=== chacha20_keystream_sequencer ===
### M1 wires, chacha20_keystream_sequencer

Scale: 1 px per µm. Supply wires on this layer in grey.
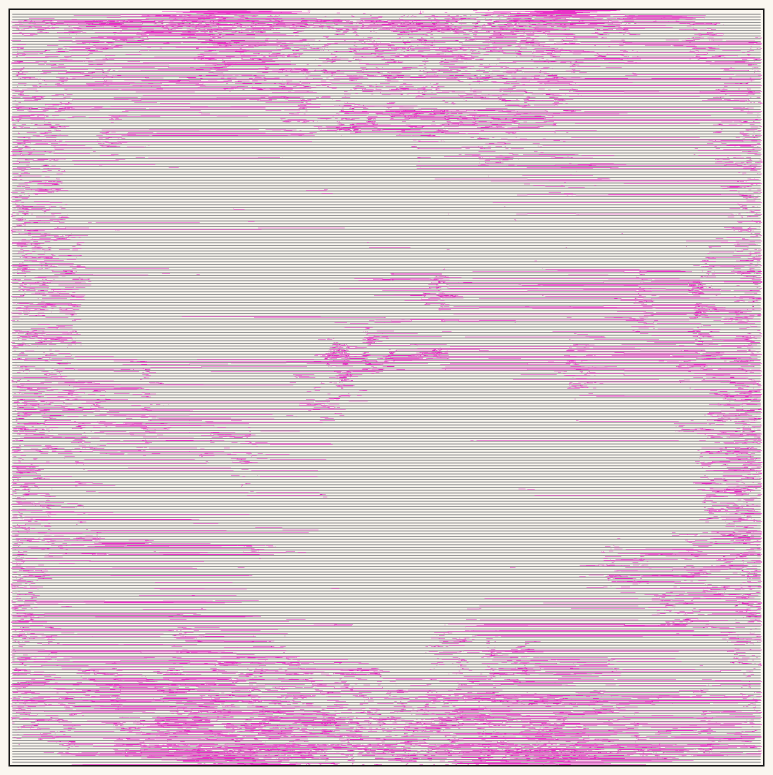
### Congestion heat map, chacha20_keystream_sequencer

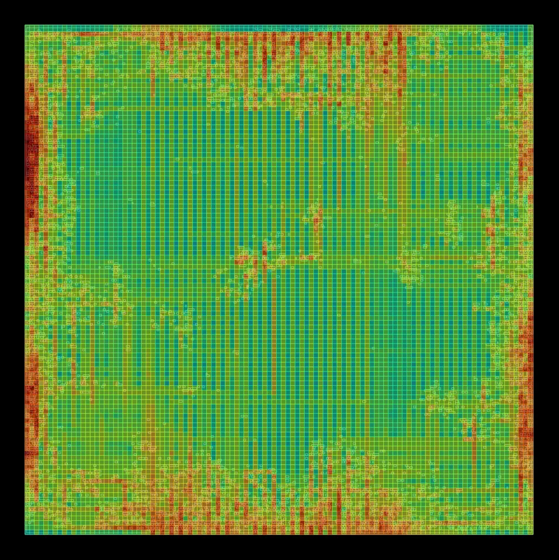
File: src/rtl/chacha20_pkg.sv
`default_nettype none
// +--------------------------------------------------------------------------+
// | chacha20_pkg: widths, sigma constants, sequencer states, state assembly   |
// | Revision: 1.0                                                             |
// +--------------------------------------------------------------------------+
package chacha20_pkg;

  localparam int KEY_W   = 256;
  localparam int NONCE_W = 96;
  localparam int CTR_W   = 32;
  localparam int BLOCK_W = 512;

  // "expand 32-byte k" as four little-endian words
  localparam logic [31:0] SIGMA0 = 32'h61707865;
  localparam logic [31:0] SIGMA1 = 32'h3320646e;
  localparam logic [31:0] SIGMA2 = 32'h79622d32;
  localparam logic [31:0] SIGMA3 = 32'h6b206574;

  typedef enum logic [2:0] {
    ST_IDLE  = 3'd0,
    ST_LOAD  = 3'd1,
    ST_START = 3'd2,
    ST_BUSY  = 3'd3,
    ST_HOLD  = 3'd4
  } seq_state_t;

  // Word i of the result sits at bits [32i+31:32i].
  function automatic logic [BLOCK_W-1:0] build_state(
    input logic [KEY_W-1:0]   key,
    input logic [NONCE_W-1:0] nonce,
    input logic [CTR_W-1:0]   ctr
  );
    return {nonce, ctr, key, SIGMA3, SIGMA2, SIGMA1, SIGMA0};
  endfunction

endpackage
`default_nettype wire

File: src/rtl/chacha20_keystream_sequencer.sv
`default_nettype none
// +--------------------------------------------------------------------------+
// | chacha20_keystream_sequencer: drives a serial ChaCha20 encoder and       |
// | streams 512-bit keystream blocks over valid/ready. Revision: 1.0          |
// +--------------------------------------------------------------------------+
module chacha20_keystream_sequencer
  import chacha20_pkg::*;
#(
  parameter int WATCHDOG_CYCLES = 1024
) (
  input  logic               clock,
  input  logic               reset_n,
  input  logic               key_load,
  input  logic [KEY_W-1:0]   key,
  input  logic [NONCE_W-1:0] nonce,
  input  logic [CTR_W-1:0]   counter_init,
  output logic               ks_valid,
  input  logic               ks_ready,
  output logic [BLOCK_W-1:0] ks_data,
  output logic               busy,
  output logic               exhausted,
  output logic               error,
  output logic               enc_clear,
  output logic               enc_set_state,
  output logic               enc_start_round,
  output logic [BLOCK_W-1:0] enc_round_input,
  input  logic [BLOCK_W-1:0] enc_round_output,
  input  logic               enc_finished
);

  localparam int WD_W = (WATCHDOG_CYCLES > 1) ? $clog2(WATCHDOG_CYCLES) : 1;
  localparam bit WD_EN = (WATCHDOG_CYCLES > 0);
  localparam logic [WD_W-1:0] WD_LAST = WD_W'((WATCHDOG_CYCLES > 0) ? WATCHDOG_CYCLES - 1 : 0);

  seq_state_t         r_state, w_state;
  logic [KEY_W-1:0]   r_key, w_key;
  logic [NONCE_W-1:0] r_nonce, w_nonce;
  logic [CTR_W-1:0]   r_counter, w_counter;
  logic [BLOCK_W-1:0] r_data, w_data;
  logic [WD_W-1:0]    r_wd, w_wd;
  logic               r_valid, w_valid;
  logic               r_exhausted, w_exhausted;
  logic               r_error, w_error;
  logic               r_clear, w_clear;
  logic               r_restart, w_restart;
  logic               r_set, w_set;
  logic               r_start, w_start;
  logic               r_busy, w_busy;

  always_ff @(posedge clock or negedge reset_n) begin
    if (!reset_n) begin
      r_state     <= ST_IDLE;
      r_key       <= '0;
      r_nonce     <= '0;
      r_counter   <= '0;
      r_data      <= '0;
      r_wd        <= '0;
      r_valid     <= 1'b0;
      r_exhausted <= 1'b0;
      r_error     <= 1'b0;
      r_clear     <= 1'b0;
      r_restart   <= 1'b0;
      r_set       <= 1'b0;
      r_start     <= 1'b0;
      r_busy      <= 1'b0;
    end else begin
      r_state     <= w_state;
      r_key       <= w_key;
      r_nonce     <= w_nonce;
      r_counter   <= w_counter;
      r_data      <= w_data;
      r_wd        <= w_wd;
      r_valid     <= w_valid;
      r_exhausted <= w_exhausted;
      r_error     <= w_error;
      r_clear     <= w_clear;
      r_restart   <= w_restart;
      r_set       <= w_set;
      r_start     <= w_start;
      r_busy      <= w_busy;
    end
  end

  // Control outputs are decoded from the next state so each is a clean register.
  always_comb begin
    w_state     = r_state;
    w_key       = r_key;
    w_nonce     = r_nonce;
    w_counter   = r_counter;
    w_data      = r_data;
    w_wd        = r_wd;
    w_valid     = r_valid;
    w_exhausted = r_exhausted;
    w_error     = r_error;
    w_clear     = 1'b0;
    w_restart   = 1'b0;

    if (key_load) begin
      // Rekey discards everything in flight; the clear cycle precedes LOAD.
      w_key       = key;
      w_nonce     = nonce;
      w_counter   = counter_init;
      w_valid     = 1'b0;
      w_exhausted = 1'b0;
      w_error     = 1'b0;
      w_clear     = 1'b1;
      w_restart   = 1'b1;
      w_state     = ST_IDLE;
    end else begin
      case (r_state)
        ST_IDLE:  if (r_restart) w_state = ST_LOAD;
        ST_LOAD:  w_state = ST_START;
        ST_START: begin
          w_state = ST_BUSY;
          w_wd    = '0;
        end
        ST_BUSY: begin
          if (enc_finished) begin
            w_data  = enc_round_output;
            w_valid = 1'b1;
            w_state = ST_HOLD;
            if (r_counter == {CTR_W{1'b1}}) w_exhausted = 1'b1;
            else                            w_counter   = r_counter + CTR_W'(1);
          end else if (WD_EN && (r_wd == WD_LAST)) begin
            w_error = 1'b1;
            w_clear = 1'b1;
            w_state = ST_IDLE;
          end else begin
            w_wd = r_wd + WD_W'(1);
          end
        end
        ST_HOLD: begin
          if (r_valid && ks_ready) begin
            w_valid = 1'b0;
            w_state = r_exhausted ? ST_IDLE : ST_LOAD;
          end
        end
        default: w_state = ST_IDLE;
      endcase
    end

    w_set   = (w_state == ST_LOAD);
    w_start = (w_state == ST_START);
    w_busy  = (w_state == ST_LOAD) || (w_state == ST_START) || (w_state == ST_BUSY);
  end

  assign ks_valid        = r_valid;
  assign ks_data         = r_data;
  assign busy            = r_busy;
  assign exhausted       = r_exhausted;
  assign error           = r_error;
  assign enc_clear       = r_clear;
  assign enc_set_state   = r_set;
  assign enc_start_round = r_start;
  assign enc_round_input = build_state(r_key, r_nonce, r_counter);

endmodule
`default_nettype wire

File: config.mk
export PLATFORM = sky130hd
export DESIGN_NAME = chacha20_keystream_sequencer
export DESIGN_NICKNAME = d
export VERILOG_FILES = /design/src/rtl/chacha20_pkg.sv /design/src/rtl/chacha20_keystream_sequencer.sv
export SDC_FILE = /design/constraint.sdc
export NUM_CORES = 1
export LEC_CHECK = 0
export CAP_MARGIN = 40
export CORE_AREA = 2 2 751 753
export CTS_BUF_LIST = sky130_fd_sc_hd__clkbuf_8
export DETAILED_ROUTE_END_ITERATION = 12
export DIE_AREA = 0 0 753 755
export GPL_ROUTABILITY_DRIVEN = 0
export GPL_TIMING_DRIVEN = 0
export PLACE_DENSITY_LB_ADDON = 0.15
export SYNTH_ARGS = -nofsm -noshare
export SYNTH_HDL_FRONTEND = slang
export SYNTH_SLANG_ARGS = --single-unit
File: constraint.sdc
create_clock -name clock -period 3.02 [get_ports clock]
set_clock_uncertainty 0.05 [all_clocks]
set_input_delay 0.453 -clock clock [delete_from_list [all_inputs] [get_ports clock]]
set_output_delay 0.453 -clock clock [all_outputs]
set_load 0.01 [all_outputs]
==> run summary <==
Status on the layout run. For this run, the number of standard cells in the final layout without fillers is between 10000 and 15000. After layout, the clock buffer instance count stands at 269. For this run, the script counts the antenna cells in the layout as around 60. After detailed routing, the number of vias per cell comes to approximately 2.5. Simple-gate share of the synthesized area landed at around 2.7%.

Endpoint arrival time on the critical path landed at ~3.8 ns. Mean instance size in the synthesized netlist landed at 15.49 µm². met2 is the most crowded layer. Switching portion of total power landed at approximately two fifths. Power density over the cells landed at ~730 mW/mm².

Worst-case hold slack landed at between 0.1 and 0.15 ns. Number of instances on the worst hold path landed at 2. Entering global routing, the biggest net connects about 140 pins. Counting flops with a built-in enable in the synthesized netlist gives 0. Sequential cell area landed at 0.02295 mm². The worst setup path is launched from a register. STA on the placed design reports a worst setup slack of -1.909 ns. Per STA, the endpoint of the critical path is r_counter[1]. Count of vias placed by the detailed router landed at 33056.

Flip-flop count of the largest register after layout landed at between 500 and 600. The first detailed-routing pass took 5 iterations. The flow ran to the end, and the final reports show no timing, DRC or antenna violations. Combinational cells consume a total of ~22000 µW. Setup slack on the critical path of the routed design comes to about 0.11 ns. Before placement the cells fill under 10% of the core. Share of synthesized cell area in and-or and or-and compound cells landed at 1.384%.

Internal reg-to-reg setup slack landed at 0.11 ns. Power attributed to the clock group landed at 15900 µW. For reference, the critical path is launched at r_counter[20]. Count of distinct cell types in the synthesized netlist landed at roughly 50.

For hold timing, the worst endpoint is r_nonce[32]. In this run the critical path is formed by and3_2 -> clkbuf_1 -> and4_2 -> a31oi_2 -> buf_6 -> mux2_2 -> mux2_2. Per the layout report, the design carries 10 non-clock inverters.

Summed negative setup slack over all endpoints landed at 0 ns. Clock input transition at the sequential cells of the worst setup and hold paths landed at roughly 0.06 ns. Ranked by total cell area, the synthesized netlist is headed by dfrtp_1, mux2_2, buf_4, clkbuf_1, nand2_1.

Number of max-slew violations in the final report landed at 0. Data required time at the worst endpoint landed at 3.88 ns. The first global-routing pass estimated around 440 mm of wire.

Per the CTS log, the buffer count on the longest clock path is 4. Final design utilization landed at about 14%. The detailed router used layers up to and including met5. The biggest slice of the total power is consumed by combinational cells.
## Picture notes: 'M1 wires' of chacha20_keystream_sequencer
share of all routed wire: 39%
longest straight run: 340 µm
main direction: horizontal
nets with wire on the layer: 5626

## Picture notes: 'Congestion heat map' of chacha20_keystream_sequencer
overall routing resource usage: 12.13%
average routed wire per standard cell: 27.45 µm


=== sdram_port_arb_flat ===
===== src/rtl/sdram_port_arb_if.sv =====
// Bundle of requester-side and sdram_raw-side signals for the port arbiter.
interface sdram_port_arb_if #(
    parameter int unsigned NPORTS = 2,
    parameter int unsigned ADDR_W = 25
);
    logic [NPORTS-1:0]        req_enable;
    logic [NPORTS*ADDR_W-1:0] req_addr;
    logic [NPORTS-1:0]        req_write;
    logic [NPORTS*32-1:0]     req_wdata;
    logic [NPORTS*2-1:0]      req_width;
    logic [31:0]              req_rdata;
    logic [NPORTS-1:0]        req_ready;
    logic [NPORTS-1:0]        req_err;

    logic                     mem_enable;
    logic [ADDR_W-2:0]        mem_addr;
    logic                     mem_write;
    logic [31:0]              mem_wdata;
    logic [3:0]               mem_dqm_mask;
    logic [31:0]              mem_rdata;
    logic                     mem_ready;

    // Requesters plus the memory model drive this side.
    modport master (
        output req_enable, req_addr, req_write, req_wdata, req_width,
        input  req_rdata, req_ready, req_err,
        input  mem_enable, mem_addr, mem_write, mem_wdata, mem_dqm_mask,
        output mem_rdata, mem_ready
    );

    // The arbiter itself.
    modport slave (
        input  req_enable, req_addr, req_write, req_wdata, req_width,
        output req_rdata, req_ready, req_err,
        output mem_enable, mem_addr, mem_write, mem_wdata, mem_dqm_mask,
        input  mem_rdata, mem_ready
    );
endinterface


===== src/rtl/sdram_port_arb.sv =====
// Round-robin arbiter funnelling byte/halfword/word requests from NPORTS
// requesters onto a single 32-bit sdram_raw word port with lane masks.
module sdram_port_arb #(
    parameter int unsigned NPORTS  = 2,
    parameter int unsigned ADDR_W  = 25,
    parameter int unsigned TIMEOUT = 0
) (
    input logic             clk,
    input logic             rst,
    sdram_port_arb_if.slave bus
);
    localparam int unsigned GW = (NPORTS > 1) ? $clog2(NPORTS) : 1;

    typedef enum logic [1:0] {StIdle, StIssue, StDone} state_e;

    state_e          state_q;
    logic [GW-1:0]   grant_q;
    logic [GW-1:0]   last_grant_q;
    logic            odd_q;
    logic [1:0]      width_q;
    logic [31:0]     tmo_cnt_q;

    logic            found;
    logic [GW-1:0]   pick;
    logic [ADDR_W-1:0] sel_addr;
    logic [31:0]     sel_wdata;
    logic [1:0]      sel_width;
    logic            sel_write;
    logic            sel_legal;
    logic [3:0]      sel_mask;
    logic [31:0]     shifted;
    logic [31:0]     rd_masked;
    logic            timed_out;

    // Round-robin pick: first requester after the last granted port.
    always_comb begin
        int idx;
        found = 1'b0;
        pick  = '0;
        for (int i = 1; i <= int'(NPORTS); i++) begin
            idx = (int'(last_grant_q) + i) % NPORTS;
            if (!found && bus.req_enable[idx]) begin
                found = 1'b1;
                pick  = GW'(idx);
            end
        end
    end

    // Decode the picked request: legality, lane mask, aligned write data.
    always_comb begin
        sel_addr  = bus.req_addr[int'(pick)*ADDR_W +: ADDR_W];
        sel_wdata = bus.req_wdata[int'(pick)*32 +: 32];
        sel_width = bus.req_width[int'(pick)*2 +: 2];
        sel_write = bus.req_write[pick];
        sel_legal = (sel_width == 2'b00) || (sel_width == 2'b01) ||
                    (sel_width == 2'b10 && !sel_addr[0]);
        case ({sel_addr[0], sel_width})
            3'b000:  sel_mask = 4'b1110;
            3'b001:  sel_mask = 4'b1100;
            3'b010:  sel_mask = 4'b0000;
            3'b100:  sel_mask = 4'b1101;
            3'b101:  sel_mask = 4'b1001;
            default: sel_mask = 4'b1111;
        endcase
    end

    // Right-justify and zero-extend returned data for the registered access.
    always_comb begin
        shifted = odd_q ? {8'h00, bus.mem_rdata[31:8]} : bus.mem_rdata;
        case (width_q)
            2'b00:   rd_masked = {24'h0, shifted[7:0]};
            2'b01:   rd_masked = {16'h0, shifted[15:0]};
            default: rd_masked = shifted;
        endcase
        timed_out = (TIMEOUT != 0) && (tmo_cnt_q == TIMEOUT - 1);
    end

    // Arbitration FSM with all outputs registered.
    always_ff @(posedge clk or posedge rst) begin
        if (rst) begin
            state_q          <= StIdle;
            grant_q          <= '0;
            last_grant_q     <= GW'(NPORTS - 1);
            odd_q            <= 1'b0;
            width_q          <= 2'b00;
            tmo_cnt_q        <= '0;
            bus.mem_enable   <= 1'b0;
            bus.mem_addr     <= '0;
            bus.mem_write    <= 1'b0;
            bus.mem_wdata    <= '0;
            bus.mem_dqm_mask <= 4'b1111;
            bus.req_ready    <= '0;
            bus.req_err      <= '0;
            bus.req_rdata    <= '0;
        end else begin
            unique case (state_q)
                StIdle: begin
                    if (found) begin
                        grant_q <= pick;
                        odd_q   <= sel_addr[0];
                        width_q <= sel_width;
                        if (sel_legal) begin
                            bus.mem_enable   <= 1'b1;
                            bus.mem_addr     <= sel_addr[ADDR_W-1:1];
                            bus.mem_write    <= sel_write;
                            bus.mem_wdata    <= sel_addr[0] ? (sel_wdata << 8) : sel_wdata;
                            bus.mem_dqm_mask <= sel_mask;
                            tmo_cnt_q        <= '0;
                            state_q          <= StIssue;
                        end else begin
                            // Illegal access never reaches memory.
                            bus.req_ready <= NPORTS'(1) << pick;
                            bus.req_err   <= NPORTS'(1) << pick;
                            bus.req_rdata <= '0;
                            state_q       <= StDone;
                        end
                    end
                end
                StIssue: begin
                    if (bus.mem_ready) begin
                        bus.mem_enable <= 1'b0;
                        bus.req_ready  <= NPORTS'(1) << grant_q;
                        bus.req_err    <= '0;
                        bus.req_rdata  <= bus.mem_write ? 32'h0 : rd_masked;
                        state_q        <= StDone;
                    end else if (timed_out) begin
                        bus.mem_enable <= 1'b0;
                        bus.req_ready  <= NPORTS'(1) << grant_q;
                        bus.req_err    <= NPORTS'(1) << grant_q;
                        bus.req_rdata  <= '0;
                        state_q        <= StDone;
                    end else begin
                        tmo_cnt_q <= tmo_cnt_q + 32'd1;
                    end
                end
                StDone: begin
                    bus.req_ready <= '0;
                    bus.req_err   <= '0;
                    bus.req_rdata <= '0;
                    last_grant_q  <= grant_q;
                    state_q       <= StIdle;
                end
                default: state_q <= StIdle;
            endcase
        end
    end
endmodule


===== src/flat_wrapper.sv =====
// flat-port wrapper written by rule: the top's interface ports become plain ports
module sdram_port_arb_flat 
#(
    parameter int unsigned NPORTS  = 2,
    parameter int unsigned ADDR_W  = 25,
    parameter int unsigned TIMEOUT = 0
)
  (clk, rst, bus_req_enable, bus_req_addr, bus_req_write, bus_req_wdata, bus_req_width, bus_req_rdata, bus_req_ready, bus_req_err, bus_mem_enable, bus_mem_addr, bus_mem_write, bus_mem_wdata, bus_mem_dqm_mask, bus_mem_rdata, bus_mem_ready);
  sdram_port_arb_if #(.NPORTS(NPORTS), .ADDR_W(ADDR_W)) bus_i ();
  input logic clk;
  input logic rst;
  input wire logic [$bits(bus_i.req_enable)-1:0] bus_req_enable;
  input wire logic [$bits(bus_i.req_addr)-1:0] bus_req_addr;
  input wire logic [$bits(bus_i.req_write)-1:0] bus_req_write;
  input wire logic [$bits(bus_i.req_wdata)-1:0] bus_req_wdata;
  input wire logic [$bits(bus_i.req_width)-1:0] bus_req_width;
  output wire logic [$bits(bus_i.req_rdata)-1:0] bus_req_rdata;
  output wire logic [$bits(bus_i.req_ready)-1:0] bus_req_ready;
  output wire logic [$bits(bus_i.req_err)-1:0] bus_req_err;
  output wire logic [$bits(bus_i.mem_enable)-1:0] bus_mem_enable;
  output wire logic [$bits(bus_i.mem_addr)-1:0] bus_mem_addr;
  output wire logic [$bits(bus_i.mem_write)-1:0] bus_mem_write;
  output wire logic [$bits(bus_i.mem_wdata)-1:0] bus_mem_wdata;
  output wire logic [$bits(bus_i.mem_dqm_mask)-1:0] bus_mem_dqm_mask;
  input wire logic [$bits(bus_i.mem_rdata)-1:0] bus_mem_rdata;
  input wire logic [$bits(bus_i.mem_ready)-1:0] bus_mem_ready;
  assign bus_i.req_enable = bus_req_enable;
  assign bus_i.req_addr = bus_req_addr;
  assign bus_i.req_write = bus_req_write;
  assign bus_i.req_wdata = bus_req_wdata;
  assign bus_i.req_width = bus_req_width;
  assign bus_req_rdata = bus_i.req_rdata;
  assign bus_req_ready = bus_i.req_ready;
  assign bus_req_err = bus_i.req_err;
  assign bus_mem_enable = bus_i.mem_enable;
  assign bus_mem_addr = bus_i.mem_addr;
  assign bus_mem_write = bus_i.mem_write;
  assign bus_mem_wdata = bus_i.mem_wdata;
  assign bus_mem_dqm_mask = bus_i.mem_dqm_mask;
  assign bus_i.mem_rdata = bus_mem_rdata;
  assign bus_i.mem_ready = bus_mem_ready;
  sdram_port_arb #(.NPORTS(NPORTS), .ADDR_W(ADDR_W), .TIMEOUT(TIMEOUT)) u_core (.clk(clk), .rst(rst), .bus(bus_i));
endmodule

===== config.mk =====
export PLATFORM = sky130hd
export DESIGN_NAME = sdram_port_arb_flat
export DESIGN_NICKNAME = d
export VERILOG_FILES = /design/src/rtl/sdram_port_arb_if.sv /design/src/rtl/sdram_port_arb.sv /design/src/flat_wrapper.sv
export SDC_FILE = /design/constraint.sdc
export NUM_CORES = 1
export LEC_CHECK = 0
export ABC_AREA = 1
export CORE_ASPECT_RATIO = 0.75
export CORE_MARGIN = 2
export CORE_UTILIZATION = 35
export CTS_CLUSTER_DIAMETER = 120
export DETAILED_ROUTE_END_ITERATION = 10
export HOLD_SLACK_MARGIN = 0.06
export PLACE_DENSITY = 0.68
export RECOVER_POWER = 50
export SYNTH_ARGS = -nofsm -noshare
export SYNTH_HDL_FRONTEND = slang
export SYNTH_SLANG_ARGS = --single-unit

===== constraint.sdc =====
create_clock -name clk -period 3.75 [get_ports clk]
set_clock_uncertainty 0.15 [all_clocks]
set_input_delay 0.375 -clock clk [delete_from_list [all_inputs] [get_ports clk]]
set_output_delay 0.375 -clock clk [all_outputs]
set_load 0.02 [all_outputs]

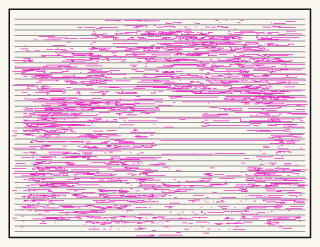
*M1 wires, sdram_port_arb_flat*
Scale: 2 px per µm. Supply wires on this layer in grey.
longest straight run: 69.9 µm
main direction: horizontal
nets with wire on the layer: 942
wire length on this layer: 7960 µm
share of all routed wire: 45%

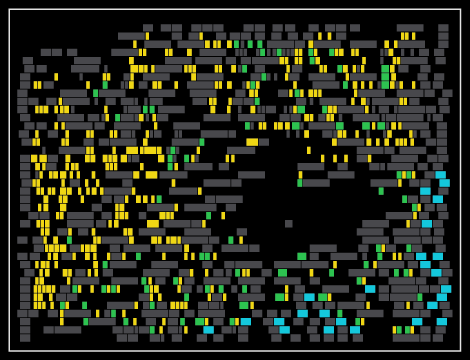
*Gate-type map, sdram_port_arb_flat*
Scale: 3 px per µm.
| family | colour | cells |
|---|---|---|
| aoi and oai cells | green | 88 |
| mux cells | cyan | 25 |
| nand cells | yellow | 369 |

==> run summary <==
Status on the layout run. Starting DRC count in detailed routing landed at between 300 and 400. The worst setup path is launched from a register. Peak fanout along the critical path landed at approximately 100. The highest metal layer carrying signal wires in the routed design is met4. The chip occupies roughly 0.017 mm². Clock-pin slew was measured on the worst setup and hold paths at around 0.070 ns.

Met1 track utilization from global routing landed at between 20 and 30%. The longest clock path from root to sink contains 2 buffers. After synthesis, the share of cell area in mux cells is between 4 and 5%.

Area of the multi-input gates landed at 0.002561 mm². Met2 wirelength from detailed routing landed at a little under 8 mm. Total of fill cells in the finished design landed at roughly 1500.

Overall power landed at around 6000 µW. For reference, XOR and XNOR gates occupy 0% of the area reported after synthesis. The global routing stage identified its most utilized layer as met2. STA puts the critical path data required time at approximately 3.8 ns.

Flop share of the area landed at a little under a third. Number of synthesized register bits landed at about 110. Endpoint arrival time on the critical path landed at 2.99 ns. Among all cell classes, the greatest summed area belongs to flip-flops and latches. Combinational logic is responsible for ~53% of the overall power. The post-route netlist has ~5.3% of its cells at a drive strength greater than 1.

Setup repair after global routing left no endpoint under its margin. Yosys shows that the main logic family after synthesis is simple AND/OR/NAND/NOR gates. Per the post-synthesis report, the nets total roughly 900. The final hold violation count recorded for this run is 0. The flow ran to the end, and the final reports show no timing, DRC or antenna violations. In the hold report, the worst path ends at u_core.bus.mem_dqm_mask[3]. Per the layout report, the design carries 259 non-clock buffers. STA reports a reg2reg setup slack of 0.84 ns.

In the post-synthesis netlist, the cell with the most instances is nand2_1. Adder-cell share of the synthesized area landed at less than 1%. Per-cell routed wire length landed at 15.48 µm. The first global-routing pass estimated about 28 mm of wire. In this run the worst hold path is classified as register to register. Power density over the cells landed at about 700 mW/mm². The longest incremental delay of any stage on the critical path is reported as between 0.5 and 0.6 ns. Share of synthesized cell area in and-or and or-and compound cells landed at a little under 9%. Of all the cell area in the finished design, the clock network holds 3.527%.

The detailed router placed 5501 vias in this run. Combinational power landed at ~3200 µW. The number of buffers and inverters on the critical path is 0.

=== image_refill_scheduler ===
### Congestion heat map, image_refill_scheduler

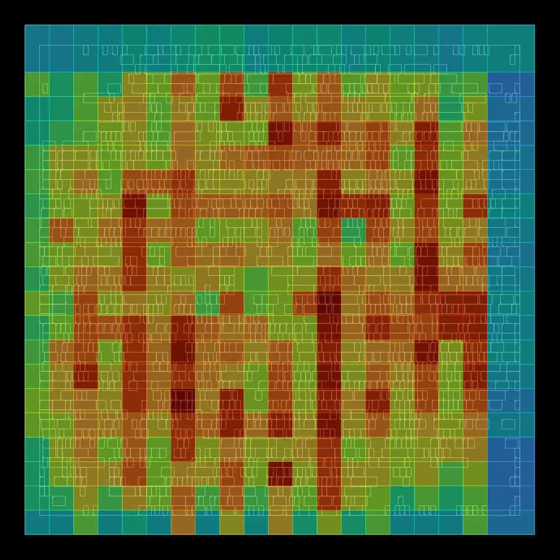
<file path="src/rtl/image_refill_pkg.sv">
// Shared types and constants for the ImageController pixel-FIFO refill scheduler.
package image_refill_pkg;

  typedef enum logic [2:0] {
    IDLE      = 3'd0,
    EVAL      = 3'd1,
    IRQ       = 3'd2,
    WAIT_DATA = 3'd3,
    DONE      = 3'd4
  } refill_state_t;

  localparam int unsigned STATUS_LEN_LSB = 64;
  localparam int unsigned STATUS_ADDR_W  = 39;

  // Burst length is the smaller of the beats still owed and the burst cap.
  function automatic logic [8:0] min_len(input logic [31:0] rem, input logic [31:0] max);
    logic [31:0] w_sel;
    w_sel = (rem < max) ? rem : max;
    return w_sel[8:0];
  endfunction

endpackage

</file>
<file path="src/rtl/image_refill_scheduler.sv">
// Interrupt-driven refill sequencer: requests bursts when the pixel FIFO drains,
// then counts host write beats and walks the frame address forward.
module image_refill_scheduler
  import image_refill_pkg::*;
#(
  parameter int unsigned FIFO_DEPTH    = 4096,
  parameter int unsigned MAX_BURST     = 256,
  parameter int unsigned LOW_WATERMARK = 2048,
  parameter int unsigned BEAT_BYTES    = 16
) (
  input  logic                          s_axi_aclk,
  input  logic                          s_axi_aresetn,
  input  logic                          cfg_enable,
  input  logic                          cfg_loop,
  input  logic [38:0]                   cfg_base_addr,
  input  logic [31:0]                   cfg_total_words,
  input  logic [$clog2(FIFO_DEPTH):0]   fifo_level,
  input  logic                          irq_ack,
  input  logic                          beat_valid,
  input  logic                          beat_last,
  output logic                          irq_signal,
  output logic [127:0]                  status_word,
  output logic [31:0]                   words_remaining,
  output logic                          frame_done,
  output logic                          busy,
  output logic                          err_sticky
);

  localparam int unsigned LW = $clog2(FIFO_DEPTH) + 1;

  refill_state_t r_state, w_next;
  logic [31:0]   r_rem;
  logic [38:0]   r_addr;
  logic [38:0]   r_req_addr;
  logic [8:0]    r_req_len;
  logic [8:0]    r_cnt;
  logic          r_err;

  logic [8:0]    w_len;
  logic [LW:0]   w_free;
  logic          w_req_ok;
  logic          w_start;
  logic          w_final;

  // Free space computed one bit wider; an over-range level reads as full.
  always_comb begin
    w_len  = min_len(r_rem, 32'(MAX_BURST));
    w_free = '0;
    if (32'(fifo_level) <= FIFO_DEPTH)
      w_free = (LW+1)'(FIFO_DEPTH) - {1'b0, fifo_level};
    w_req_ok = (32'(fifo_level) <= LOW_WATERMARK) && (32'(w_free) >= 32'(w_len));
    w_start  = cfg_enable && (cfg_total_words != '0);
    w_final  = (r_cnt == (r_req_len - 9'd1));
  end

  always_comb begin
    w_next = r_state;
    case (r_state)
      IDLE: if (w_start) w_next = EVAL;
      EVAL: begin
        if (!cfg_enable)        w_next = IDLE;
        else if (r_rem == '0)   w_next = DONE;
        else if (w_req_ok)      w_next = IRQ;
      end
      IRQ: begin
        if (irq_ack)            w_next = WAIT_DATA;
        else if (!cfg_enable)   w_next = IDLE;
      end
      WAIT_DATA: if (beat_valid && w_final) w_next = cfg_enable ? EVAL : IDLE;
      DONE: w_next = (cfg_loop && cfg_enable) ? EVAL : IDLE;
      default: w_next = IDLE;
    endcase
  end

  always_ff @(posedge s_axi_aclk) begin
    if (!s_axi_aresetn) begin
      r_state    <= IDLE;
      r_rem      <= '0;
      r_addr     <= '0;
      r_req_addr <= '0;
      r_req_len  <= '0;
      r_cnt      <= '0;
      r_err      <= 1'b0;
    end else begin
      r_state <= w_next;
      if (beat_valid && (r_state != WAIT_DATA))
        r_err <= 1'b1;
      case (r_state)
        IDLE: if (w_start) begin
          r_rem  <= cfg_total_words;
          r_addr <= cfg_base_addr;
          r_cnt  <= '0;
          r_err  <= 1'b0;
        end
        EVAL: if (w_next == IRQ) begin
          r_req_len  <= w_len;
          r_req_addr <= r_addr;
        end
        WAIT_DATA: if (beat_valid) begin
          if (w_final) begin
            r_rem  <= r_rem - 32'(r_req_len);
            r_addr <= r_addr + (39'(r_req_len) * 39'(BEAT_BYTES));
            r_cnt  <= '0;
            if (!beat_last) r_err <= 1'b1;
          end else begin
            r_cnt <= r_cnt + 9'd1;
            if (beat_last) r_err <= 1'b1;
          end
        end
        DONE: if (cfg_loop && cfg_enable) begin
          r_rem  <= cfg_total_words;
          r_addr <= cfg_base_addr;
        end
        default: ;
      endcase
    end
  end

  always_comb begin
    irq_signal      = (r_state == IRQ);
    frame_done      = (r_state == DONE);
    busy            = (r_state != IDLE);
    err_sticky      = r_err;
    words_remaining = r_rem;
    status_word     = '0;
    status_word[STATUS_LEN_LSB +: 64]  = 64'(r_req_len);
    status_word[STATUS_ADDR_W-1:0]     = r_req_addr;
  end

endmodule

</file>
<file path="config.mk">
export PLATFORM = sky130hd
export DESIGN_NAME = image_refill_scheduler
export DESIGN_NICKNAME = d
export VERILOG_FILES = /design/src/rtl/image_refill_pkg.sv /design/src/rtl/image_refill_scheduler.sv
export SDC_FILE = /design/constraint.sdc
export NUM_CORES = 1
export LEC_CHECK = 0
export ABC_AREA = 1
export CAP_MARGIN = 10
export CORE_MARGIN = 4
export CORE_UTILIZATION = 50
export DETAILED_ROUTE_END_ITERATION = 8
export PLACE_DENSITY = 0.83
export SLEW_MARGIN = 30
export SYNTH_ARGS = -nofsm -noshare
export SYNTH_HDL_FRONTEND = slang
export SYNTH_SLANG_ARGS = --single-unit
</file>
<file path="constraint.sdc">
create_clock -name s_axi_aclk -period 2.8 [get_ports s_axi_aclk]
set_input_delay 0.28 -clock s_axi_aclk [delete_from_list [all_inputs] [get_ports s_axi_aclk]]
set_output_delay 0.28 -clock s_axi_aclk [all_outputs]
set_load 0.05 [all_outputs]
</file>
==> run summary <==
Status on the layout run. Growth of design area from synthesis to finish landed at 25.13%. 0 antenna diodes ended up in the layout. Fraction of final layout cells with drive strength greater than 1 landed at 5.575%. Cell count after placement landed at roughly 1900. Starting DRC count in detailed routing landed at between 900 and 1000. Sequential cell area landed at ~0.0026 mm². STA classifies the critical path startpoint as a register. Ranked by total area, the top cell class in this layout is logic gates.

Clock tree skew after final layout landed at 0.01087 ns. In this run the post-CTS setup repair buffer count came out at 0. The design has about 130 sequential cells. The pre-antenna-repair detailed-routing pass consisted of 7 iterations. Worst-case vdd ir drop landed at approximately 400 µV. The main area contributors are dfxtp_1, nand2_1, a21oi_1, buf_4, nand3_1. Per the final report, max-transition violations number 0. Count of multi-input gates landed at 1231.

In this run the tool buffered the top-level ports with between 150 and 200 buffer cells. In the final layout, multi-input gates take up 48.43% of the cell area. Worst reg-to-reg path cell count landed at 12. Final design utilization landed at 64.20%. The cell that appears most often on the critical path is nand2_1. Level count of the clock H-tree landed at 4. Per-cell routed wire length landed at roughly 15 µm. Flop share of the area landed at 22.69%. The floorplan has between 40 and 50 rows. Setup repair after global routing left no endpoint under its margin. The slowest stage of the critical path belongs to the cell dfxtp_1. The multi-input combinational cells in the finished layout cover a total of roughly 0.0056 mm². The flow ran to the end, and the final reports show no timing, DRC or antenna violations. Maximum buffer depth of the clock tree landed at 2. TritonCTS built the clock tree. In the final report, the number of hold violations comes to 0. Number of nets at the end of the flow landed at around 1800. Synthesized instance count landed at 1544.

Power density over the cells landed at 616.4 mW/mm². By startpoint and endpoint, the worst setup path is classified as register to register. Power attributed to combinational cells is between 2000 and 3000 µW. In the CTS report, the clock slew at the register clock pins of the worst setup and hold paths is listed as 0.06 ns. Number of synthesized flops with an enable pin landed at 0.
About 'Congestion heat map' of image_refill_scheduler:
M3 GR Usage: 5.754%
met2 global-route usage: 44.94%


=== l1_refill_ctrl ===
[src/rtl/l1_refill_ctrl.sv]
// L1 data-cache refill and write-through controller: services read misses with a
// single-word downstream read and drains CPU stores in order through a small FIFO.
module l1_refill_ctrl #(
    parameter int unsigned ADDR_WIDTH = 32,
    parameter int unsigned DATA_WIDTH = 32,
    parameter int unsigned WB_DEPTH   = 4
) (
    input  logic                  clk,
    input  logic                  rst,
    input  logic                  rd_en_i,
    input  logic                  wr_en_i,
    input  logic [ADDR_WIDTH-1:0] addr_i,
    input  logic [DATA_WIDTH-1:0] wr_data_i,
    input  logic [3:0]            byte_en_i,
    input  logic                  l1_cache_hit_i,
    output logic                  l2_cache_valid_o,
    output logic [DATA_WIDTH-1:0] l2_cache_data_o,
    output logic                  stall_o,
    output logic                  mem_req_o,
    output logic                  mem_we_o,
    output logic [ADDR_WIDTH-1:0] mem_addr_o,
    output logic [DATA_WIDTH-1:0] mem_wdata_o,
    output logic [3:0]            mem_be_o,
    input  logic                  mem_ack_i,
    input  logic [DATA_WIDTH-1:0] mem_rdata_i
);

    localparam int unsigned PTR_W = (WB_DEPTH > 1) ? $clog2(WB_DEPTH) : 1;
    localparam int unsigned BE_W  = 4;
    localparam logic [PTR_W:0] PTR_ONE = (PTR_W+1)'(1);
    localparam logic [ADDR_WIDTH-1:0] WORD_MASK = ~ADDR_WIDTH'(3);

    typedef enum logic [1:0] {IDLE, WR_REQ, RD_REQ, FILL} state_t;

    typedef struct packed {
        logic [ADDR_WIDTH-1:0] addr;
        logic [DATA_WIDTH-1:0] data;
        logic [BE_W-1:0]       be;
    } wb_entry_t;

    state_t state, state_d;

    wb_entry_t      wb_mem [WB_DEPTH];
    wb_entry_t      wb_head;
    logic [PTR_W:0] wr_ptr, rd_ptr;
    logic           wb_empty, wb_full, push, pop, rd_miss;
    logic [ADDR_WIDTH-1:0] word_addr;

    logic                  req_d, we_d, valid_d;
    logic [ADDR_WIDTH-1:0] addr_d;
    logic [DATA_WIDTH-1:0] wdata_d, fill_d;
    logic [BE_W-1:0]       be_d;

    assign word_addr = addr_i & WORD_MASK;
    assign rd_miss   = rd_en_i && !l1_cache_hit_i;
    assign wb_empty  = (wr_ptr == rd_ptr);
    assign wb_full   = (wr_ptr[PTR_W] != rd_ptr[PTR_W]) &&
                       (wr_ptr[PTR_W-1:0] == rd_ptr[PTR_W-1:0]);
    assign push      = wr_en_i && !wb_full;
    assign pop       = (state == WR_REQ) && mem_ack_i;
    assign wb_head   = wb_mem[rd_ptr[PTR_W-1:0]];

    // Stall until the fill word is on its way, or while a store cannot be queued.
    assign stall_o = (rd_miss && (state != FILL)) || (wr_en_i && wb_full);

    // Write-buffer storage needs no reset; the pointers define validity.
    always_ff @(posedge clk) begin
        if (push) begin
            wb_mem[wr_ptr[PTR_W-1:0]] <= '{addr: word_addr, data: wr_data_i, be: byte_en_i};
        end
    end

    always_ff @(posedge clk or posedge rst) begin
        if (rst) begin
            wr_ptr <= '0;
            rd_ptr <= '0;
        end else begin
            if (push) wr_ptr <= wr_ptr + PTR_ONE;
            if (pop)  rd_ptr <= rd_ptr + PTR_ONE;
        end
    end

    // Next state and next registered outputs; buffered stores always go before a miss.
    always_comb begin
        state_d = state;
        req_d   = mem_req_o;
        we_d    = mem_we_o;
        addr_d  = mem_addr_o;
        wdata_d = mem_wdata_o;
        be_d    = mem_be_o;
        valid_d = 1'b0;
        fill_d  = l2_cache_data_o;
        case (state)
            IDLE: begin
                if (!wb_empty) begin
                    req_d   = 1'b1;
                    we_d    = 1'b1;
                    addr_d  = wb_head.addr;
                    wdata_d = wb_head.data;
                    be_d    = wb_head.be;
                    state_d = WR_REQ;
                end else if (rd_miss && !wr_en_i) begin
                    req_d   = 1'b1;
                    we_d    = 1'b0;
                    addr_d  = word_addr;
                    wdata_d = '0;
                    be_d    = '0;
                    state_d = RD_REQ;
                end
            end
            WR_REQ: begin
                if (mem_ack_i) begin
                    req_d   = 1'b0;
                    state_d = IDLE;
                end
            end
            RD_REQ: begin
                if (mem_ack_i) begin
                    req_d   = 1'b0;
                    fill_d  = mem_rdata_i;
                    valid_d = 1'b1;
                    state_d = FILL;
                end
            end
            FILL: begin
                state_d = IDLE;
            end
            default: begin
                state_d = IDLE;
                req_d   = 1'b0;
            end
        endcase
    end

    always_ff @(posedge clk or posedge rst) begin
        if (rst) begin
            state            <= IDLE;
            mem_req_o        <= 1'b0;
            mem_we_o         <= 1'b0;
            mem_addr_o       <= '0;
            mem_wdata_o      <= '0;
            mem_be_o         <= '0;
            l2_cache_valid_o <= 1'b0;
            l2_cache_data_o  <= '0;
        end else begin
            state            <= state_d;
            mem_req_o        <= req_d;
            mem_we_o         <= we_d;
            mem_addr_o       <= addr_d;
            mem_wdata_o      <= wdata_d;
            mem_be_o         <= be_d;
            l2_cache_valid_o <= valid_d;
            l2_cache_data_o  <= fill_d;
        end
    end

endmodule

[config.mk]
export PLATFORM = sky130hd
export DESIGN_NAME = l1_refill_ctrl
export DESIGN_NICKNAME = d
export VERILOG_FILES = /design/src/rtl/l1_refill_ctrl.sv
export SDC_FILE = /design/constraint.sdc
export NUM_CORES = 1
export LEC_CHECK = 0
export CORE_ASPECT_RATIO = 0.5
export CORE_UTILIZATION = 37
export CTS_CLUSTER_DIAMETER = 60
export DETAILED_ROUTE_END_ITERATION = 12
export GPL_TIMING_DRIVEN = 0
export PLACE_DENSITY = 0.56
export SLEW_MARGIN = 20
export SYNTH_ARGS = -nofsm -noshare
export SYNTH_HDL_FRONTEND = slang
export SYNTH_SLANG_ARGS = --single-unit
[constraint.sdc]
create_clock -name clk -period 7.8 [get_ports clk]
set_clock_uncertainty 0.2 [all_clocks]
set_input_delay 1.95 -clock clk [delete_from_list [all_inputs] [get_ports clk]]
set_output_delay 1.95 -clock clk [all_outputs]
set_load 0.01 [all_outputs]
==> run summary <==
Status on the layout run. Fraction of registers with async set or reset after synthesis landed at approximately 30%. Summing the areas of all fa, ha and maj instances in the mapped netlist gives less than 1% of the synthesized area. For this run, design rule violations remaining after detail routing come to 0. Source-to-sink clock delay at the later pin of the worst-skew pair landed at between 0.5 and 0.6 ns. In the post-synthesis netlist, the cell with the most instances is edfxtp_1. Number of clock buffers in the layout landed at around 52. Combinational power landed at ~2800 µW. Fraction of final layout cells with drive strength greater than 1 landed at about 18%. Synthesized instance count landed at 704. Number of max-slew violations in the final report landed at 0. By area the synthesized netlist is led by edfxtp_1, dfrtp_1, mux4_2, mux2_2, a22o_1. Detailed-route wire length on metal 1 landed at between 10 and 15 mm. The flow ran to the end, and the final reports show no timing, DRC or antenna violations. Summed negative setup slack over all endpoints landed at 0 ns. Flip-flop and latch power landed at between 2000 and 3000 µW.

The library cell used most frequently in the layout, excluding fill and tap cells, is edfxtp_1. The required time at the worst endpoint is listed as between 5 and 6 ns. Compared with the post-synthesis result, the final layout area differs by 28.12%.

Total cell area at the placement stage landed at roughly 0.017 mm². Tally of max-capacitance violations landed at 0. According to the I/O placement log, the pin count is about 210. Per STA, the worst path accumulates the most delay in the family buffers and inverters. Pre-CTS setup slack landed at ~2.1 ns. Sequential cell area landed at ~0.011 mm². The most critical hold endpoint after final layout shows a slack of roughly 0.28 ns. TritonCTS built the clock tree.

The worst register-to-register path ends at mem_wdata_o[0]. Non-clock buffer share of cell area landed at a little over an eighth. The floorplan step defined a core boundary enclosing between 0.03 and 0.04 mm². The worst setup path is launched from an input pin. For this design the static power due to leakage is between 0.006 and 0.007 µW.

In the layout the commonest cells are edfxtp_1, clkdlybuf4s50_1, dfrtp_1, mux4_2, clkbuf_16. Total length of routed met3 wires landed at approximately 1.2 mm. Cell area after synthesis landed at roughly 0.014 mm².

Largest net degree at the start of global routing landed at just under 60. Max fanout on the critical path was recorded as 3. Summing over every cut layer, the via total after detailed routing is between 7000 and 8000.

Including well taps, the total number of placed cells is between 1000 and 1500. Each instance of the synthesized netlist takes up on average between 15 and 20 µm².
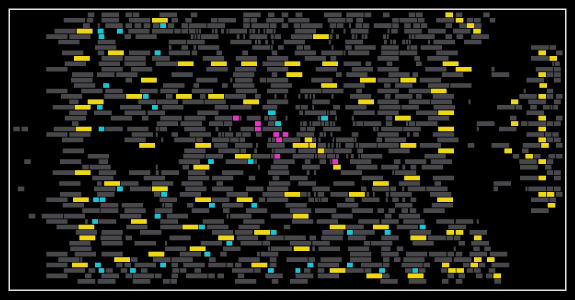
*Gate-type map, l1_refill_ctrl*
Scale: 2 px per µm.
| family | colour | cells |
|---|---|---|
| non-inverting ao/oa cells | cyan | 40 |
| mux cells | yellow | 102 |
| xor and xnor cells | magenta | 8 |

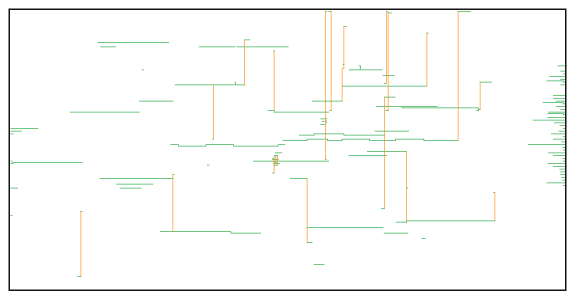
*Wiring by layer, l1_refill_ctrl*
Scale: 2 px per µm. Only two layers are drawn.
| layer | colour | wire length |
|---|---|---|
| metal 3 | green | 1200 µm |
| metal 4 | orange | 645 µm |


=== vga_timing_pipe ===
### Congestion heat map, vga_timing_pipe

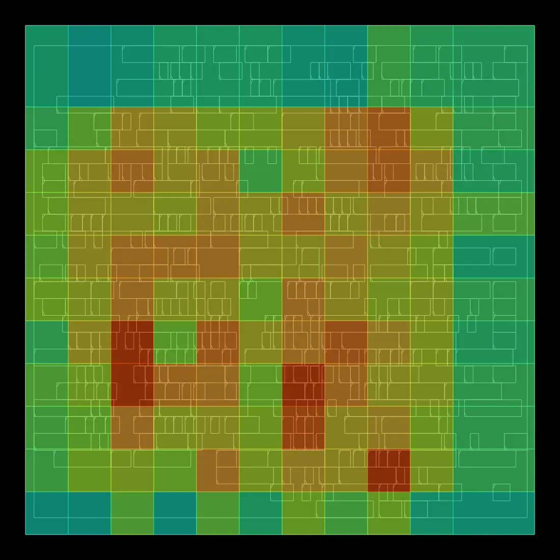
### Gate-type map, vga_timing_pipe

Scale: 6 px per µm.
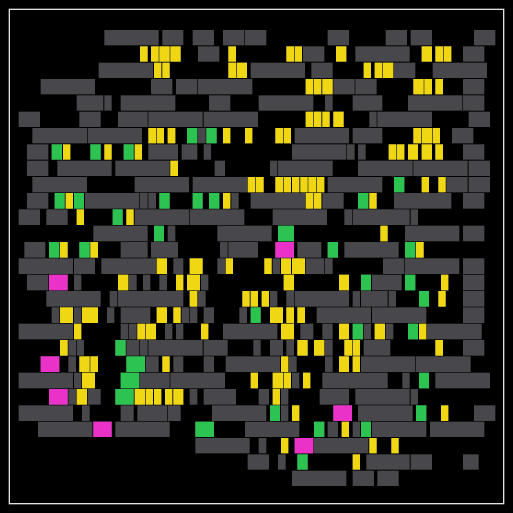
<file path="src/rtl/vga_pkg.sv">
// rtl/vga_pkg.sv - shared VGA timing records, presets and width helpers
package vga_pkg;

    typedef struct packed {
        logic [15:0] active;
        logic [15:0] fp;
        logic [15:0] sync;
        logic [15:0] bp;
    } vga_timing_t;

    localparam vga_timing_t VGA_640x480 = '{active: 16'd640, fp: 16'd16, sync: 16'd96, bp: 16'd48};
    localparam vga_timing_t VGA_800x600 = '{active: 16'd800, fp: 16'd40, sync: 16'd128, bp: 16'd88};

    localparam int RGB_W_DEF = 4;

    typedef struct packed {
        logic [RGB_W_DEF-1:0] r;
        logic [RGB_W_DEF-1:0] g;
        logic [RGB_W_DEF-1:0] b;
    } rgb_t;

    function automatic int total(input vga_timing_t t);
        return int'(t.active) + int'(t.fp) + int'(t.sync) + int'(t.bp);
    endfunction

    // Never narrower than one bit, so degenerate sizes still give legal vectors
    function automatic int clog2(input int v);
        return (v <= 2) ? 1 : $clog2(v);
    endfunction

endpackage

</file>
<file path="src/rtl/vga_axis_counter.sv">
// rtl/vga_axis_counter.sv - one timing axis: wrapping counter with active and sync decode
module vga_axis_counter
    import vga_pkg::*;
#(
    parameter int ACTIVE = 640,
    parameter int FP     = 16,
    parameter int SYNC   = 96,
    parameter int BP     = 48,
    parameter int W      = clog2(ACTIVE + FP + SYNC + BP)
) (
    input  logic         clk,
    input  logic         rstn,
    input  logic         en,
    output logic [W-1:0] cnt,
    output logic         wrap,
    output logic         active,
    output logic         sync
);

    localparam int TOTAL = ACTIVE + FP + SYNC + BP;
    localparam logic [W-1:0] LAST = W'(TOTAL - 1);
    // One extra bit so a region edge equal to 2**W does not truncate to zero
    localparam logic [W:0] ACT_END  = (W+1)'(ACTIVE);
    localparam logic [W:0] SYNC_BEG = (W+1)'(ACTIVE + FP);
    localparam logic [W:0] SYNC_END = (W+1)'(ACTIVE + FP + SYNC);

    always_ff @(posedge clk or negedge rstn) begin
        if (!rstn) begin
            cnt <= '0;
        end else if (en) begin
            cnt <= (cnt == LAST) ? '0 : cnt + 1'b1;
        end
    end

    assign wrap   = en && (cnt == LAST);
    assign active = {1'b0, cnt} < ACT_END;
    assign sync   = ({1'b0, cnt} >= SYNC_BEG) && ({1'b0, cnt} < SYNC_END);

endmodule

</file>
<file path="src/rtl/vga_timing_pipe.sv">
// rtl/vga_timing_pipe.sv - VGA timing generator with latency-matched pixel fetch pipeline
// Optional colour-bar generator is built when VGA_TESTPAT_EN is defined.
module vga_timing_pipe
    import vga_pkg::*;
#(
    parameter int H_ACTIVE = 640,
    parameter int H_FP     = 16,
    parameter int H_SYNC   = 96,
    parameter int H_BP     = 48,
    parameter int V_ACTIVE = 480,
    parameter int V_FP     = 10,
    parameter int V_SYNC   = 2,
    parameter int V_BP     = 33,
    parameter bit HS_POL   = 1'b0,
    parameter bit VS_POL   = 1'b0,
    parameter int CLK_DIV  = 4,
    parameter int READ_LAT = 2,
    parameter int COLOR_W  = 4
) (
    input  logic                          clk,
    input  logic                          rstn,
    input  logic [3*COLOR_W-1:0]          pix_rgb,
    input  logic                          test_mode,
    output logic                          req_valid,
    output logic [clog2(H_ACTIVE)-1:0]    req_x,
    output logic [clog2(V_ACTIVE)-1:0]    req_y,
    output logic                          pix_tick,
    output logic                          frame_start,
    output logic                          hs,
    output logic                          vs,
    output logic                          de,
    output logic [COLOR_W-1:0]            r,
    output logic [COLOR_W-1:0]            g,
    output logic [COLOR_W-1:0]            b
);

    localparam vga_timing_t H_T = '{active: 16'(H_ACTIVE), fp: 16'(H_FP), sync: 16'(H_SYNC), bp: 16'(H_BP)};
    localparam vga_timing_t V_T = '{active: 16'(V_ACTIVE), fp: 16'(V_FP), sync: 16'(V_SYNC), bp: 16'(V_BP)};
    localparam int HW = clog2(total(H_T));
    localparam int VW = clog2(total(V_T));
    localparam int XW = clog2(H_ACTIVE);
    localparam int YW = clog2(V_ACTIVE);
    localparam int DW = clog2(CLK_DIV);
    localparam logic [DW-1:0] DIV_LAST = DW'(CLK_DIV - 1);

    logic [DW-1:0] div_cnt;
    logic          tick;
    logic [HW-1:0] h_cnt;
    logic [VW-1:0] v_cnt;
    logic          h_wrap, h_act, h_sync;
    logic          v_wrap_unused, v_act, v_sync;
    logic          req_hs, req_vs;

    // With CLK_DIV=1 div_cnt sits at zero and every clock is a tick
    always_ff @(posedge clk or negedge rstn) begin
        if (!rstn) begin
            div_cnt <= '0;
        end else begin
            div_cnt <= tick ? '0 : div_cnt + 1'b1;
        end
    end

    assign tick     = (div_cnt == DIV_LAST);
    assign pix_tick = tick;

    vga_axis_counter #(
        .ACTIVE(H_ACTIVE), .FP(H_FP), .SYNC(H_SYNC), .BP(H_BP), .W(HW)
    ) u_h_axis (
        .clk    (clk),
        .rstn   (rstn),
        .en     (tick),
        .cnt    (h_cnt),
        .wrap   (h_wrap),
        .active (h_act),
        .sync   (h_sync)
    );

    vga_axis_counter #(
        .ACTIVE(V_ACTIVE), .FP(V_FP), .SYNC(V_SYNC), .BP(V_BP), .W(VW)
    ) u_v_axis (
        .clk    (clk),
        .rstn   (rstn),
        .en     (h_wrap),
        .cnt    (v_cnt),
        .wrap   (v_wrap_unused),
        .active (v_act),
        .sync   (v_sync)
    );

    // Request side: snapshot of the counters taken on each tick
    always_ff @(posedge clk or negedge rstn) begin
        if (!rstn) begin
            req_valid   <= 1'b0;
            req_x       <= '0;
            req_y       <= '0;
            req_hs      <= 1'b0;
            req_vs      <= 1'b0;
            frame_start <= 1'b0;
        end else begin
            frame_start <= tick && (h_cnt == '0) && (v_cnt == '0);
            if (tick) begin
                req_valid <= h_act && v_act;
                req_x     <= (h_act && v_act) ? h_cnt[XW-1:0] : '0;
                req_y     <= (h_act && v_act) ? v_cnt[YW-1:0] : '0;
                req_hs    <= h_sync;
                req_vs    <= v_sync;
            end
        end
    end

`ifdef VGA_TESTPAT_EN
    localparam int PW = XW + 3;
    logic [PW-1:0] req_word, dly_word;
    assign req_word = {req_x, req_hs, req_vs, req_valid};
`else
    localparam int PW = 3;
    logic [PW-1:0] req_word, dly_word;
    assign req_word = {req_hs, req_vs, req_valid};
`endif

    generate
        if (READ_LAT == 0) begin : g_bypass
            assign dly_word = req_word;
        end else begin : g_pipe
            logic [PW-1:0] stage [READ_LAT];

            always_ff @(posedge clk or negedge rstn) begin
                if (!rstn) begin
                    for (int i = 0; i < READ_LAT; i++) stage[i] <= '0;
                end else if (tick) begin
                    stage[0] <= req_word;
                    for (int i = 1; i < READ_LAT; i++) stage[i] <= stage[i-1];
                end
            end

            assign dly_word = stage[READ_LAT-1];
        end
    endgenerate

    logic [3*COLOR_W-1:0] src_rgb;

`ifdef VGA_TESTPAT_EN
    logic [XW-1:0] dly_x;
    logic [2:0]    bar_idx;
    logic [2:0]    bar_bits;

    assign dly_x    = dly_word[PW-1:3];
    assign bar_idx  = 3'({dly_x, 3'b000} / (XW+3)'(H_ACTIVE));
    assign bar_bits = ~bar_idx;
    assign src_rgb  = test_mode ? {{COLOR_W{bar_bits[2]}}, {COLOR_W{bar_bits[1]}}, {COLOR_W{bar_bits[0]}}}
                                : pix_rgb;
`else
    logic unused_test_mode;
    assign unused_test_mode = test_mode;
    assign src_rgb          = pix_rgb;
`endif

    // Final register: sync polarity applied here, colour forced to zero outside the active area
    always_ff @(posedge clk or negedge rstn) begin
        if (!rstn) begin
            hs      <= ~HS_POL;
            vs      <= ~VS_POL;
            de      <= 1'b0;
            {r, g, b} <= '0;
        end else if (tick) begin
            hs      <= dly_word[2] ? HS_POL : ~HS_POL;
            vs      <= dly_word[1] ? VS_POL : ~VS_POL;
            de      <= dly_word[0];
            {r, g, b} <= dly_word[0] ? src_rgb : '0;
        end
    end

endmodule

</file>
<file path="config.mk">
export PLATFORM = sky130hd
export DESIGN_NAME = vga_timing_pipe
export DESIGN_NICKNAME = d
export VERILOG_FILES = /design/src/rtl/vga_pkg.sv /design/src/rtl/vga_axis_counter.sv /design/src/rtl/vga_timing_pipe.sv
export SDC_FILE = /design/constraint.sdc
export NUM_CORES = 1
export LEC_CHECK = 0
export ABC_AREA = 1
export CORE_UTILIZATION = 45
export DETAILED_ROUTE_END_ITERATION = 16
export GPL_TIMING_DRIVEN = 0
export PLACE_DENSITY = 0.66
export SLEW_MARGIN = 30
export SYNTH_ARGS = -nofsm -noshare
export SYNTH_HDL_FRONTEND = slang
export SYNTH_SLANG_ARGS = --single-unit
</file>
<file path="constraint.sdc">
create_clock -name clk -period 2.7 [get_ports clk]
set_input_delay 0.54 -clock clk [delete_from_list [all_inputs] [get_ports clk]]
set_output_delay 0.54 -clock clk [all_outputs]
set_load 0.02 [all_outputs]
</file>
==> run summary <==
Status on the layout run. Summed negative setup slack over all endpoints landed at 0 ns. The biggest slice of the area belongs to flip-flops and latches. The layout has slightly above 60 buffers outside the clock class. The power report lists cell-internal power as 1584 µW. Worst reg-to-reg path cell count landed at 6. Compared with the post-synthesis result, the final layout area differs by 28.53%. After its last routability iteration, the placer logged a weighted congestion of 0.7847.

Walking the worst path, the cells encountered are ha_1 -> clkdlybuf4s50_1. The placed instances occupy a cell area of about 0.0035 mm². Number of synthesized register bits landed at 66. Per the synthesis report, the number of distinct cell types is 29. Setup repair after global routing left no endpoint under its margin.

Dividing the detail-routed via count by the number of cells gives approximately 5.0. TritonCTS built the clock tree. Number of clock buffers in the layout landed at 14. For reference, the post-synthesis area per instance comes to slightly below 9 µm². Once the floorplan was initialized, standard cells occupied a little under half of the core. Per the timing report, the most critical flop-to-flop path originates at div_cnt[0]. The most used flip-flop cell after synthesis is dfrtp_1. In the final design database the tool counted around 410 nets. The flow ran to the end, and the final reports show no timing, DRC or antenna violations. The final layout report lists a non-clock inverter count of 32. Switching power summed over all nets landed at around 400 µW.

Fraction of registers with async set or reset after synthesis landed at 100.0%. Simple-gate share of the synthesized area landed at approximately 25%.
Notes on 'Congestion heat map' of vga_timing_pipe above:
average routed wire per standard cell: 13.70 µm
layer with the highest usage after global routing: met2
met2 global-route usage: 32.23%

Notes on 'Gate-type map' of vga_timing_pipe above:
| family | colour | cells |
|---|---|---|
| xor and xnor cells | magenta | 7 |
| nand cells | yellow | 131 |
| aoi and oai cells | green | 36 |


=== instr_fetch_decode_flat ===
[src/rtl/instr_fetch_decode_if.sv]
// Fetch/decode bus bundle: instruction-memory read port, PC redirect
// input and the decoded-instruction handoff to the Data stage.
// master = fetch/decode unit, slave = memory / branch / Data-stage side.
interface instr_fetch_decode_if;
  // instruction memory
  logic        mem_req;
  logic [15:0] mem_addr;
  logic        mem_ready;
  logic [15:0] mem_rdata;
  // redirect from branch/jump resolution
  logic        pc_load;
  logic [15:0] pc_target;
  // decoded instruction to the Data stage
  logic        out_valid;
  logic        out_ready;
  logic [3:0]  output_opcode;
  logic [2:0]  output_reg_readA_address;
  logic [2:0]  output_reg_readB_address;
  logic [2:0]  output_reg_write_address;
  logic [15:0] output_imm;
  logic [15:0] output_pc;

  modport master (
    output mem_req, mem_addr,
    input  mem_ready, mem_rdata,
    input  pc_load, pc_target,
    output out_valid,
    input  out_ready,
    output output_opcode, output_reg_readA_address, output_reg_readB_address,
    output output_reg_write_address, output_imm, output_pc
  );

  modport slave (
    input  mem_req, mem_addr,
    output mem_ready, mem_rdata,
    output pc_load, pc_target,
    input  out_valid,
    output out_ready,
    input  output_opcode, output_reg_readA_address, output_reg_readB_address,
    input  output_reg_write_address, output_imm, output_pc
  );
endinterface

[src/rtl/instr_fetch_decode.sv]
// Fetch/decode stage of the 16-bit multi-cycle core.
// IDLE -> FETCH (memory handshake) -> HOLD (offer decoded word) -> FETCH ...
// Redirects that arrive while a read is outstanding are parked in a
// target register; the returning word is then dropped and refetch starts
// from the newest target.
module instr_fetch_decode #(
  parameter logic [15:0] RESET_PC = 16'h0000,
  parameter logic [15:0] PC_INC   = 16'd2
) (
  input  logic                  clk,
  input  logic                  rst_n,
  instr_fetch_decode_if.master  bus
);

  typedef enum logic [1:0] {IDLE, FETCH, HOLD} state_t;

  typedef struct packed {
    logic [3:0]  opcode;
    logic [2:0]  ra;
    logic [2:0]  rb;
    logic [2:0]  rw;
    logic [15:0] imm;
  } dec_t;

  state_t      state;
  logic [15:0] pc;
  logic [15:0] ir;
  logic [15:0] held_pc;
  logic [15:0] tgt;
  logic        squash;
  logic        req_q;
  logic        vld_q;
  dec_t        dec;

  // Sequencer: state, PC, IR and the registered handshake outputs.
  always_ff @(posedge clk or negedge rst_n) begin
    if (!rst_n) begin
      state   <= IDLE;
      pc      <= RESET_PC;
      ir      <= 16'h0000;
      held_pc <= 16'h0000;
      tgt     <= 16'h0000;
      squash  <= 1'b0;
      req_q   <= 1'b0;
      vld_q   <= 1'b0;
    end else begin
      case (state)
        IDLE: begin
          // memory responses here are stale and ignored
          if (bus.pc_load) pc <= bus.pc_target;
          state <= FETCH;
          req_q <= 1'b1;
          vld_q <= 1'b0;
        end
        FETCH: begin
          if (bus.mem_ready) begin
            if (squash || bus.pc_load) begin
              // drop the word; a same-cycle redirect beats the parked one
              pc     <= bus.pc_load ? bus.pc_target : tgt;
              squash <= 1'b0;
            end else begin
              ir      <= bus.mem_rdata;
              held_pc <= pc;
              pc      <= pc + PC_INC;
              state   <= HOLD;
              req_q   <= 1'b0;
              vld_q   <= 1'b1;
            end
          end else if (bus.pc_load) begin
            // address must not move mid-request, so park the target
            tgt    <= bus.pc_target;
            squash <= 1'b1;
          end
        end
        HOLD: begin
          if (bus.pc_load) begin
            // held instruction is squashed even if out_ready is high
            pc    <= bus.pc_target;
            state <= FETCH;
            req_q <= 1'b1;
            vld_q <= 1'b0;
          end else if (bus.out_ready) begin
            state <= FETCH;
            req_q <= 1'b1;
            vld_q <= 1'b0;
          end
        end
        default: begin
          state <= IDLE;
          req_q <= 1'b0;
          vld_q <= 1'b0;
        end
      endcase
    end
  end

  // Decode the instruction register into R/I/J-type fields.
  always_comb begin
    dec        = '0;
    dec.opcode = ir[15:12];
    if (ir[15:12] == 4'h0) begin
      dec.ra  = ir[8:6];
      dec.rb  = ir[5:3];
      dec.rw  = ir[11:9];
      dec.imm = 16'h0000;
    end else if (ir[15:12] <= 4'hB) begin
      dec.ra  = ir[8:6];
      dec.rb  = ir[11:9];
      dec.rw  = ir[11:9];
      dec.imm = {{10{ir[5]}}, ir[5:0]};
    end else begin
      dec.ra  = 3'd0;
      dec.rb  = 3'd0;
      dec.rw  = 3'd0;
      dec.imm = {{4{ir[11]}}, ir[11:0]};
    end
  end

  assign bus.mem_req                  = req_q;
  assign bus.mem_addr                 = pc;
  assign bus.out_valid                = vld_q;
  assign bus.output_opcode            = dec.opcode;
  assign bus.output_reg_readA_address = dec.ra;
  assign bus.output_reg_readB_address = dec.rb;
  assign bus.output_reg_write_address = dec.rw;
  assign bus.output_imm               = dec.imm;
  assign bus.output_pc                = held_pc;

endmodule
[src/flat_wrapper.sv]
// flat-port wrapper written by rule: the top's interface ports become plain ports
module instr_fetch_decode_flat 
#(
  parameter logic [15:0] RESET_PC = 16'h0000,
  parameter logic [15:0] PC_INC   = 16'd2
)
  (clk, rst_n, bus_mem_req, bus_mem_addr, bus_mem_ready, bus_mem_rdata, bus_pc_load, bus_pc_target, bus_out_valid, bus_out_ready, bus_output_opcode, bus_output_reg_readA_address, bus_output_reg_readB_address, bus_output_reg_write_address, bus_output_imm, bus_output_pc);
  instr_fetch_decode_if bus_i ();
  input  logic clk;
  input  logic rst_n;
  output wire logic [$bits(bus_i.mem_req)-1:0] bus_mem_req;
  output wire logic [$bits(bus_i.mem_addr)-1:0] bus_mem_addr;
  input wire logic [$bits(bus_i.mem_ready)-1:0] bus_mem_ready;
  input wire logic [$bits(bus_i.mem_rdata)-1:0] bus_mem_rdata;
  input wire logic [$bits(bus_i.pc_load)-1:0] bus_pc_load;
  input wire logic [$bits(bus_i.pc_target)-1:0] bus_pc_target;
  output wire logic [$bits(bus_i.out_valid)-1:0] bus_out_valid;
  input wire logic [$bits(bus_i.out_ready)-1:0] bus_out_ready;
  output wire logic [$bits(bus_i.output_opcode)-1:0] bus_output_opcode;
  output wire logic [$bits(bus_i.output_reg_readA_address)-1:0] bus_output_reg_readA_address;
  output wire logic [$bits(bus_i.output_reg_readB_address)-1:0] bus_output_reg_readB_address;
  output wire logic [$bits(bus_i.output_reg_write_address)-1:0] bus_output_reg_write_address;
  output wire logic [$bits(bus_i.output_imm)-1:0] bus_output_imm;
  output wire logic [$bits(bus_i.output_pc)-1:0] bus_output_pc;
  assign bus_mem_req = bus_i.mem_req;
  assign bus_mem_addr = bus_i.mem_addr;
  assign bus_i.mem_ready = bus_mem_ready;
  assign bus_i.mem_rdata = bus_mem_rdata;
  assign bus_i.pc_load = bus_pc_load;
  assign bus_i.pc_target = bus_pc_target;
  assign bus_out_valid = bus_i.out_valid;
  assign bus_i.out_ready = bus_out_ready;
  assign bus_output_opcode = bus_i.output_opcode;
  assign bus_output_reg_readA_address = bus_i.output_reg_readA_address;
  assign bus_output_reg_readB_address = bus_i.output_reg_readB_address;
  assign bus_output_reg_write_address = bus_i.output_reg_write_address;
  assign bus_output_imm = bus_i.output_imm;
  assign bus_output_pc = bus_i.output_pc;
  instr_fetch_decode #(.RESET_PC(RESET_PC), .PC_INC(PC_INC)) u_core (.clk(clk), .rst_n(rst_n), .bus(bus_i));
endmodule
[config.mk]
export PLATFORM = sky130hd
export DESIGN_NAME = instr_fetch_decode_flat
export DESIGN_NICKNAME = d
export VERILOG_FILES = /design/src/rtl/instr_fetch_decode_if.sv /design/src/rtl/instr_fetch_decode.sv /design/src/flat_wrapper.sv
export SDC_FILE = /design/constraint.sdc
export NUM_CORES = 1
export LEC_CHECK = 0
export CAP_MARGIN = 5
export CORE_ASPECT_RATIO = 0.9
export CORE_MARGIN = 1
export CORE_UTILIZATION = 33
export CTS_BUF_LIST = sky130_fd_sc_hd__clkbuf_8
export DETAILED_ROUTE_END_ITERATION = 7
export PLACE_DENSITY = 0.66
export SYNTH_ARGS = -nofsm -noshare
export SYNTH_HDL_FRONTEND = slang
export SYNTH_SLANG_ARGS = --single-unit
[constraint.sdc]
create_clock -name clk -period 6.1 [get_ports clk]
set_input_delay 0.915 -clock clk [delete_from_list [all_inputs] [get_ports clk]]
set_output_delay 0.915 -clock clk [all_outputs]
set_load 0.01 [all_outputs]
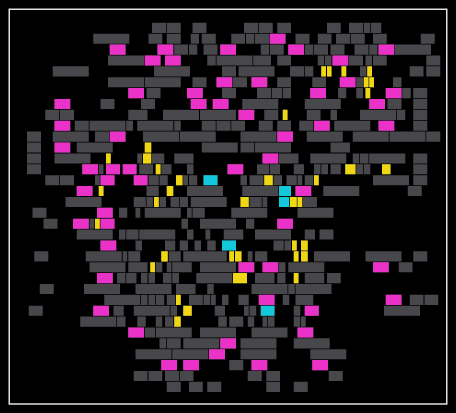
*Gate-type map, instr_fetch_decode_flat*
Scale: 4 px per µm.
| family | colour | cells |
|---|---|---|
| nand cells | yellow | 37 |
| non-inverting ao/oa cells | cyan | 5 |
| mux cells | magenta | 57 |

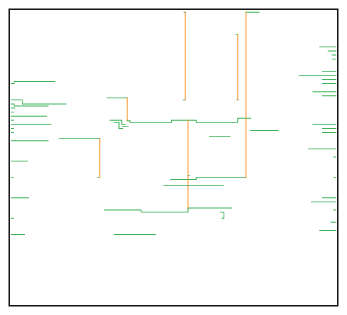
*Wiring by layer, instr_fetch_decode_flat*
Scale: 3 px per µm. Only two layers are drawn.
| layer | colour | wire length |
|---|---|---|
| metal 4 | orange | 156 µm |
| metal 3 | green | 409 µm |

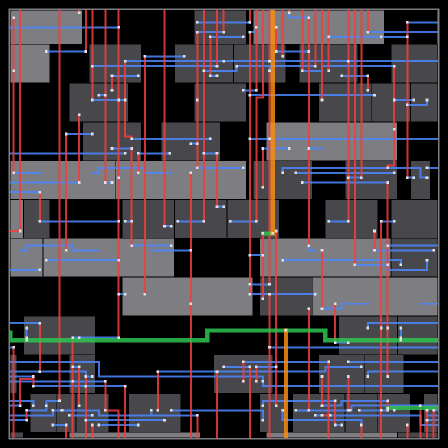
*Layout detail, instr_fetch_decode_flat*
Window x 40 to 70, y 54 to 84 µm. Cells in grey, sequential cells in the stronger grey; small squares are vias.
| layer | colour |
|---|---|
| metal 4 | orange |
| metal 1 | blue |
| metal 2 | red |
| metal 3 | green |
cells with their middle in the window: 48
netlist names of flops here include: u_core.ir (7), u_core.bus.output_pc (2)
most frequent: clkdlybuf4s50_1 (13), mux2_2 (9), dfrtp_1 (9)
sequential cells in the window: 9

==> run summary <==
Status on the layout run. The final power report lists total power as 2378 µW. Met1 track utilization from global routing landed at between 20 and 25%. Synthesized instance count landed at approximately 310. Wire length of the first global-routing pass landed at roughly 14 mm. Headroom to the max-slew limit landed at around 19%. Total number of yosys warnings landed at 0. The largest share of the power goes to combinational cells. STA on the placed design reports a worst setup slack of about 2.8 ns. Of all flip-flops after synthesis, the portion carrying an async set or reset was 100.0%. Cells with a size suffix above 1 make up 20.40% of the layout. The flow inserted 126 tap cells. Total cell area at the placement stage landed at around 0.0044 mm².

Count of vias placed by the detailed router landed at ~2700. Non-clock buffer share of cell area landed at a little over a fifth. Looking at hold timing, the worst path starts from u_core.tgt[6]. Fraction of post-synthesis cell area in the top cell type by area landed at approximately half. Max-slew check failures listed in the final report amount to 0. The run finished with clean final reports. In this run, the synthesized area fraction spent on AND-OR/OR-AND gates is recorded as approximately 11%. OpenSTA lists the critical path endpoint as bus_output_reg_readB_address[0]. For reference, the critical path is launched at u_core.ir[14]. Total of fill cells in the finished design landed at about 920. Remaining design rule violation count landed at 0. Summed over all instances, the cell type with the most area after synthesis is dfrtp_1. The via count of the first global-routing pass was approximately 2700.

Initial core utilization landed at approximately a third. Summed negative setup slack over all endpoints landed at 0 ns. Flip-flop and latch power landed at between 800 and 900 µW.

Total routing resource utilization after global routing landed at between 15 and 20%. Measured along the x axis, the die boundary spans 109.0 µm. In the synthesized netlist, the dominant kind of combinational cell is multiplexers. The floorplan has 34 rows. The H-tree was split into 3 levels. Number of gates given a new drive strength after cts landed at 0. Looking at the setup timing report, the critical path kind is register to primary output. Number of buffers added to fix hold violations after cts landed at 0. The tightest min-delay check is of the register to register type. Per-cell routed wire length landed at 15.99 µm. Looking at the max-slew report, the worst-margin pin has a slew of approximately 1.2 ns.

=== cla_req_arbiter ===
`src/rtl/cla_req_arbiter.sv`:
```
// cla_req_arbiter: round-robin front end for one shared pipelined 16-bit CLA adder.
// Grants at most one requester per cycle, registers the operands toward the adder,
// and carries the requester ID alongside the adder pipeline so each result returns
// tagged with its originator.
module cla_req_arbiter #(
  parameter int unsigned NREQ = 4,
  parameter int unsigned LAT  = 3,
  parameter int unsigned IDW  = 2
) (
  input  logic                 clk,
  input  logic                 rst_n,
  input  logic [NREQ-1:0]      i_req_valid,
  input  logic [16*NREQ-1:0]   i_req_a,
  input  logic [16*NREQ-1:0]   i_req_b,
  input  logic [NREQ-1:0]      i_req_cin,
  output logic [NREQ-1:0]      o_req_ready,
  output logic [15:0]          o_add_m,
  output logic [15:0]          o_add_n,
  output logic                 o_add_cin,
  input  logic [15:0]          i_add_o,
  input  logic                 i_add_of,
  output logic                 o_rsp_valid,
  output logic [IDW-1:0]       o_rsp_id,
  output logic [15:0]          o_rsp_sum,
  output logic                 o_rsp_of,
  output logic                 o_busy
);

  localparam int unsigned DW = 16;
  localparam int unsigned PW = IDW + 1;
  localparam int unsigned CW = $clog2(LAT + 2);

  // Round-robin pointer and arbitration results
  logic [IDW-1:0]  r_ptr;
  logic [IDW-1:0]  w_ptr_nxt;
  logic [PW-1:0]   w_idx;
  logic            w_found;
  logic [IDW-1:0]  w_gnt_id;
  logic [NREQ-1:0] w_grant;
  logic [DW-1:0]   w_gnt_a;
  logic [DW-1:0]   w_gnt_b;
  logic            w_gnt_cin;

  // Issue stage (aligned with the adder operand registers)
  logic [DW-1:0]   r_add_m;
  logic [DW-1:0]   r_add_n;
  logic            r_add_cin;
  logic            r_iss_vld;
  logic [IDW-1:0]  r_iss_id;

  // Tag delay line following the adder pipeline
  logic [LAT-1:0]  r_tag_vld;
  logic [IDW-1:0]  r_tag_id [LAT];
  logic            w_rsp_fire;

  // Response registers
  logic            r_rsp_valid;
  logic [IDW-1:0]  r_rsp_id;
  logic [DW-1:0]   r_rsp_sum;
  logic            r_rsp_of;

  // In-flight accounting
  logic [CW-1:0]   r_cnt;
  logic [CW-1:0]   w_cnt_nxt;
  logic            r_busy;

  // Search from the pointer, wrapping modulo NREQ; first valid index wins
  always_comb begin
    w_grant  = '0;
    w_gnt_id = '0;
    w_found  = 1'b0;
    w_idx    = '0;
    for (int unsigned off = 0; off < NREQ; off++) begin
      w_idx = {1'b0, r_ptr} + PW'(off);
      if (w_idx >= PW'(NREQ)) begin
        w_idx = w_idx - PW'(NREQ);
      end
      if (!w_found && i_req_valid[w_idx[IDW-1:0]]) begin
        w_found                   = 1'b1;
        w_gnt_id                  = w_idx[IDW-1:0];
        w_grant[w_idx[IDW-1:0]]   = 1'b1;
      end
    end
    // No grant may be offered while the block is held in reset
    if (!rst_n) begin
      w_grant = '0;
      w_found = 1'b0;
    end
  end

  // Operand mux driven by the one-hot grant
  always_comb begin
    w_gnt_a   = '0;
    w_gnt_b   = '0;
    w_gnt_cin = 1'b0;
    for (int unsigned i = 0; i < NREQ; i++) begin
      if (w_grant[i]) begin
        w_gnt_a   = i_req_a[i*DW +: DW];
        w_gnt_b   = i_req_b[i*DW +: DW];
        w_gnt_cin = i_req_cin[i];
      end
    end
  end

  // Pointer moves just past the winner so it becomes lowest priority next
  always_comb begin
    w_ptr_nxt = w_gnt_id + IDW'(1);
    if (w_gnt_id == IDW'(NREQ - 1)) begin
      w_ptr_nxt = '0;
    end
  end

  // Round-robin pointer register
  always_ff @(posedge clk or negedge rst_n) begin
    if (!rst_n) begin
      r_ptr <= '0;
    end else if (w_found) begin
      r_ptr <= w_ptr_nxt;
    end
  end

  // Operand registers hold their value when nothing is issued
  always_ff @(posedge clk or negedge rst_n) begin
    if (!rst_n) begin
      r_add_m   <= '0;
      r_add_n   <= '0;
      r_add_cin <= 1'b0;
    end else if (w_found) begin
      r_add_m   <= w_gnt_a;
      r_add_n   <= w_gnt_b;
      r_add_cin <= w_gnt_cin;
    end
  end

  // Stage 0 of the tag line, loaded on the same edge as the operands
  always_ff @(posedge clk or negedge rst_n) begin
    if (!rst_n) begin
      r_iss_vld <= 1'b0;
      r_iss_id  <= '0;
    end else begin
      r_iss_vld <= w_found;
      r_iss_id  <= w_gnt_id;
    end
  end

  // Remaining tag stages; the last one is valid while the adder output matches it
  always_ff @(posedge clk or negedge rst_n) begin
    if (!rst_n) begin
      r_tag_vld <= '0;
      for (int unsigned s = 0; s < LAT; s++) begin
        r_tag_id[s] <= '0;
      end
    end else begin
      r_tag_vld[0] <= r_iss_vld;
      r_tag_id[0]  <= r_iss_id;
      for (int unsigned s = 1; s < LAT; s++) begin
        r_tag_vld[s] <= r_tag_vld[s-1];
        r_tag_id[s]  <= r_tag_id[s-1];
      end
    end
  end

  assign w_rsp_fire = r_tag_vld[LAT-1];

  // Capture the adder result with its tag; payload holds between pulses
  always_ff @(posedge clk or negedge rst_n) begin
    if (!rst_n) begin
      r_rsp_valid <= 1'b0;
      r_rsp_id    <= '0;
      r_rsp_sum   <= '0;
      r_rsp_of    <= 1'b0;
    end else begin
      r_rsp_valid <= w_rsp_fire;
      if (w_rsp_fire) begin
        r_rsp_id  <= r_tag_id[LAT-1];
        r_rsp_sum <= i_add_o;
        r_rsp_of  <= i_add_of;
      end
    end
  end

  // Next in-flight count: +1 on issue, -1 on response, both cancel
  always_comb begin
    w_cnt_nxt = r_cnt;
    if (w_found && !w_rsp_fire) begin
      w_cnt_nxt = r_cnt + CW'(1);
    end else if (!w_found && w_rsp_fire) begin
      w_cnt_nxt = r_cnt - CW'(1);
    end
  end

  // In-flight counter and registered busy flag derived from it
  always_ff @(posedge clk or negedge rst_n) begin
    if (!rst_n) begin
      r_cnt  <= '0;
      r_busy <= 1'b0;
    end else begin
      r_cnt  <= w_cnt_nxt;
      r_busy <= (w_cnt_nxt != '0);
    end
  end

  assign o_req_ready = w_grant;
  assign o_add_m     = r_add_m;
  assign o_add_n     = r_add_n;
  assign o_add_cin   = r_add_cin;
  assign o_rsp_valid = r_rsp_valid;
  assign o_rsp_id    = r_rsp_id;
  assign o_rsp_sum   = r_rsp_sum;
  assign o_rsp_of    = r_rsp_of;
  assign o_busy      = r_busy;

endmodule

```
`config.mk`:
```
export PLATFORM = sky130hd
export DESIGN_NAME = cla_req_arbiter
export DESIGN_NICKNAME = d
export VERILOG_FILES = /design/src/rtl/cla_req_arbiter.sv
export SDC_FILE = /design/constraint.sdc
export NUM_CORES = 1
export LEC_CHECK = 0
export CORE_UTILIZATION = 43
export DETAILED_ROUTE_END_ITERATION = 8
export GPL_TIMING_DRIVEN = 0
export HOLD_SLACK_MARGIN = 0.1
export PLACE_DENSITY_LB_ADDON = 0.3
export SKIP_CTS_REPAIR_TIMING = 1
export SLEW_MARGIN = 20
export SYNTH_ARGS = -nofsm -noshare
export SYNTH_HDL_FRONTEND = slang
export SYNTH_SLANG_ARGS = --single-unit
```
`constraint.sdc`:
```
create_clock -name clk -period 6.34 [get_ports clk]
set_clock_uncertainty 0.05 [all_clocks]
set_input_delay 1.268 -clock clk [delete_from_list [all_inputs] [get_ports clk]]
set_output_delay 1.268 -clock clk [all_outputs]
set_load 0.02 [all_outputs]
```
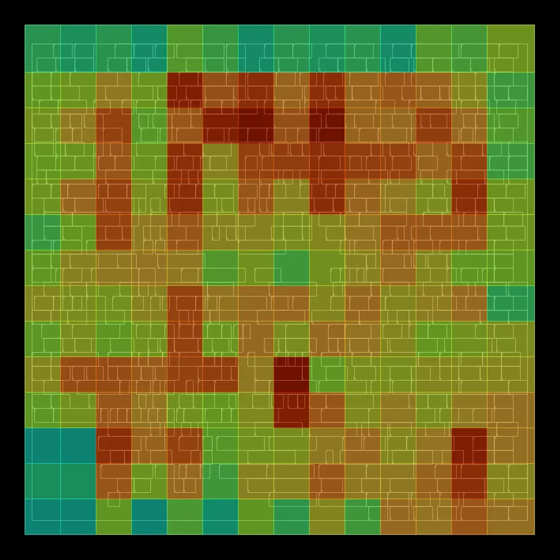
*Congestion heat map, cla_req_arbiter*
utilization after layout: 73.15%
met2 global-route usage: 48.79%

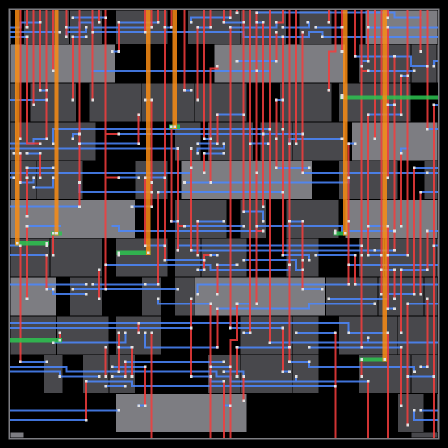
*Layout detail, cla_req_arbiter*
Window x 34 to 64, y 54 to 84 µm. Cells in grey, sequential cells in the stronger grey; small squares are vias.
| layer | colour |
|---|---|
| metal 4 | orange |
| metal 2 | red |
| metal 1 | blue |
| metal 3 | green |
cells with their middle in the window: 63
most frequent: clkdlybuf4s50_1 (21), dfrtp_1 (9), nand3_1 (8)
sequential cells in the window: 9
netlist names of flops here include: o_add_m (7), o_add_n (2)

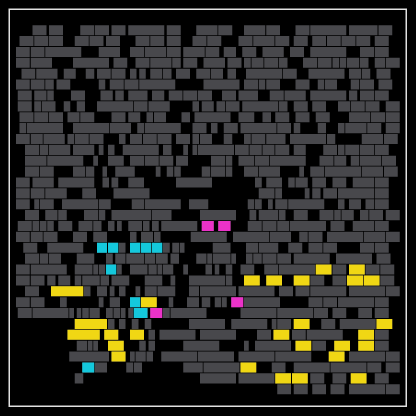
*Gate-type map, cla_req_arbiter*
Scale: 4 px per µm.
| family | colour | cells |
|---|---|---|
| non-inverting ao/oa cells | cyan | 9 |
| xor and xnor cells | magenta | 4 |
| mux cells | yellow | 27 |

==> run summary <==
Status on the layout run. The die is roughly 99 µm wide. The synthesized netlist occupies a cell area of 0.004036 mm². Per report_power, the Combinational row totals approximately 1700 µW. Among cell families on the critical path, the largest total delay comes from buffers and inverters.

The layout report lists the combined flip-flop and latch area as 0.001777 mm². Total cell area at the placement stage landed at 0.006311 mm². The report counts max-capacitance violations totalling 0.

Inverter count landed at 12. Internal reg-to-reg setup slack landed at ~2.6 ns. Level count of the clock H-tree landed at 3. Power density over the cells landed at around 430 mW/mm². The critical path is of the input pin to primary output type. Per the layout area report, the combinational fraction of cell area is about a third.

By area, non-clock buffers come first. Net count after synthesis landed at 517. Multiplexer share of the synthesized area landed at between 8 and 9%. The flow ran to the end, and the final reports show no timing, DRC or antenna violations.

Simple-gate share of the synthesized area landed at between 7 and 8%. Number of input and output port buffers inserted landed at approximately 210. Peak fanout along the critical path landed at 10.

=== load_store_unit ===
### Wiring by layer, load_store_unit

Scale: 3 px per µm. Only two layers are drawn.
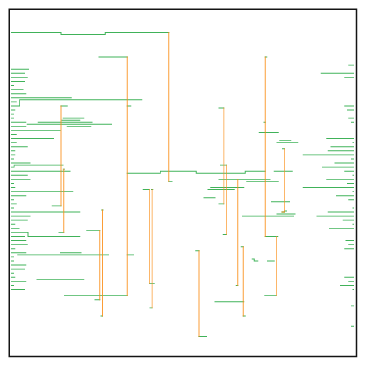
### Congestion heat map, load_store_unit

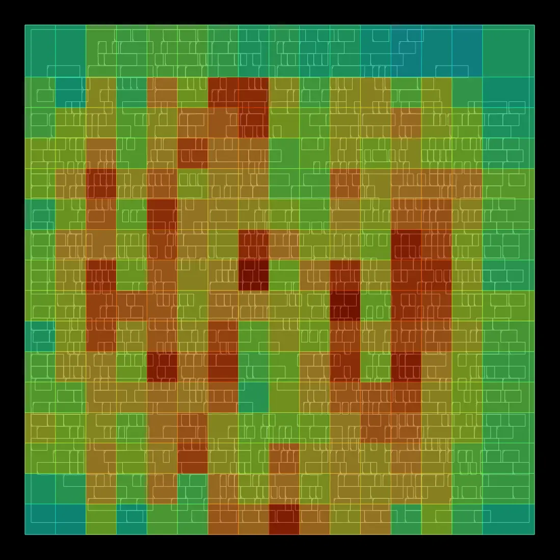
### Layout detail, load_store_unit

Window x 43 to 73, y 66 to 96 µm. Cells in grey, sequential cells in the stronger grey; small squares are vias.
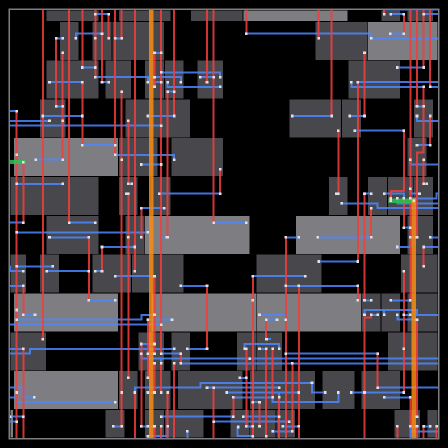
--- config.mk ---
export PLATFORM = sky130hd
export DESIGN_NAME = load_store_unit
export DESIGN_NICKNAME = d
export VERILOG_FILES = /design/src/rtl/load_store_unit.sv
export SDC_FILE = /design/constraint.sdc
export NUM_CORES = 1
export LEC_CHECK = 0
export ABC_AREA = 1
export CORE_UTILIZATION = 40
export CTS_CLUSTER_SIZE = 12
export DETAILED_ROUTE_END_ITERATION = 6
export PLACE_DENSITY_LB_ADDON = 0.15
export SYNTH_ARGS = -nofsm -noshare
export SYNTH_HDL_FRONTEND = slang
export SYNTH_SLANG_ARGS = --single-unit
--- constraint.sdc ---
create_clock -name clk -period 2.28 [get_ports clk]
set_input_delay 0.456 -clock clk [delete_from_list [all_inputs] [get_ports clk]]
set_output_delay 0.456 -clock clk [all_outputs]
set_load 0.02 [all_outputs]
--- src/rtl/load_store_unit.sv ---
// ---------------------------------------------------------------------------
// load_store_unit
//
// Initiator side of the MIPS32SOC data-memory port. Accepts one load/store
// request at a time from the CPU pipeline and turns it into a single
// word-addressed, byte-masked access on a data memory with a one-cycle
// registered read. Handles big-endian lane formatting for stores, lane
// selection plus sign/zero extension for loads, and rejects illegal requests
// (out of range, size 2'b11) without touching memory.
//
// Optional feature macro: ALIGN_CHECK_EN
//   defined   : misaligned halfword/word requests are rejected with resp_err.
//   undefined : misaligned halfword/word addresses are aligned down.
//
// Ports:
//   clk, rst_n            clock (rising edge), synchronous active-low reset
//   req_valid/req_ready   request handshake (ready only while idle)
//   req_write             1 = store, 0 = load
//   req_size              00 byte, 01 halfword, 10 word, 11 illegal
//   req_unsigned          load zero-extends when 1, sign-extends when 0
//   req_addr              byte address
//   req_wdata             right-justified store data
//   resp_valid            single-cycle completion pulse
//   resp_rdata            extended load data (0 for stores and errors)
//   resp_err              request rejected, no memory access made
//   mem_en                memory chip enable (one cycle per access)
//   mem_write             byte write mask, bit i = byte offset i (bit0 = [31:24])
//   mem_addr              memory word address
//   mem_wdata             lane-replicated write data
//   mem_rdata             memory read data, valid the cycle after mem_en
// ---------------------------------------------------------------------------
module load_store_unit #(
  parameter int          ADDR_WORDS = 2048,
  parameter int          AW         = 11,
  parameter logic [31:0] BASE_ADDR  = 32'h1001_0000
) (
  input  logic          clk,
  input  logic          rst_n,
  input  logic          req_valid,
  output logic          req_ready,
  input  logic          req_write,
  input  logic [1:0]    req_size,
  input  logic          req_unsigned,
  input  logic [31:0]   req_addr,
  input  logic [31:0]   req_wdata,
  output logic          resp_valid,
  output logic [31:0]   resp_rdata,
  output logic          resp_err,
  output logic          mem_en,
  output logic [3:0]    mem_write,
  output logic [AW-1:0] mem_addr,
  output logic [31:0]   mem_wdata,
  input  logic [31:0]   mem_rdata
);

  localparam logic [31:0] SPAN_BYTES = 32'(4 * ADDR_WORDS);

  localparam logic [1:0] SZ_BYTE = 2'b00;
  localparam logic [1:0] SZ_HALF = 2'b01;
  localparam logic [1:0] SZ_WORD = 2'b10;
  localparam logic [1:0] SZ_BAD  = 2'b11;

  typedef enum logic [1:0] {
    S_IDLE    = 2'd0,
    S_ACCESS  = 2'd1,
    S_CAPTURE = 2'd2,
    S_RESP    = 2'd3
  } state_t;

  // Byte write mask for a store; lane is the (already aligned) byte offset.
  function automatic logic [3:0] store_mask(input logic [1:0] size, input logic [1:0] lane);
    logic [3:0] mask;
    case (size)
      SZ_BYTE: mask = 4'b0001 << lane;
      SZ_HALF: mask = lane[1] ? 4'b1100 : 4'b0011;
      SZ_WORD: mask = 4'b1111;
      default: mask = 4'b0000;
    endcase
    return mask;
  endfunction

  // Replicate right-justified store data across every lane it could occupy.
  function automatic logic [31:0] store_data(input logic [1:0] size, input logic [31:0] wdata);
    logic [31:0] data;
    case (size)
      SZ_BYTE: data = {4{wdata[7:0]}};
      SZ_HALF: data = {2{wdata[15:0]}};
      SZ_WORD: data = wdata;
      default: data = 32'h0000_0000;
    endcase
    return data;
  endfunction

  // Pick the addressed big-endian lane out of a memory word and extend it.
  function automatic logic [31:0] load_extract(input logic [1:0]  size,
                                               input logic        zext,
                                               input logic [1:0]  lane,
                                               input logic [31:0] rdata);
    logic [7:0]  byte_v;
    logic [15:0] half_v;
    logic [31:0] result;
    case (lane)
      2'd0:    byte_v = rdata[31:24];
      2'd1:    byte_v = rdata[23:16];
      2'd2:    byte_v = rdata[15:8];
      2'd3:    byte_v = rdata[7:0];
      default: byte_v = 8'h00;
    endcase
    half_v = lane[1] ? rdata[15:0] : rdata[31:16];
    case (size)
      SZ_BYTE: result = zext ? {24'h00_0000, byte_v} : {{24{byte_v[7]}}, byte_v};
      SZ_HALF: result = zext ? {16'h0000, half_v} : {{16{half_v[15]}}, half_v};
      SZ_WORD: result = rdata;
      default: result = 32'h0000_0000;
    endcase
    return result;
  endfunction

  state_t          state_r;
  logic            write_r;
  logic [1:0]      size_r;
  logic            unsigned_r;
  logic [1:0]      lane_r;
  logic            resp_valid_r;
  logic [31:0]     resp_rdata_r;
  logic            resp_err_r;
  logic            mem_en_r;
  logic [3:0]      mem_write_r;
  logic [AW-1:0]   mem_addr_r;
  logic [31:0]     mem_wdata_r;

  logic [31:0]     off_s;
  logic [1:0]      lane_s;
  logic            range_err_s;
  logic            align_err_s;
  logic            req_err_s;
  logic            req_ready_s;
  logic            handshake_s;

  // Request decode: byte offset into the memory window, aligned lane, error flags.
  always_comb begin
    off_s       = req_addr - BASE_ADDR;
    range_err_s = (off_s >= SPAN_BYTES);
    lane_s      = off_s[1:0];
    align_err_s = 1'b0;
    case (req_size)
      SZ_BYTE: begin
        lane_s = off_s[1:0];
      end
      SZ_HALF: begin
        lane_s = {off_s[1], 1'b0};
`ifdef ALIGN_CHECK_EN
        align_err_s = off_s[0];
`endif
      end
      SZ_WORD: begin
        lane_s = 2'b00;
`ifdef ALIGN_CHECK_EN
        align_err_s = (off_s[1:0] != 2'b00);
`endif
      end
      default: begin
        lane_s = 2'b00;
      end
    endcase
    req_err_s = range_err_s || align_err_s || (req_size == SZ_BAD);
  end

  // Ready only in IDLE; gated by rst_n so it reads 0 for as long as reset is
  // held and 1 in the very first cycle after release.
  always_comb begin
    if (rst_n && (state_r == S_IDLE)) begin
      req_ready_s = 1'b1;
    end else begin
      req_ready_s = 1'b0;
    end
    handshake_s = req_valid && req_ready_s;
  end

  // Request FSM with all memory-side and response outputs registered.
  always_ff @(posedge clk) begin
    if (!rst_n) begin
      state_r      <= S_IDLE;
      write_r      <= 1'b0;
      size_r       <= 2'b00;
      unsigned_r   <= 1'b0;
      lane_r       <= 2'b00;
      resp_valid_r <= 1'b0;
      resp_rdata_r <= 32'h0000_0000;
      resp_err_r   <= 1'b0;
      mem_en_r     <= 1'b0;
      mem_write_r  <= 4'b0000;
      mem_addr_r   <= '0;
      mem_wdata_r  <= 32'h0000_0000;
    end else begin
      case (state_r)
        S_IDLE: begin
          if (handshake_s) begin
            if (req_err_s) begin
              // Rejected requests skip memory and respond in the next cycle.
              resp_valid_r <= 1'b1;
              resp_err_r   <= 1'b1;
              resp_rdata_r <= 32'h0000_0000;
              state_r      <= S_RESP;
            end else begin
              write_r     <= req_write;
              size_r      <= req_size;
              unsigned_r  <= req_unsigned;
              lane_r      <= lane_s;
              mem_en_r    <= 1'b1;
              mem_addr_r  <= off_s[AW+1:2];
              mem_write_r <= req_write ? store_mask(req_size, lane_s) : 4'b0000;
              mem_wdata_r <= req_write ? store_data(req_size, req_wdata) : 32'h0000_0000;
              state_r     <= S_ACCESS;
            end
          end else begin
            state_r <= S_IDLE;
          end
        end
        S_ACCESS: begin
          mem_en_r    <= 1'b0;
          mem_write_r <= 4'b0000;
          if (write_r) begin
            // The write lands at the end of this cycle; the store is complete.
            resp_valid_r <= 1'b1;
            resp_err_r   <= 1'b0;
            resp_rdata_r <= 32'h0000_0000;
            state_r      <= S_RESP;
          end else begin
            state_r <= S_CAPTURE;
          end
        end
        S_CAPTURE: begin
          // Registered memory read data is valid in this cycle.
          resp_rdata_r <= load_extract(size_r, unsigned_r, lane_r, mem_rdata);
          resp_valid_r <= 1'b1;
          resp_err_r   <= 1'b0;
          state_r      <= S_RESP;
        end
        S_RESP: begin
          resp_valid_r <= 1'b0;
          resp_err_r   <= 1'b0;
          resp_rdata_r <= 32'h0000_0000;
          state_r      <= S_IDLE;
        end
        default: begin
          resp_valid_r <= 1'b0;
          resp_err_r   <= 1'b0;
          resp_rdata_r <= 32'h0000_0000;
          mem_en_r     <= 1'b0;
          mem_write_r  <= 4'b0000;
          state_r      <= S_IDLE;
        end
      endcase
    end
  end

  assign req_ready  = req_ready_s;
  assign resp_valid = resp_valid_r;
  assign resp_rdata = resp_rdata_r;
  assign resp_err   = resp_err_r;
  assign mem_en     = mem_en_r;
  assign mem_write  = mem_write_r;
  assign mem_addr   = mem_addr_r;
  assign mem_wdata  = mem_wdata_r;

endmodule

==> run summary <==
Status on the layout run. The floorplan has roughly 40 rows. Non-clock buffer share of cell area landed at between 20 and 30%. Per the OpenROAD timing report, the critical path contains 8 cells. Tally of max-capacitance violations landed at 0. After clock tree synthesis, the flow added hold-fix buffers numbering 0. According to the timing report, the critical path is captured at resp_rdata[6]. The global routing stage identified its most utilized layer as met2. The final design was reported to hold multi-input combinational gates totalling ~570. The biggest area contributor in the post-synthesis netlist is dfxtp_1. The synthesized netlist handed to floorplanning was reported with a cell count of roughly 800.

Multiplexer cells account for 0% of the synthesized area. Number of input and output port buffers inserted landed at 185. The filler cells instantiated in the layout total about 1300. The run finished with clean final reports. Once iteration 0 of detailed routing completed, the report listed 307 DRC markers. Post-route period utilization is reported as 87.72%. The worst setup path is launched from a register. The cell-mix breakdown from Yosys lists the adder-cell area share as between 1 and 1.5%. Number of synthesized register bits landed at 90. There are about 90 flip-flops and latches. Sequential power for this build is about 1900 µW.

In this run the power spent charging and discharging nets is 2405 µW. Total routing resource utilization after global routing landed at approximately a quarter. Per the cell usage report, the commonest logic cells after layout are nand2_1, clkdlybuf4s50_1, inv_1, dfxtp_1, nor2_1. TritonCTS built the clock tree. For this block, the via count after detailed routing is between 5000 and 6000. Growth of design area from synthesis to finish landed at 45.08%. In this run the static leakage power is just over 0.003 µW. The biggest slice of the area belongs to logic gates.

The clock passes through at most 2 buffers. After clock tree synthesis, the setup repair step added 0 buffers. After clock tree synthesis, the clock-pin slew on the worst setup and hold paths is about 0.07 ns. The launch point of the critical path was reported as state_r[1].

After synthesis, the most frequently instantiated cells are nand2_1, inv_1, dfxtp_1. Fraction of final layout cells with drive strength greater than 1 landed at under 10%. Floorplan core area landed at 0.01257 mm². The fraction of cell area in sequential cells is reported as between 20% and 30%. Entering global routing, the biggest net connects around 69 pins. On the final layout, the worst clock skew is a little under 0.008 ns. The first global-routing pass estimated about 25 mm of wire. Remaining design rule violation count landed at 0. Post-CTS repair ended up resizing 0 cells. Total length of routed met3 wires landed at around 930 µm.
Notes on 'Wiring by layer' of load_store_unit above:
| layer | colour | wire length |
|---|---|---|
| metal 3 | green | 926 µm |
| metal 4 | orange | 557 µm |

Notes on 'Congestion heat map' of load_store_unit above:
utilization after layout: 59.24%
met2 global-route usage: 41.45%
M3 GR Usage: 4.481%
average routed wire per standard cell: 13.51 µm

Notes on 'Layout detail' of load_store_unit above:
| layer | colour |
|---|---|
| metal 1 | blue |
| metal 3 | green |
| metal 2 | red |
| metal 4 | orange |
netlist names of flops here include: mem_addr (2), mem_wdata (2), resp_rdata (2)
sequential cells in the window: 8
cells with their middle in the window: 63
most frequent: inv_1 (10), clkdlybuf4s50_1 (9), dfxtp_1 (8)


=== axis_mty_to_keep_flat ===
### Wiring by layer, axis_mty_to_keep_flat

Scale: 1.5 px per µm. Only two layers are drawn.
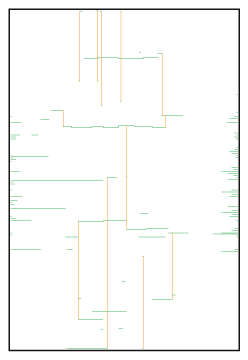
===== src/rtl/axis_mty_to_keep_if.sv =====
// ---------------------------------------------------------------------------
// axis_mty_to_keep_if
//
// Purpose : One AXI-Stream style beat bus. It is used for both sides of
//           axis_mty_to_keep. The ingress side uses tmty, and the egress
//           side uses tkeep.
//
// Parameters:
//   DWIDTH    - data width in bits (multiple of 8)
//   BYTES     - derived byte-lane count
//   MTY_WIDTH - derived empty-count width
//
// Signals:
//   tdata  - beat data; byte lane BYTES-1 (MSB) carries the first byte
//   tvalid - beat valid (master -> slave)
//   tready - beat accepted when tvalid & tready (slave -> master)
//   tlast  - last beat of packet
//   tmty   - number of empty LSB byte lanes on the last beat
//   tkeep  - per-byte valid mask, MSB-justified
// ---------------------------------------------------------------------------
interface axis_mty_to_keep_if #(
   parameter int DWIDTH = 64
);
   localparam int BYTES     = DWIDTH / 8;
   localparam int MTY_WIDTH = $clog2(BYTES);

   logic [DWIDTH-1:0]    tdata;
   logic                 tvalid;
   logic                 tready;
   logic                 tlast;
   logic [MTY_WIDTH-1:0] tmty;
   logic [BYTES-1:0]     tkeep;

   modport master (
      output tdata,
      output tvalid,
      output tlast,
      output tmty,
      output tkeep,
      input  tready
   );

   modport slave (
      input  tdata,
      input  tvalid,
      input  tlast,
      input  tmty,
      input  tkeep,
      output tready
   );
endinterface


===== src/rtl/axis_mty_to_keep.sv =====
// ---------------------------------------------------------------------------
// axis_mty_to_keep
//
// Purpose : Egress stream converter. It turns an empty-byte count (tmty)
//           carried on the last beat into an MSB-justified AXI-Stream tkeep
//           mask. It is fully registered: an output register (OR) plus one
//           skid register (SK) break both the valid and ready paths. There is
//           no combinational path from s_axis to m_axis.
//
// Parameters:
//   DWIDTH - data width in bits, multiple of 8, 16..512
//
// Ports:
//   clk     - single clock
//   rst_n   - asynchronous active-low reset
//   s_axis  - ingress beats (slave modport); tmty is used, tkeep is ignored
//   m_axis  - egress beats (master modport); tkeep is generated, tmty is 0
//   pkt_cnt - count of last-beat handshakes on m_axis (wraps at 2^32)
//   mty_err - sticky malformed-mty flag (only with MTY_CHECK_EN)
//
// Optional feature macro: MTY_CHECK_EN
//   When it is defined, the module adds the mty_err port. The flag sets on an
//   accepted non-last beat with tmty != 0. It also sets on an accepted last
//   beat with tmty >= BYTES. It stays set until reset.
// ---------------------------------------------------------------------------
module axis_mty_to_keep #(
   parameter int DWIDTH = 64
) (
   input  logic                      clk,
   input  logic                      rst_n,
   axis_mty_to_keep_if.slave         s_axis,
   axis_mty_to_keep_if.master        m_axis,
   output logic [31:0]               pkt_cnt
`ifdef MTY_CHECK_EN
   ,
   output logic                      mty_err
`endif
);
   localparam int BYTES     = DWIDTH / 8;
   localparam int MTY_WIDTH = $clog2(BYTES);

   typedef enum logic [1:0] {
      ST_EMPTY = 2'd0,
      ST_ONE   = 2'd1,
      ST_TWO   = 2'd2
   } state_t;

   state_t               state_q;
   logic                 s_ready_q;
   logic                 m_valid_q;
   logic [DWIDTH-1:0]    or_data_q;
   logic [BYTES-1:0]     or_keep_q;
   logic                 or_last_q;
   logic [DWIDTH-1:0]    sk_data_q;
   logic [BYTES-1:0]     sk_keep_q;
   logic                 sk_last_q;
   logic [31:0]          pkt_cnt_q;

   logic                 in_hs;
   logic                 out_hs;
   logic [MTY_WIDTH-1:0] mty_eff;
   logic [BYTES-1:0]     keep_d;

   // Ingress tkeep is not meaningful on this side.
   logic                 unused_s_keep;
   assign unused_s_keep = ^s_axis.tkeep;

   assign in_hs  = s_axis.tvalid & s_ready_q;
   assign out_hs = m_valid_q & m_axis.tready;

   // -----------------------------------------------------------------------
   // mty clamp. When BYTES is a power of two, every tmty code is a legal
   // lane count, so no clamp logic is built. Otherwise, codes >= BYTES are
   // clamped to BYTES-1 so at least one byte stays valid.
   // -----------------------------------------------------------------------
   generate
      if ((1 << MTY_WIDTH) == BYTES) begin : g_mty_pow2
         assign mty_eff = s_axis.tmty;
      end else begin : g_mty_clamp
         assign mty_eff = ({1'b0, s_axis.tmty} >= (MTY_WIDTH + 1)'(BYTES))
                          ? MTY_WIDTH'(BYTES - 1) : s_axis.tmty;
      end
   endgenerate

   // Lane gi is kept on non-last beats, or when it lies at or above the
   // first empty lane count on the last beat.
   generate
      for (genvar gi = 0; gi < BYTES; gi++) begin : g_keep
         assign keep_d[gi] = ~s_axis.tlast |
                             ((MTY_WIDTH + 1)'(gi) >= {1'b0, mty_eff});
      end
   endgenerate

   // -----------------------------------------------------------------------
   // Two-entry buffer FSM. The ready and valid outputs are registered
   // alongside the state, so every transition sets them explicitly.
   // After reset, s_ready_q rises on the first edge: EMPTY is never TWO.
   // -----------------------------------------------------------------------
   always_ff @(posedge clk or negedge rst_n) begin
      if (!rst_n) begin
         state_q   <= ST_EMPTY;
         s_ready_q <= 1'b0;
         m_valid_q <= 1'b0;
         or_data_q <= '0;
         or_keep_q <= '0;
         or_last_q <= 1'b0;
         sk_data_q <= '0;
         sk_keep_q <= '0;
         sk_last_q <= 1'b0;
      end else begin
         unique case (state_q)
            ST_EMPTY: begin
               s_ready_q <= 1'b1;
               if (in_hs) begin
                  or_data_q <= s_axis.tdata;
                  or_keep_q <= keep_d;
                  or_last_q <= s_axis.tlast;
                  m_valid_q <= 1'b1;
                  state_q   <= ST_ONE;
               end
            end
            ST_ONE: begin
               if (in_hs && m_axis.tready) begin
                  or_data_q <= s_axis.tdata;
                  or_keep_q <= keep_d;
                  or_last_q <= s_axis.tlast;
               end else if (in_hs) begin
                  // Downstream stalled: park the new beat in the skid slot.
                  sk_data_q <= s_axis.tdata;
                  sk_keep_q <= keep_d;
                  sk_last_q <= s_axis.tlast;
                  s_ready_q <= 1'b0;
                  state_q   <= ST_TWO;
               end else if (m_axis.tready) begin
                  m_valid_q <= 1'b0;
                  state_q   <= ST_EMPTY;
               end
            end
            ST_TWO: begin
               if (m_axis.tready) begin
                  or_data_q <= sk_data_q;
                  or_keep_q <= sk_keep_q;
                  or_last_q <= sk_last_q;
                  s_ready_q <= 1'b1;
                  state_q   <= ST_ONE;
               end
            end
            default: begin
               state_q   <= ST_EMPTY;
               s_ready_q <= 1'b0;
               m_valid_q <= 1'b0;
            end
         endcase
      end
   end

   always_ff @(posedge clk or negedge rst_n) begin
      if (!rst_n) begin
         pkt_cnt_q <= '0;
      end else if (out_hs && or_last_q) begin
         pkt_cnt_q <= pkt_cnt_q + 32'd1;
      end
   end

`ifdef MTY_CHECK_EN
   logic mty_over;
   logic mty_err_q;

   generate
      if ((1 << MTY_WIDTH) == BYTES) begin : g_over_pow2
         assign mty_over = 1'b0;
      end else begin : g_over_cmp
         assign mty_over = ({1'b0, s_axis.tmty} >= (MTY_WIDTH + 1)'(BYTES));
      end
   endgenerate

   always_ff @(posedge clk or negedge rst_n) begin
      if (!rst_n) begin
         mty_err_q <= 1'b0;
      end else if (in_hs && ((!s_axis.tlast && (s_axis.tmty != '0)) ||
                             (s_axis.tlast && mty_over))) begin
         mty_err_q <= 1'b1;
      end
   end

   assign mty_err = mty_err_q;
`endif

   assign s_axis.tready = s_ready_q;
   assign m_axis.tvalid = m_valid_q;
   assign m_axis.tdata  = or_data_q;
   assign m_axis.tkeep  = or_keep_q;
   assign m_axis.tlast  = or_last_q;
   assign m_axis.tmty   = '0;
   assign pkt_cnt       = pkt_cnt_q;

endmodule


===== src/flat_wrapper.sv =====
// flat-port wrapper written by rule: the top's interface ports become plain ports
module axis_mty_to_keep_flat 
#(
   parameter int DWIDTH = 64
)
  (clk, rst_n, pkt_cnt, s_axis_tdata, s_axis_tvalid, s_axis_tlast, s_axis_tmty, s_axis_tkeep, s_axis_tready, m_axis_tdata, m_axis_tvalid, m_axis_tlast, m_axis_tmty, m_axis_tkeep, m_axis_tready);
  axis_mty_to_keep_if #(.DWIDTH(DWIDTH)) s_axis_i ();
  axis_mty_to_keep_if #(.DWIDTH(DWIDTH)) m_axis_i ();
  input  logic clk;
  input  logic rst_n;
  output logic [31:0] pkt_cnt;
  input wire logic [$bits(s_axis_i.tdata)-1:0] s_axis_tdata;
  input wire logic [$bits(s_axis_i.tvalid)-1:0] s_axis_tvalid;
  input wire logic [$bits(s_axis_i.tlast)-1:0] s_axis_tlast;
  input wire logic [$bits(s_axis_i.tmty)-1:0] s_axis_tmty;
  input wire logic [$bits(s_axis_i.tkeep)-1:0] s_axis_tkeep;
  output wire logic [$bits(s_axis_i.tready)-1:0] s_axis_tready;
  output wire logic [$bits(m_axis_i.tdata)-1:0] m_axis_tdata;
  output wire logic [$bits(m_axis_i.tvalid)-1:0] m_axis_tvalid;
  output wire logic [$bits(m_axis_i.tlast)-1:0] m_axis_tlast;
  output wire logic [$bits(m_axis_i.tmty)-1:0] m_axis_tmty;
  output wire logic [$bits(m_axis_i.tkeep)-1:0] m_axis_tkeep;
  input wire logic [$bits(m_axis_i.tready)-1:0] m_axis_tready;
  assign s_axis_i.tdata = s_axis_tdata;
  assign s_axis_i.tvalid = s_axis_tvalid;
  assign s_axis_i.tlast = s_axis_tlast;
  assign s_axis_i.tmty = s_axis_tmty;
  assign s_axis_i.tkeep = s_axis_tkeep;
  assign s_axis_tready = s_axis_i.tready;
  assign m_axis_tdata = m_axis_i.tdata;
  assign m_axis_tvalid = m_axis_i.tvalid;
  assign m_axis_tlast = m_axis_i.tlast;
  assign m_axis_tmty = m_axis_i.tmty;
  assign m_axis_tkeep = m_axis_i.tkeep;
  assign m_axis_i.tready = m_axis_tready;
  axis_mty_to_keep #(.DWIDTH(DWIDTH)) u_core (.clk(clk), .rst_n(rst_n), .s_axis(s_axis_i), .m_axis(m_axis_i), .pkt_cnt(pkt_cnt));
endmodule

===== config.mk =====
export PLATFORM = sky130hd
export DESIGN_NAME = axis_mty_to_keep_flat
export DESIGN_NICKNAME = d
export VERILOG_FILES = /design/src/rtl/axis_mty_to_keep_if.sv /design/src/rtl/axis_mty_to_keep.sv /design/src/flat_wrapper.sv
export SDC_FILE = /design/constraint.sdc
export NUM_CORES = 1
export LEC_CHECK = 0
export CAP_MARGIN = 30
export CORE_ASPECT_RATIO = 1.5
export CORE_MARGIN = 2
export CORE_UTILIZATION = 24
export CTS_BUF_LIST = sky130_fd_sc_hd__clkbuf_4 sky130_fd_sc_hd__clkbuf_8 sky130_fd_sc_hd__clkbuf_16
export CTS_CLUSTER_DIAMETER = 120
export DETAILED_ROUTE_END_ITERATION = 10
export HOLD_SLACK_MARGIN = 0.1
export PLACE_DENSITY = 0.54
export SKIP_LAST_GASP = 1
export SYNTH_ARGS = -nofsm -noshare
export SYNTH_HDL_FRONTEND = slang
export SYNTH_SLANG_ARGS = --single-unit

===== constraint.sdc =====
create_clock -name clk -period 2.1 [get_ports clk]
set_input_delay 0.21 -clock clk [delete_from_list [all_inputs] [get_ports clk]]
set_output_delay 0.21 -clock clk [all_outputs]
set_load 0.05 [all_outputs]

==> run summary <==
Status on the layout run. The flow ran to the end, and the final reports show no timing, DRC or antenna violations. In this run, the combinational gates consume between 40% and 50% of the power. Looking at the group totals, the largest power group turns out to be combinational cells.

Horizontal die size landed at between 150 and 200 µm. The buffer_ports step reported a buffer count of around 180. Residual overflow from global routing landed at 0. Buffer and inverter count on the worst path landed at 1. Yosys stat counts 716 cells in the synthesized netlist. Routed signal wires occupy layers up through met4. Wire length of the first global-routing pass landed at about 32 mm. Per the CTS log, the root buffer master is clkbuf_16. Number of antenna violations at the first check in global routing landed at 1. Fraction of registers with async set or reset after synthesis landed at 100.0%. The run reported a max-capacitance violation count of 0. In this run the deepest clock path goes through 2 buffers. The post-CTS hold buffer count recorded in the log is 1. Total cell area at the placement stage landed at 0.01008 mm². For this run, the leading register cell type out of synthesis is dfrtp_1. Flop count landed at 182. Maximum achievable frequency landed at 495.8 MHz. Detailed placer's ending HPWL landed at 13.96 mm. For the worst setup path, the data required time is 1.89 ns. From bottom edge to top edge, the die measures between 200 and 250 µm.

In this run the critical path is formed by clkdlybuf4s50_1. Final non-filler cell total landed at 1314. In this run the critical register-to-register path is captured at u_core.sk_data_q[41]. The via count of the first global-routing pass is roughly 5600. Flop share of the area landed at ~43%. The tree built by TritonCTS fans out to about 180 sinks. Number of CTS-inserted buffers landed at 17.
Notes on 'Wiring by layer' of axis_mty_to_keep_flat above:
| layer | colour | wire length |
|---|---|---|
| metal 3 | green | 759 µm |
| metal 4 | orange | 630 µm |


=== clk_period_meter ===
===== src/rtl/clk_meter_pkg.sv =====
// Shared definitions for the clock period meter: FSM state encoding and
// default sizing constants.
package clk_meter_pkg;

    // Default counter width and lost-signal threshold.
    localparam int unsigned DEF_CNT_W       = 32;
    localparam int unsigned DEF_TIMEOUT     = 1000000;
    localparam int unsigned DEF_SYNC_STAGES = 2;

    // Measurement FSM states.
    typedef enum logic [1:0] {
        ST_IDLE = 2'd0,
        ST_WAIT = 2'd1,
        ST_MEAS = 2'd2
    } meter_state_t;

endpackage


===== src/rtl/sync_edge_det.sv =====
// Brings an asynchronous input into the clk domain through a flop chain
// and derives single-cycle rise/fall pulses from the synchronized level.
// Reusable for any asynchronous single-bit input.
module sync_edge_det
    import clk_meter_pkg::*;
#(
    parameter int unsigned SYNC_STAGES = DEF_SYNC_STAGES
) (
    input  logic clk,
    input  logic reset_n,
    input  logic async_in,
    output logic sync_level,
    output logic rise,
    output logic fall
);

    logic [SYNC_STAGES-1:0] sync_q;
    logic                   hist_q;

    // Synchronizer chain followed by one history flop for edge detection.
    // NOTE: the synchronizer flops are reset too, so a stale level cannot
    // produce a phantom edge right after reset is released.
    // NOTE: sequential state uses non-blocking assignments so every flop
    // samples the pre-edge value of its neighbour.
    always_ff @(posedge clk or negedge reset_n) begin
        if (!reset_n) begin
            sync_q <= '0;
            hist_q <= 1'b0;
        end else begin
            sync_q <= {sync_q[SYNC_STAGES-2:0], async_in};
            hist_q <= sync_q[SYNC_STAGES-1];
        end
    end

    assign sync_level = sync_q[SYNC_STAGES-1];
    assign rise       = sync_level & ~hist_q;
    assign fall       = ~sync_level & hist_q;

endmodule


===== src/rtl/clk_period_meter.sv =====
// Measures period and high time of an asynchronous slow signal in clk
// cycles, and flags a lost signal after TIMEOUT cycles without a rising
// edge. Optional feature macro PERIOD_METER_MINMAX_EN adds running
// minimum/maximum period tracking with a clear input.
module clk_period_meter
    import clk_meter_pkg::*;
#(
    parameter int unsigned CNT_W       = DEF_CNT_W,
    parameter int unsigned SYNC_STAGES = DEF_SYNC_STAGES,
    parameter int unsigned TIMEOUT     = DEF_TIMEOUT
) (
    input  logic             clk,
    input  logic             reset_n,
    input  logic             sig_in,
    input  logic             enable,
    output logic [CNT_W-1:0] period,
    output logic [CNT_W-1:0] high_time,
    output logic             meas_valid,
    output logic             locked,
    output logic             timeout
`ifdef PERIOD_METER_MINMAX_EN
    ,
    input  logic             minmax_clr,
    output logic [CNT_W-1:0] period_min,
    output logic [CNT_W-1:0] period_max
`endif
);

    localparam logic [CNT_W-1:0] TIMEOUT_C = CNT_W'(TIMEOUT);
    localparam logic [CNT_W-1:0] CNT_ONE   = CNT_W'(1);

    logic rise;
    logic fall;
    logic sig_sync_unused;

    meter_state_t     state_q,   state_d;
    logic [CNT_W-1:0] cnt_q,     cnt_d;
    logic [CNT_W-1:0] cnt_inc;
    logic [CNT_W-1:0] period_q,  period_d;
    logic [CNT_W-1:0] high_q,    high_d;
    logic [CNT_W-1:0] shadow_q,  shadow_d;
    logic             mv_q,      mv_d;
    logic             locked_q,  locked_d;
    logic             timeout_q, timeout_d;

    sync_edge_det #(
        .SYNC_STAGES (SYNC_STAGES)
    ) u_sync (
        .clk        (clk),
        .reset_n    (reset_n),
        .async_in   (sig_in),
        .sync_level (sig_sync_unused),
        .rise       (rise),
        .fall       (fall)
    );

    // Counter advances but sticks at all-ones instead of wrapping.
    assign cnt_inc = (cnt_q == '1) ? cnt_q : cnt_q + CNT_ONE;

    // State and measurement registers.
    always_ff @(posedge clk or negedge reset_n) begin
        if (!reset_n) begin
            state_q   <= ST_IDLE;
            cnt_q     <= '0;
            period_q  <= '0;
            high_q    <= '0;
            shadow_q  <= '0;
            mv_q      <= 1'b0;
            locked_q  <= 1'b0;
            timeout_q <= 1'b0;
        end else begin
            state_q   <= state_d;
            cnt_q     <= cnt_d;
            period_q  <= period_d;
            high_q    <= high_d;
            shadow_q  <= shadow_d;
            mv_q      <= mv_d;
            locked_q  <= locked_d;
            timeout_q <= timeout_d;
        end
    end

    // Next-state and next-value logic; disable overrides everything,
    // so an edge coinciding with enable dropping never reports.
    always_comb begin
        // NOTE: every variable gets a hold/default value first so no path
        // through the case leaves it unassigned and infers a latch.
        state_d   = state_q;
        cnt_d     = cnt_q;
        period_d  = period_q;
        high_d    = high_q;
        shadow_d  = shadow_q;
        mv_d      = 1'b0;
        locked_d  = locked_q;
        timeout_d = timeout_q;

        if (!enable) begin
            state_d   = ST_IDLE;
            cnt_d     = '0;
            locked_d  = 1'b0;
            timeout_d = 1'b0;
        end else begin
            unique case (state_q)
                ST_IDLE: begin
                    state_d   = ST_WAIT;
                    cnt_d     = '0;
                    locked_d  = 1'b0;
                    timeout_d = 1'b0;
                end
                ST_WAIT: begin
                    // First edge only arms the period counter.
                    if (rise) begin
                        state_d = ST_MEAS;
                        cnt_d   = CNT_ONE;
                    end else if (cnt_q == TIMEOUT_C) begin
                        timeout_d = 1'b1;
                        cnt_d     = '0;
                    end else begin
                        cnt_d = cnt_inc;
                    end
                end
                ST_MEAS: begin
                    cnt_d = cnt_inc;
                    if (fall) begin
                        shadow_d = cnt_q;
                    end
                    if (rise) begin
                        period_d  = cnt_q;
                        high_d    = shadow_q;
                        cnt_d     = CNT_ONE;
                        mv_d      = 1'b1;
                        locked_d  = 1'b1;
                        timeout_d = 1'b0;
                    end else if (cnt_q == TIMEOUT_C) begin
                        timeout_d = 1'b1;
                        locked_d  = 1'b0;
                        cnt_d     = '0;
                        state_d   = ST_WAIT;
                    end
                end
                default: begin
                    state_d = ST_IDLE;
                end
            endcase
        end
    end

    assign period     = period_q;
    assign high_time  = high_q;
    assign meas_valid = mv_q;
    assign locked     = locked_q;
    assign timeout    = timeout_q;

`ifdef PERIOD_METER_MINMAX_EN
    logic [CNT_W-1:0] min_q;
    logic [CNT_W-1:0] max_q;

    // Running extremes of the reported period; clear beats a new sample.
    always_ff @(posedge clk or negedge reset_n) begin
        if (!reset_n) begin
            min_q <= '1;
            max_q <= '0;
        end else if (minmax_clr) begin
            min_q <= '1;
            max_q <= '0;
        end else if (mv_q) begin
            if (period_q < min_q) min_q <= period_q;
            if (period_q > max_q) max_q <= period_q;
        end
    end

    assign period_min = min_q;
    assign period_max = max_q;
`endif

endmodule


===== config.mk =====
export PLATFORM = sky130hd
export DESIGN_NAME = clk_period_meter
export DESIGN_NICKNAME = d
export VERILOG_FILES = /design/src/rtl/clk_meter_pkg.sv /design/src/rtl/sync_edge_det.sv /design/src/rtl/clk_period_meter.sv
export SDC_FILE = /design/constraint.sdc
export NUM_CORES = 1
export LEC_CHECK = 0
export ABC_AREA = 1
export CAP_MARGIN = 10
export CELL_PAD_IN_SITES_DETAIL_PLACEMENT = 0
export CELL_PAD_IN_SITES_GLOBAL_PLACEMENT = 2
export CORE_ASPECT_RATIO = 0.8
export CORE_MARGIN = 2
export CORE_UTILIZATION = 30
export DETAILED_ROUTE_END_ITERATION = 12
export GPL_TIMING_DRIVEN = 0
export PLACE_DENSITY = 0.76
export SLEW_MARGIN = 20
export SYNTH_ARGS = -nofsm -noshare
export SYNTH_HDL_FRONTEND = slang
export SYNTH_SLANG_ARGS = --single-unit

===== constraint.sdc =====
create_clock -name clk -period 1.9 [get_ports clk]
set_clock_uncertainty 0.15 [all_clocks]
set_input_delay 0.19 -clock clk [delete_from_list [all_inputs] [get_ports clk]]
set_output_delay 0.19 -clock clk [all_outputs]
set_load 0.01 [all_outputs]

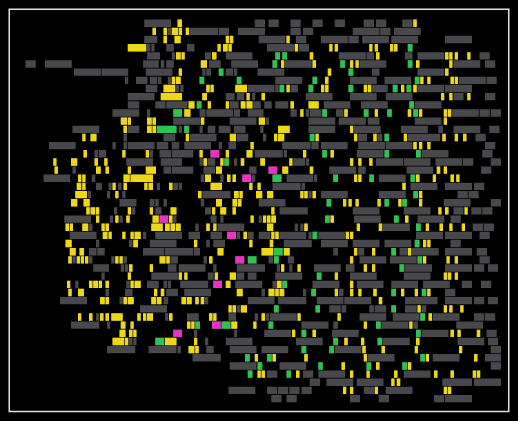
*Gate-type map, clk_period_meter*
Scale: 3 px per µm.
| family | colour | cells |
|---|---|---|
| aoi and oai cells | green | 80 |
| xor and xnor cells | magenta | 9 |
| nand cells | yellow | 396 |

==> run summary <==
Status on the layout run. Floorplan core area landed at 0.02064 mm². Including well taps, the total number of placed cells is 1124. Worst-case setup margin in the final layout landed at -0.02046 ns.

The synthesized netlist devotes between 1 and 1.5% of its cell area to XOR and XNOR gates. In the final routing, the length of wire on met1 measures 10.46 mm. Internal reg-to-reg setup slack landed at -0.02 ns.

Flop count landed at roughly 140. Sequential share of power landed at between 30% and 40%. Pre-CTS setup slack landed at -0.4224 ns. Count of endpoints failing setup in the final report landed at 17. The most used flip-flop cell after synthesis is dfrtp_1. The flow ran to the end, but the final reports show violations. In this run the number of H-tree levels came out at 4.

Hold violation total from the final report landed at 0. OpenSTA lists the critical path startpoint as cnt_q[0]. The first TritonRoute pass finished after 4 iterations. In this run, the synthesized area fraction spent on adder and majority cells is recorded as around 1.2%.

For the worst reg-to-reg path, the endpoint reported by OpenROAD is cnt_q[10]. Measured in cells, the most critical reg-to-reg path has a length of 11. Horizontal die size landed at roughly 170 µm. Total routing resource utilization after global routing landed at between 15 and 20%.

Sequential cell area landed at between 0.003 and 0.004 mm². The later pin in the worst-skew pair is clocked with a latency of 0.42 ns. Summed negative setup slack over all endpoints landed at -0.1468 ns. Per the run report, area growth between synthesis and finish was 38.61%.

The checks that failed: setup timing. The tightest hold path in the finished design has a slack of ~0.056 ns. Mean instance size in the synthesized netlist landed at approximately 8 µm². In this design, the stage delay of the slowest critical-path cell is 0.39 ns. Endpoint arrival time on the critical path landed at roughly 2.1 ns. After layout the signal buffers, clock cells excluded, come to between 10% and 20% of cell area. Met2 wirelength from detailed routing landed at around 8.3 mm. Starting DRC count in detailed routing landed at approximately 330. Dividing the detail-routed via count by the number of cells gives between 4 and 5. The via count of the first global-routing pass is approximately 5300. The tool warning count for the run is 32. Actual transition at the worst max-transition pin landed at about 0.52 ns.

The number of antenna diodes in the final layout is 0. Multiplexer share of the synthesized area landed at 0%. Final design utilization landed at 42.30%. Combinational power landed at 1730 µW. STA classifies the critical path endpoint as a register. Flop share of the area landed at about two fifths. Critical path depth landed at 11. The synthesized design contains 0 enable-type register cells.
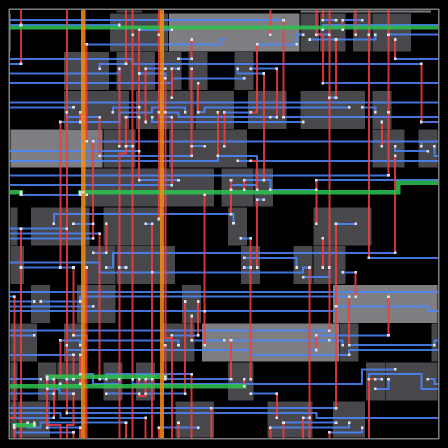
*Layout detail, clk_period_meter*
Window x 68 to 98, y 79 to 109 µm. Cells in grey, sequential cells in the stronger grey; small squares are vias.
| layer | colour |
|---|---|
| metal 2 | red |
| metal 4 | orange |
| metal 1 | blue |
| metal 3 | green |
most frequent: nand2_1 (12), nand2_2 (7), buf_4 (6)
sequential cells in the window: 4
netlist names of flops here include: cnt_q (4)
cells with their middle in the window: 56



==> notes/layouts.md <==
Pictures saved along the way, in no particular order.

M1 wires.
panel A
Scale: 4 px per µm. Supply wires on this layer in grey.
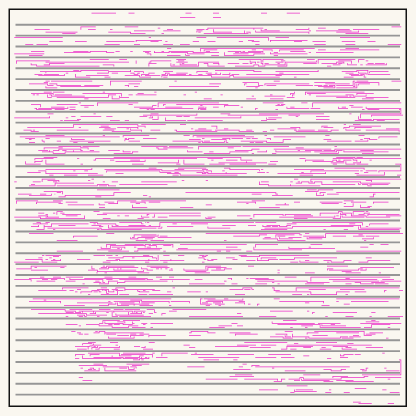
panel B
Scale: 4 px per µm. Supply wires on this layer in grey.
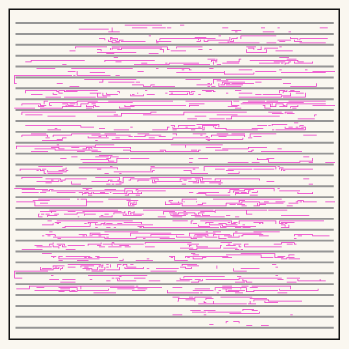
panel C
Scale: 3 px per µm. Supply wires on this layer in grey.
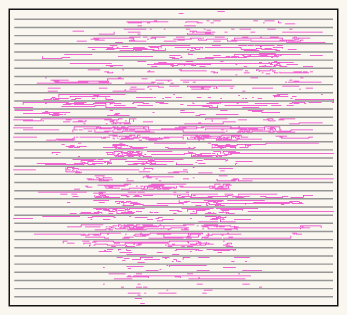
panel D
Scale: 3 px per µm. Supply wires on this layer in grey.
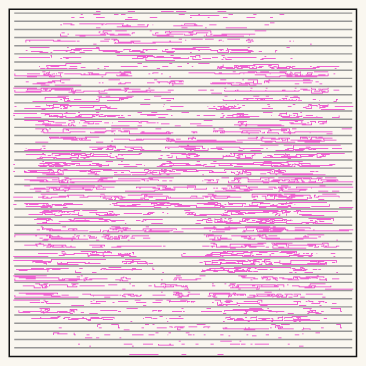
panel E
Scale: 2 px per µm. Supply wires on this layer in grey.
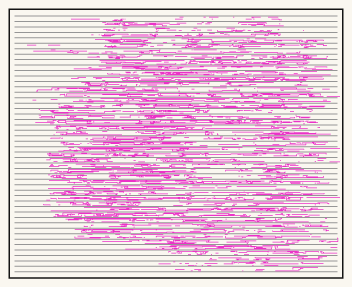
panel F
Scale: 2 px per µm. Supply wires on this layer in grey.
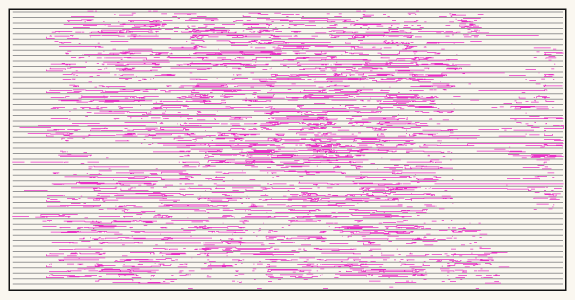
Of these, largest die: panel F
| picture | from |
|---|---|
| panel D | load_store_unit |
| panel A | cla_req_arbiter |
| panel F | l1_refill_ctrl |
| panel C | instr_fetch_decode_flat |
| panel B | vga_timing_pipe |
| panel E | clk_period_meter |

Key to panel D:
main direction: horizontal
wire length on this layer: 6490 µm
longest straight run: 24.8 µm
nets with wire on the layer: 951


==> screenshots <==
Gate-type map.
picture 1
Scale: 4 px per µm.
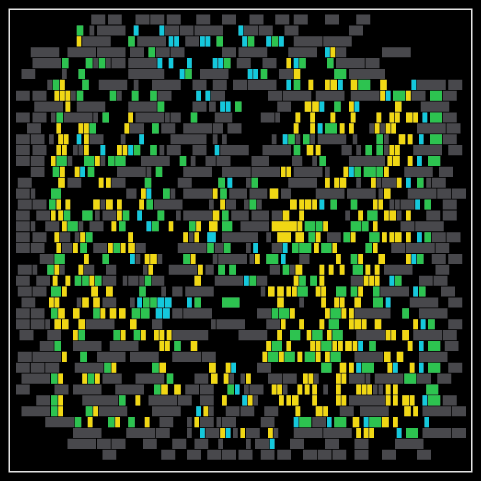
picture 2
Scale: 2 px per µm.
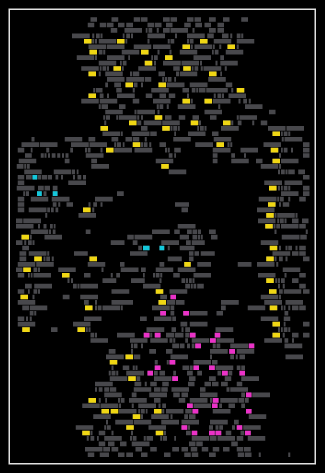
picture 3
Scale: 3 px per µm.
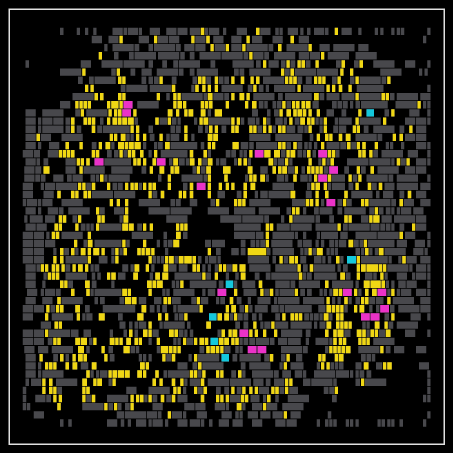
image_refill_scheduler: picture 3
load_store_unit: picture 1
axis_mty_to_keep_flat: picture 2

Key to picture 1:
| family | colour | cells |
|---|---|---|
| nor cells | cyan | 85 |
| aoi and oai cells | green | 181 |
| nand cells | yellow | 297 |

Power figures rest on the tool's default switching activity, not on a simulated workload.
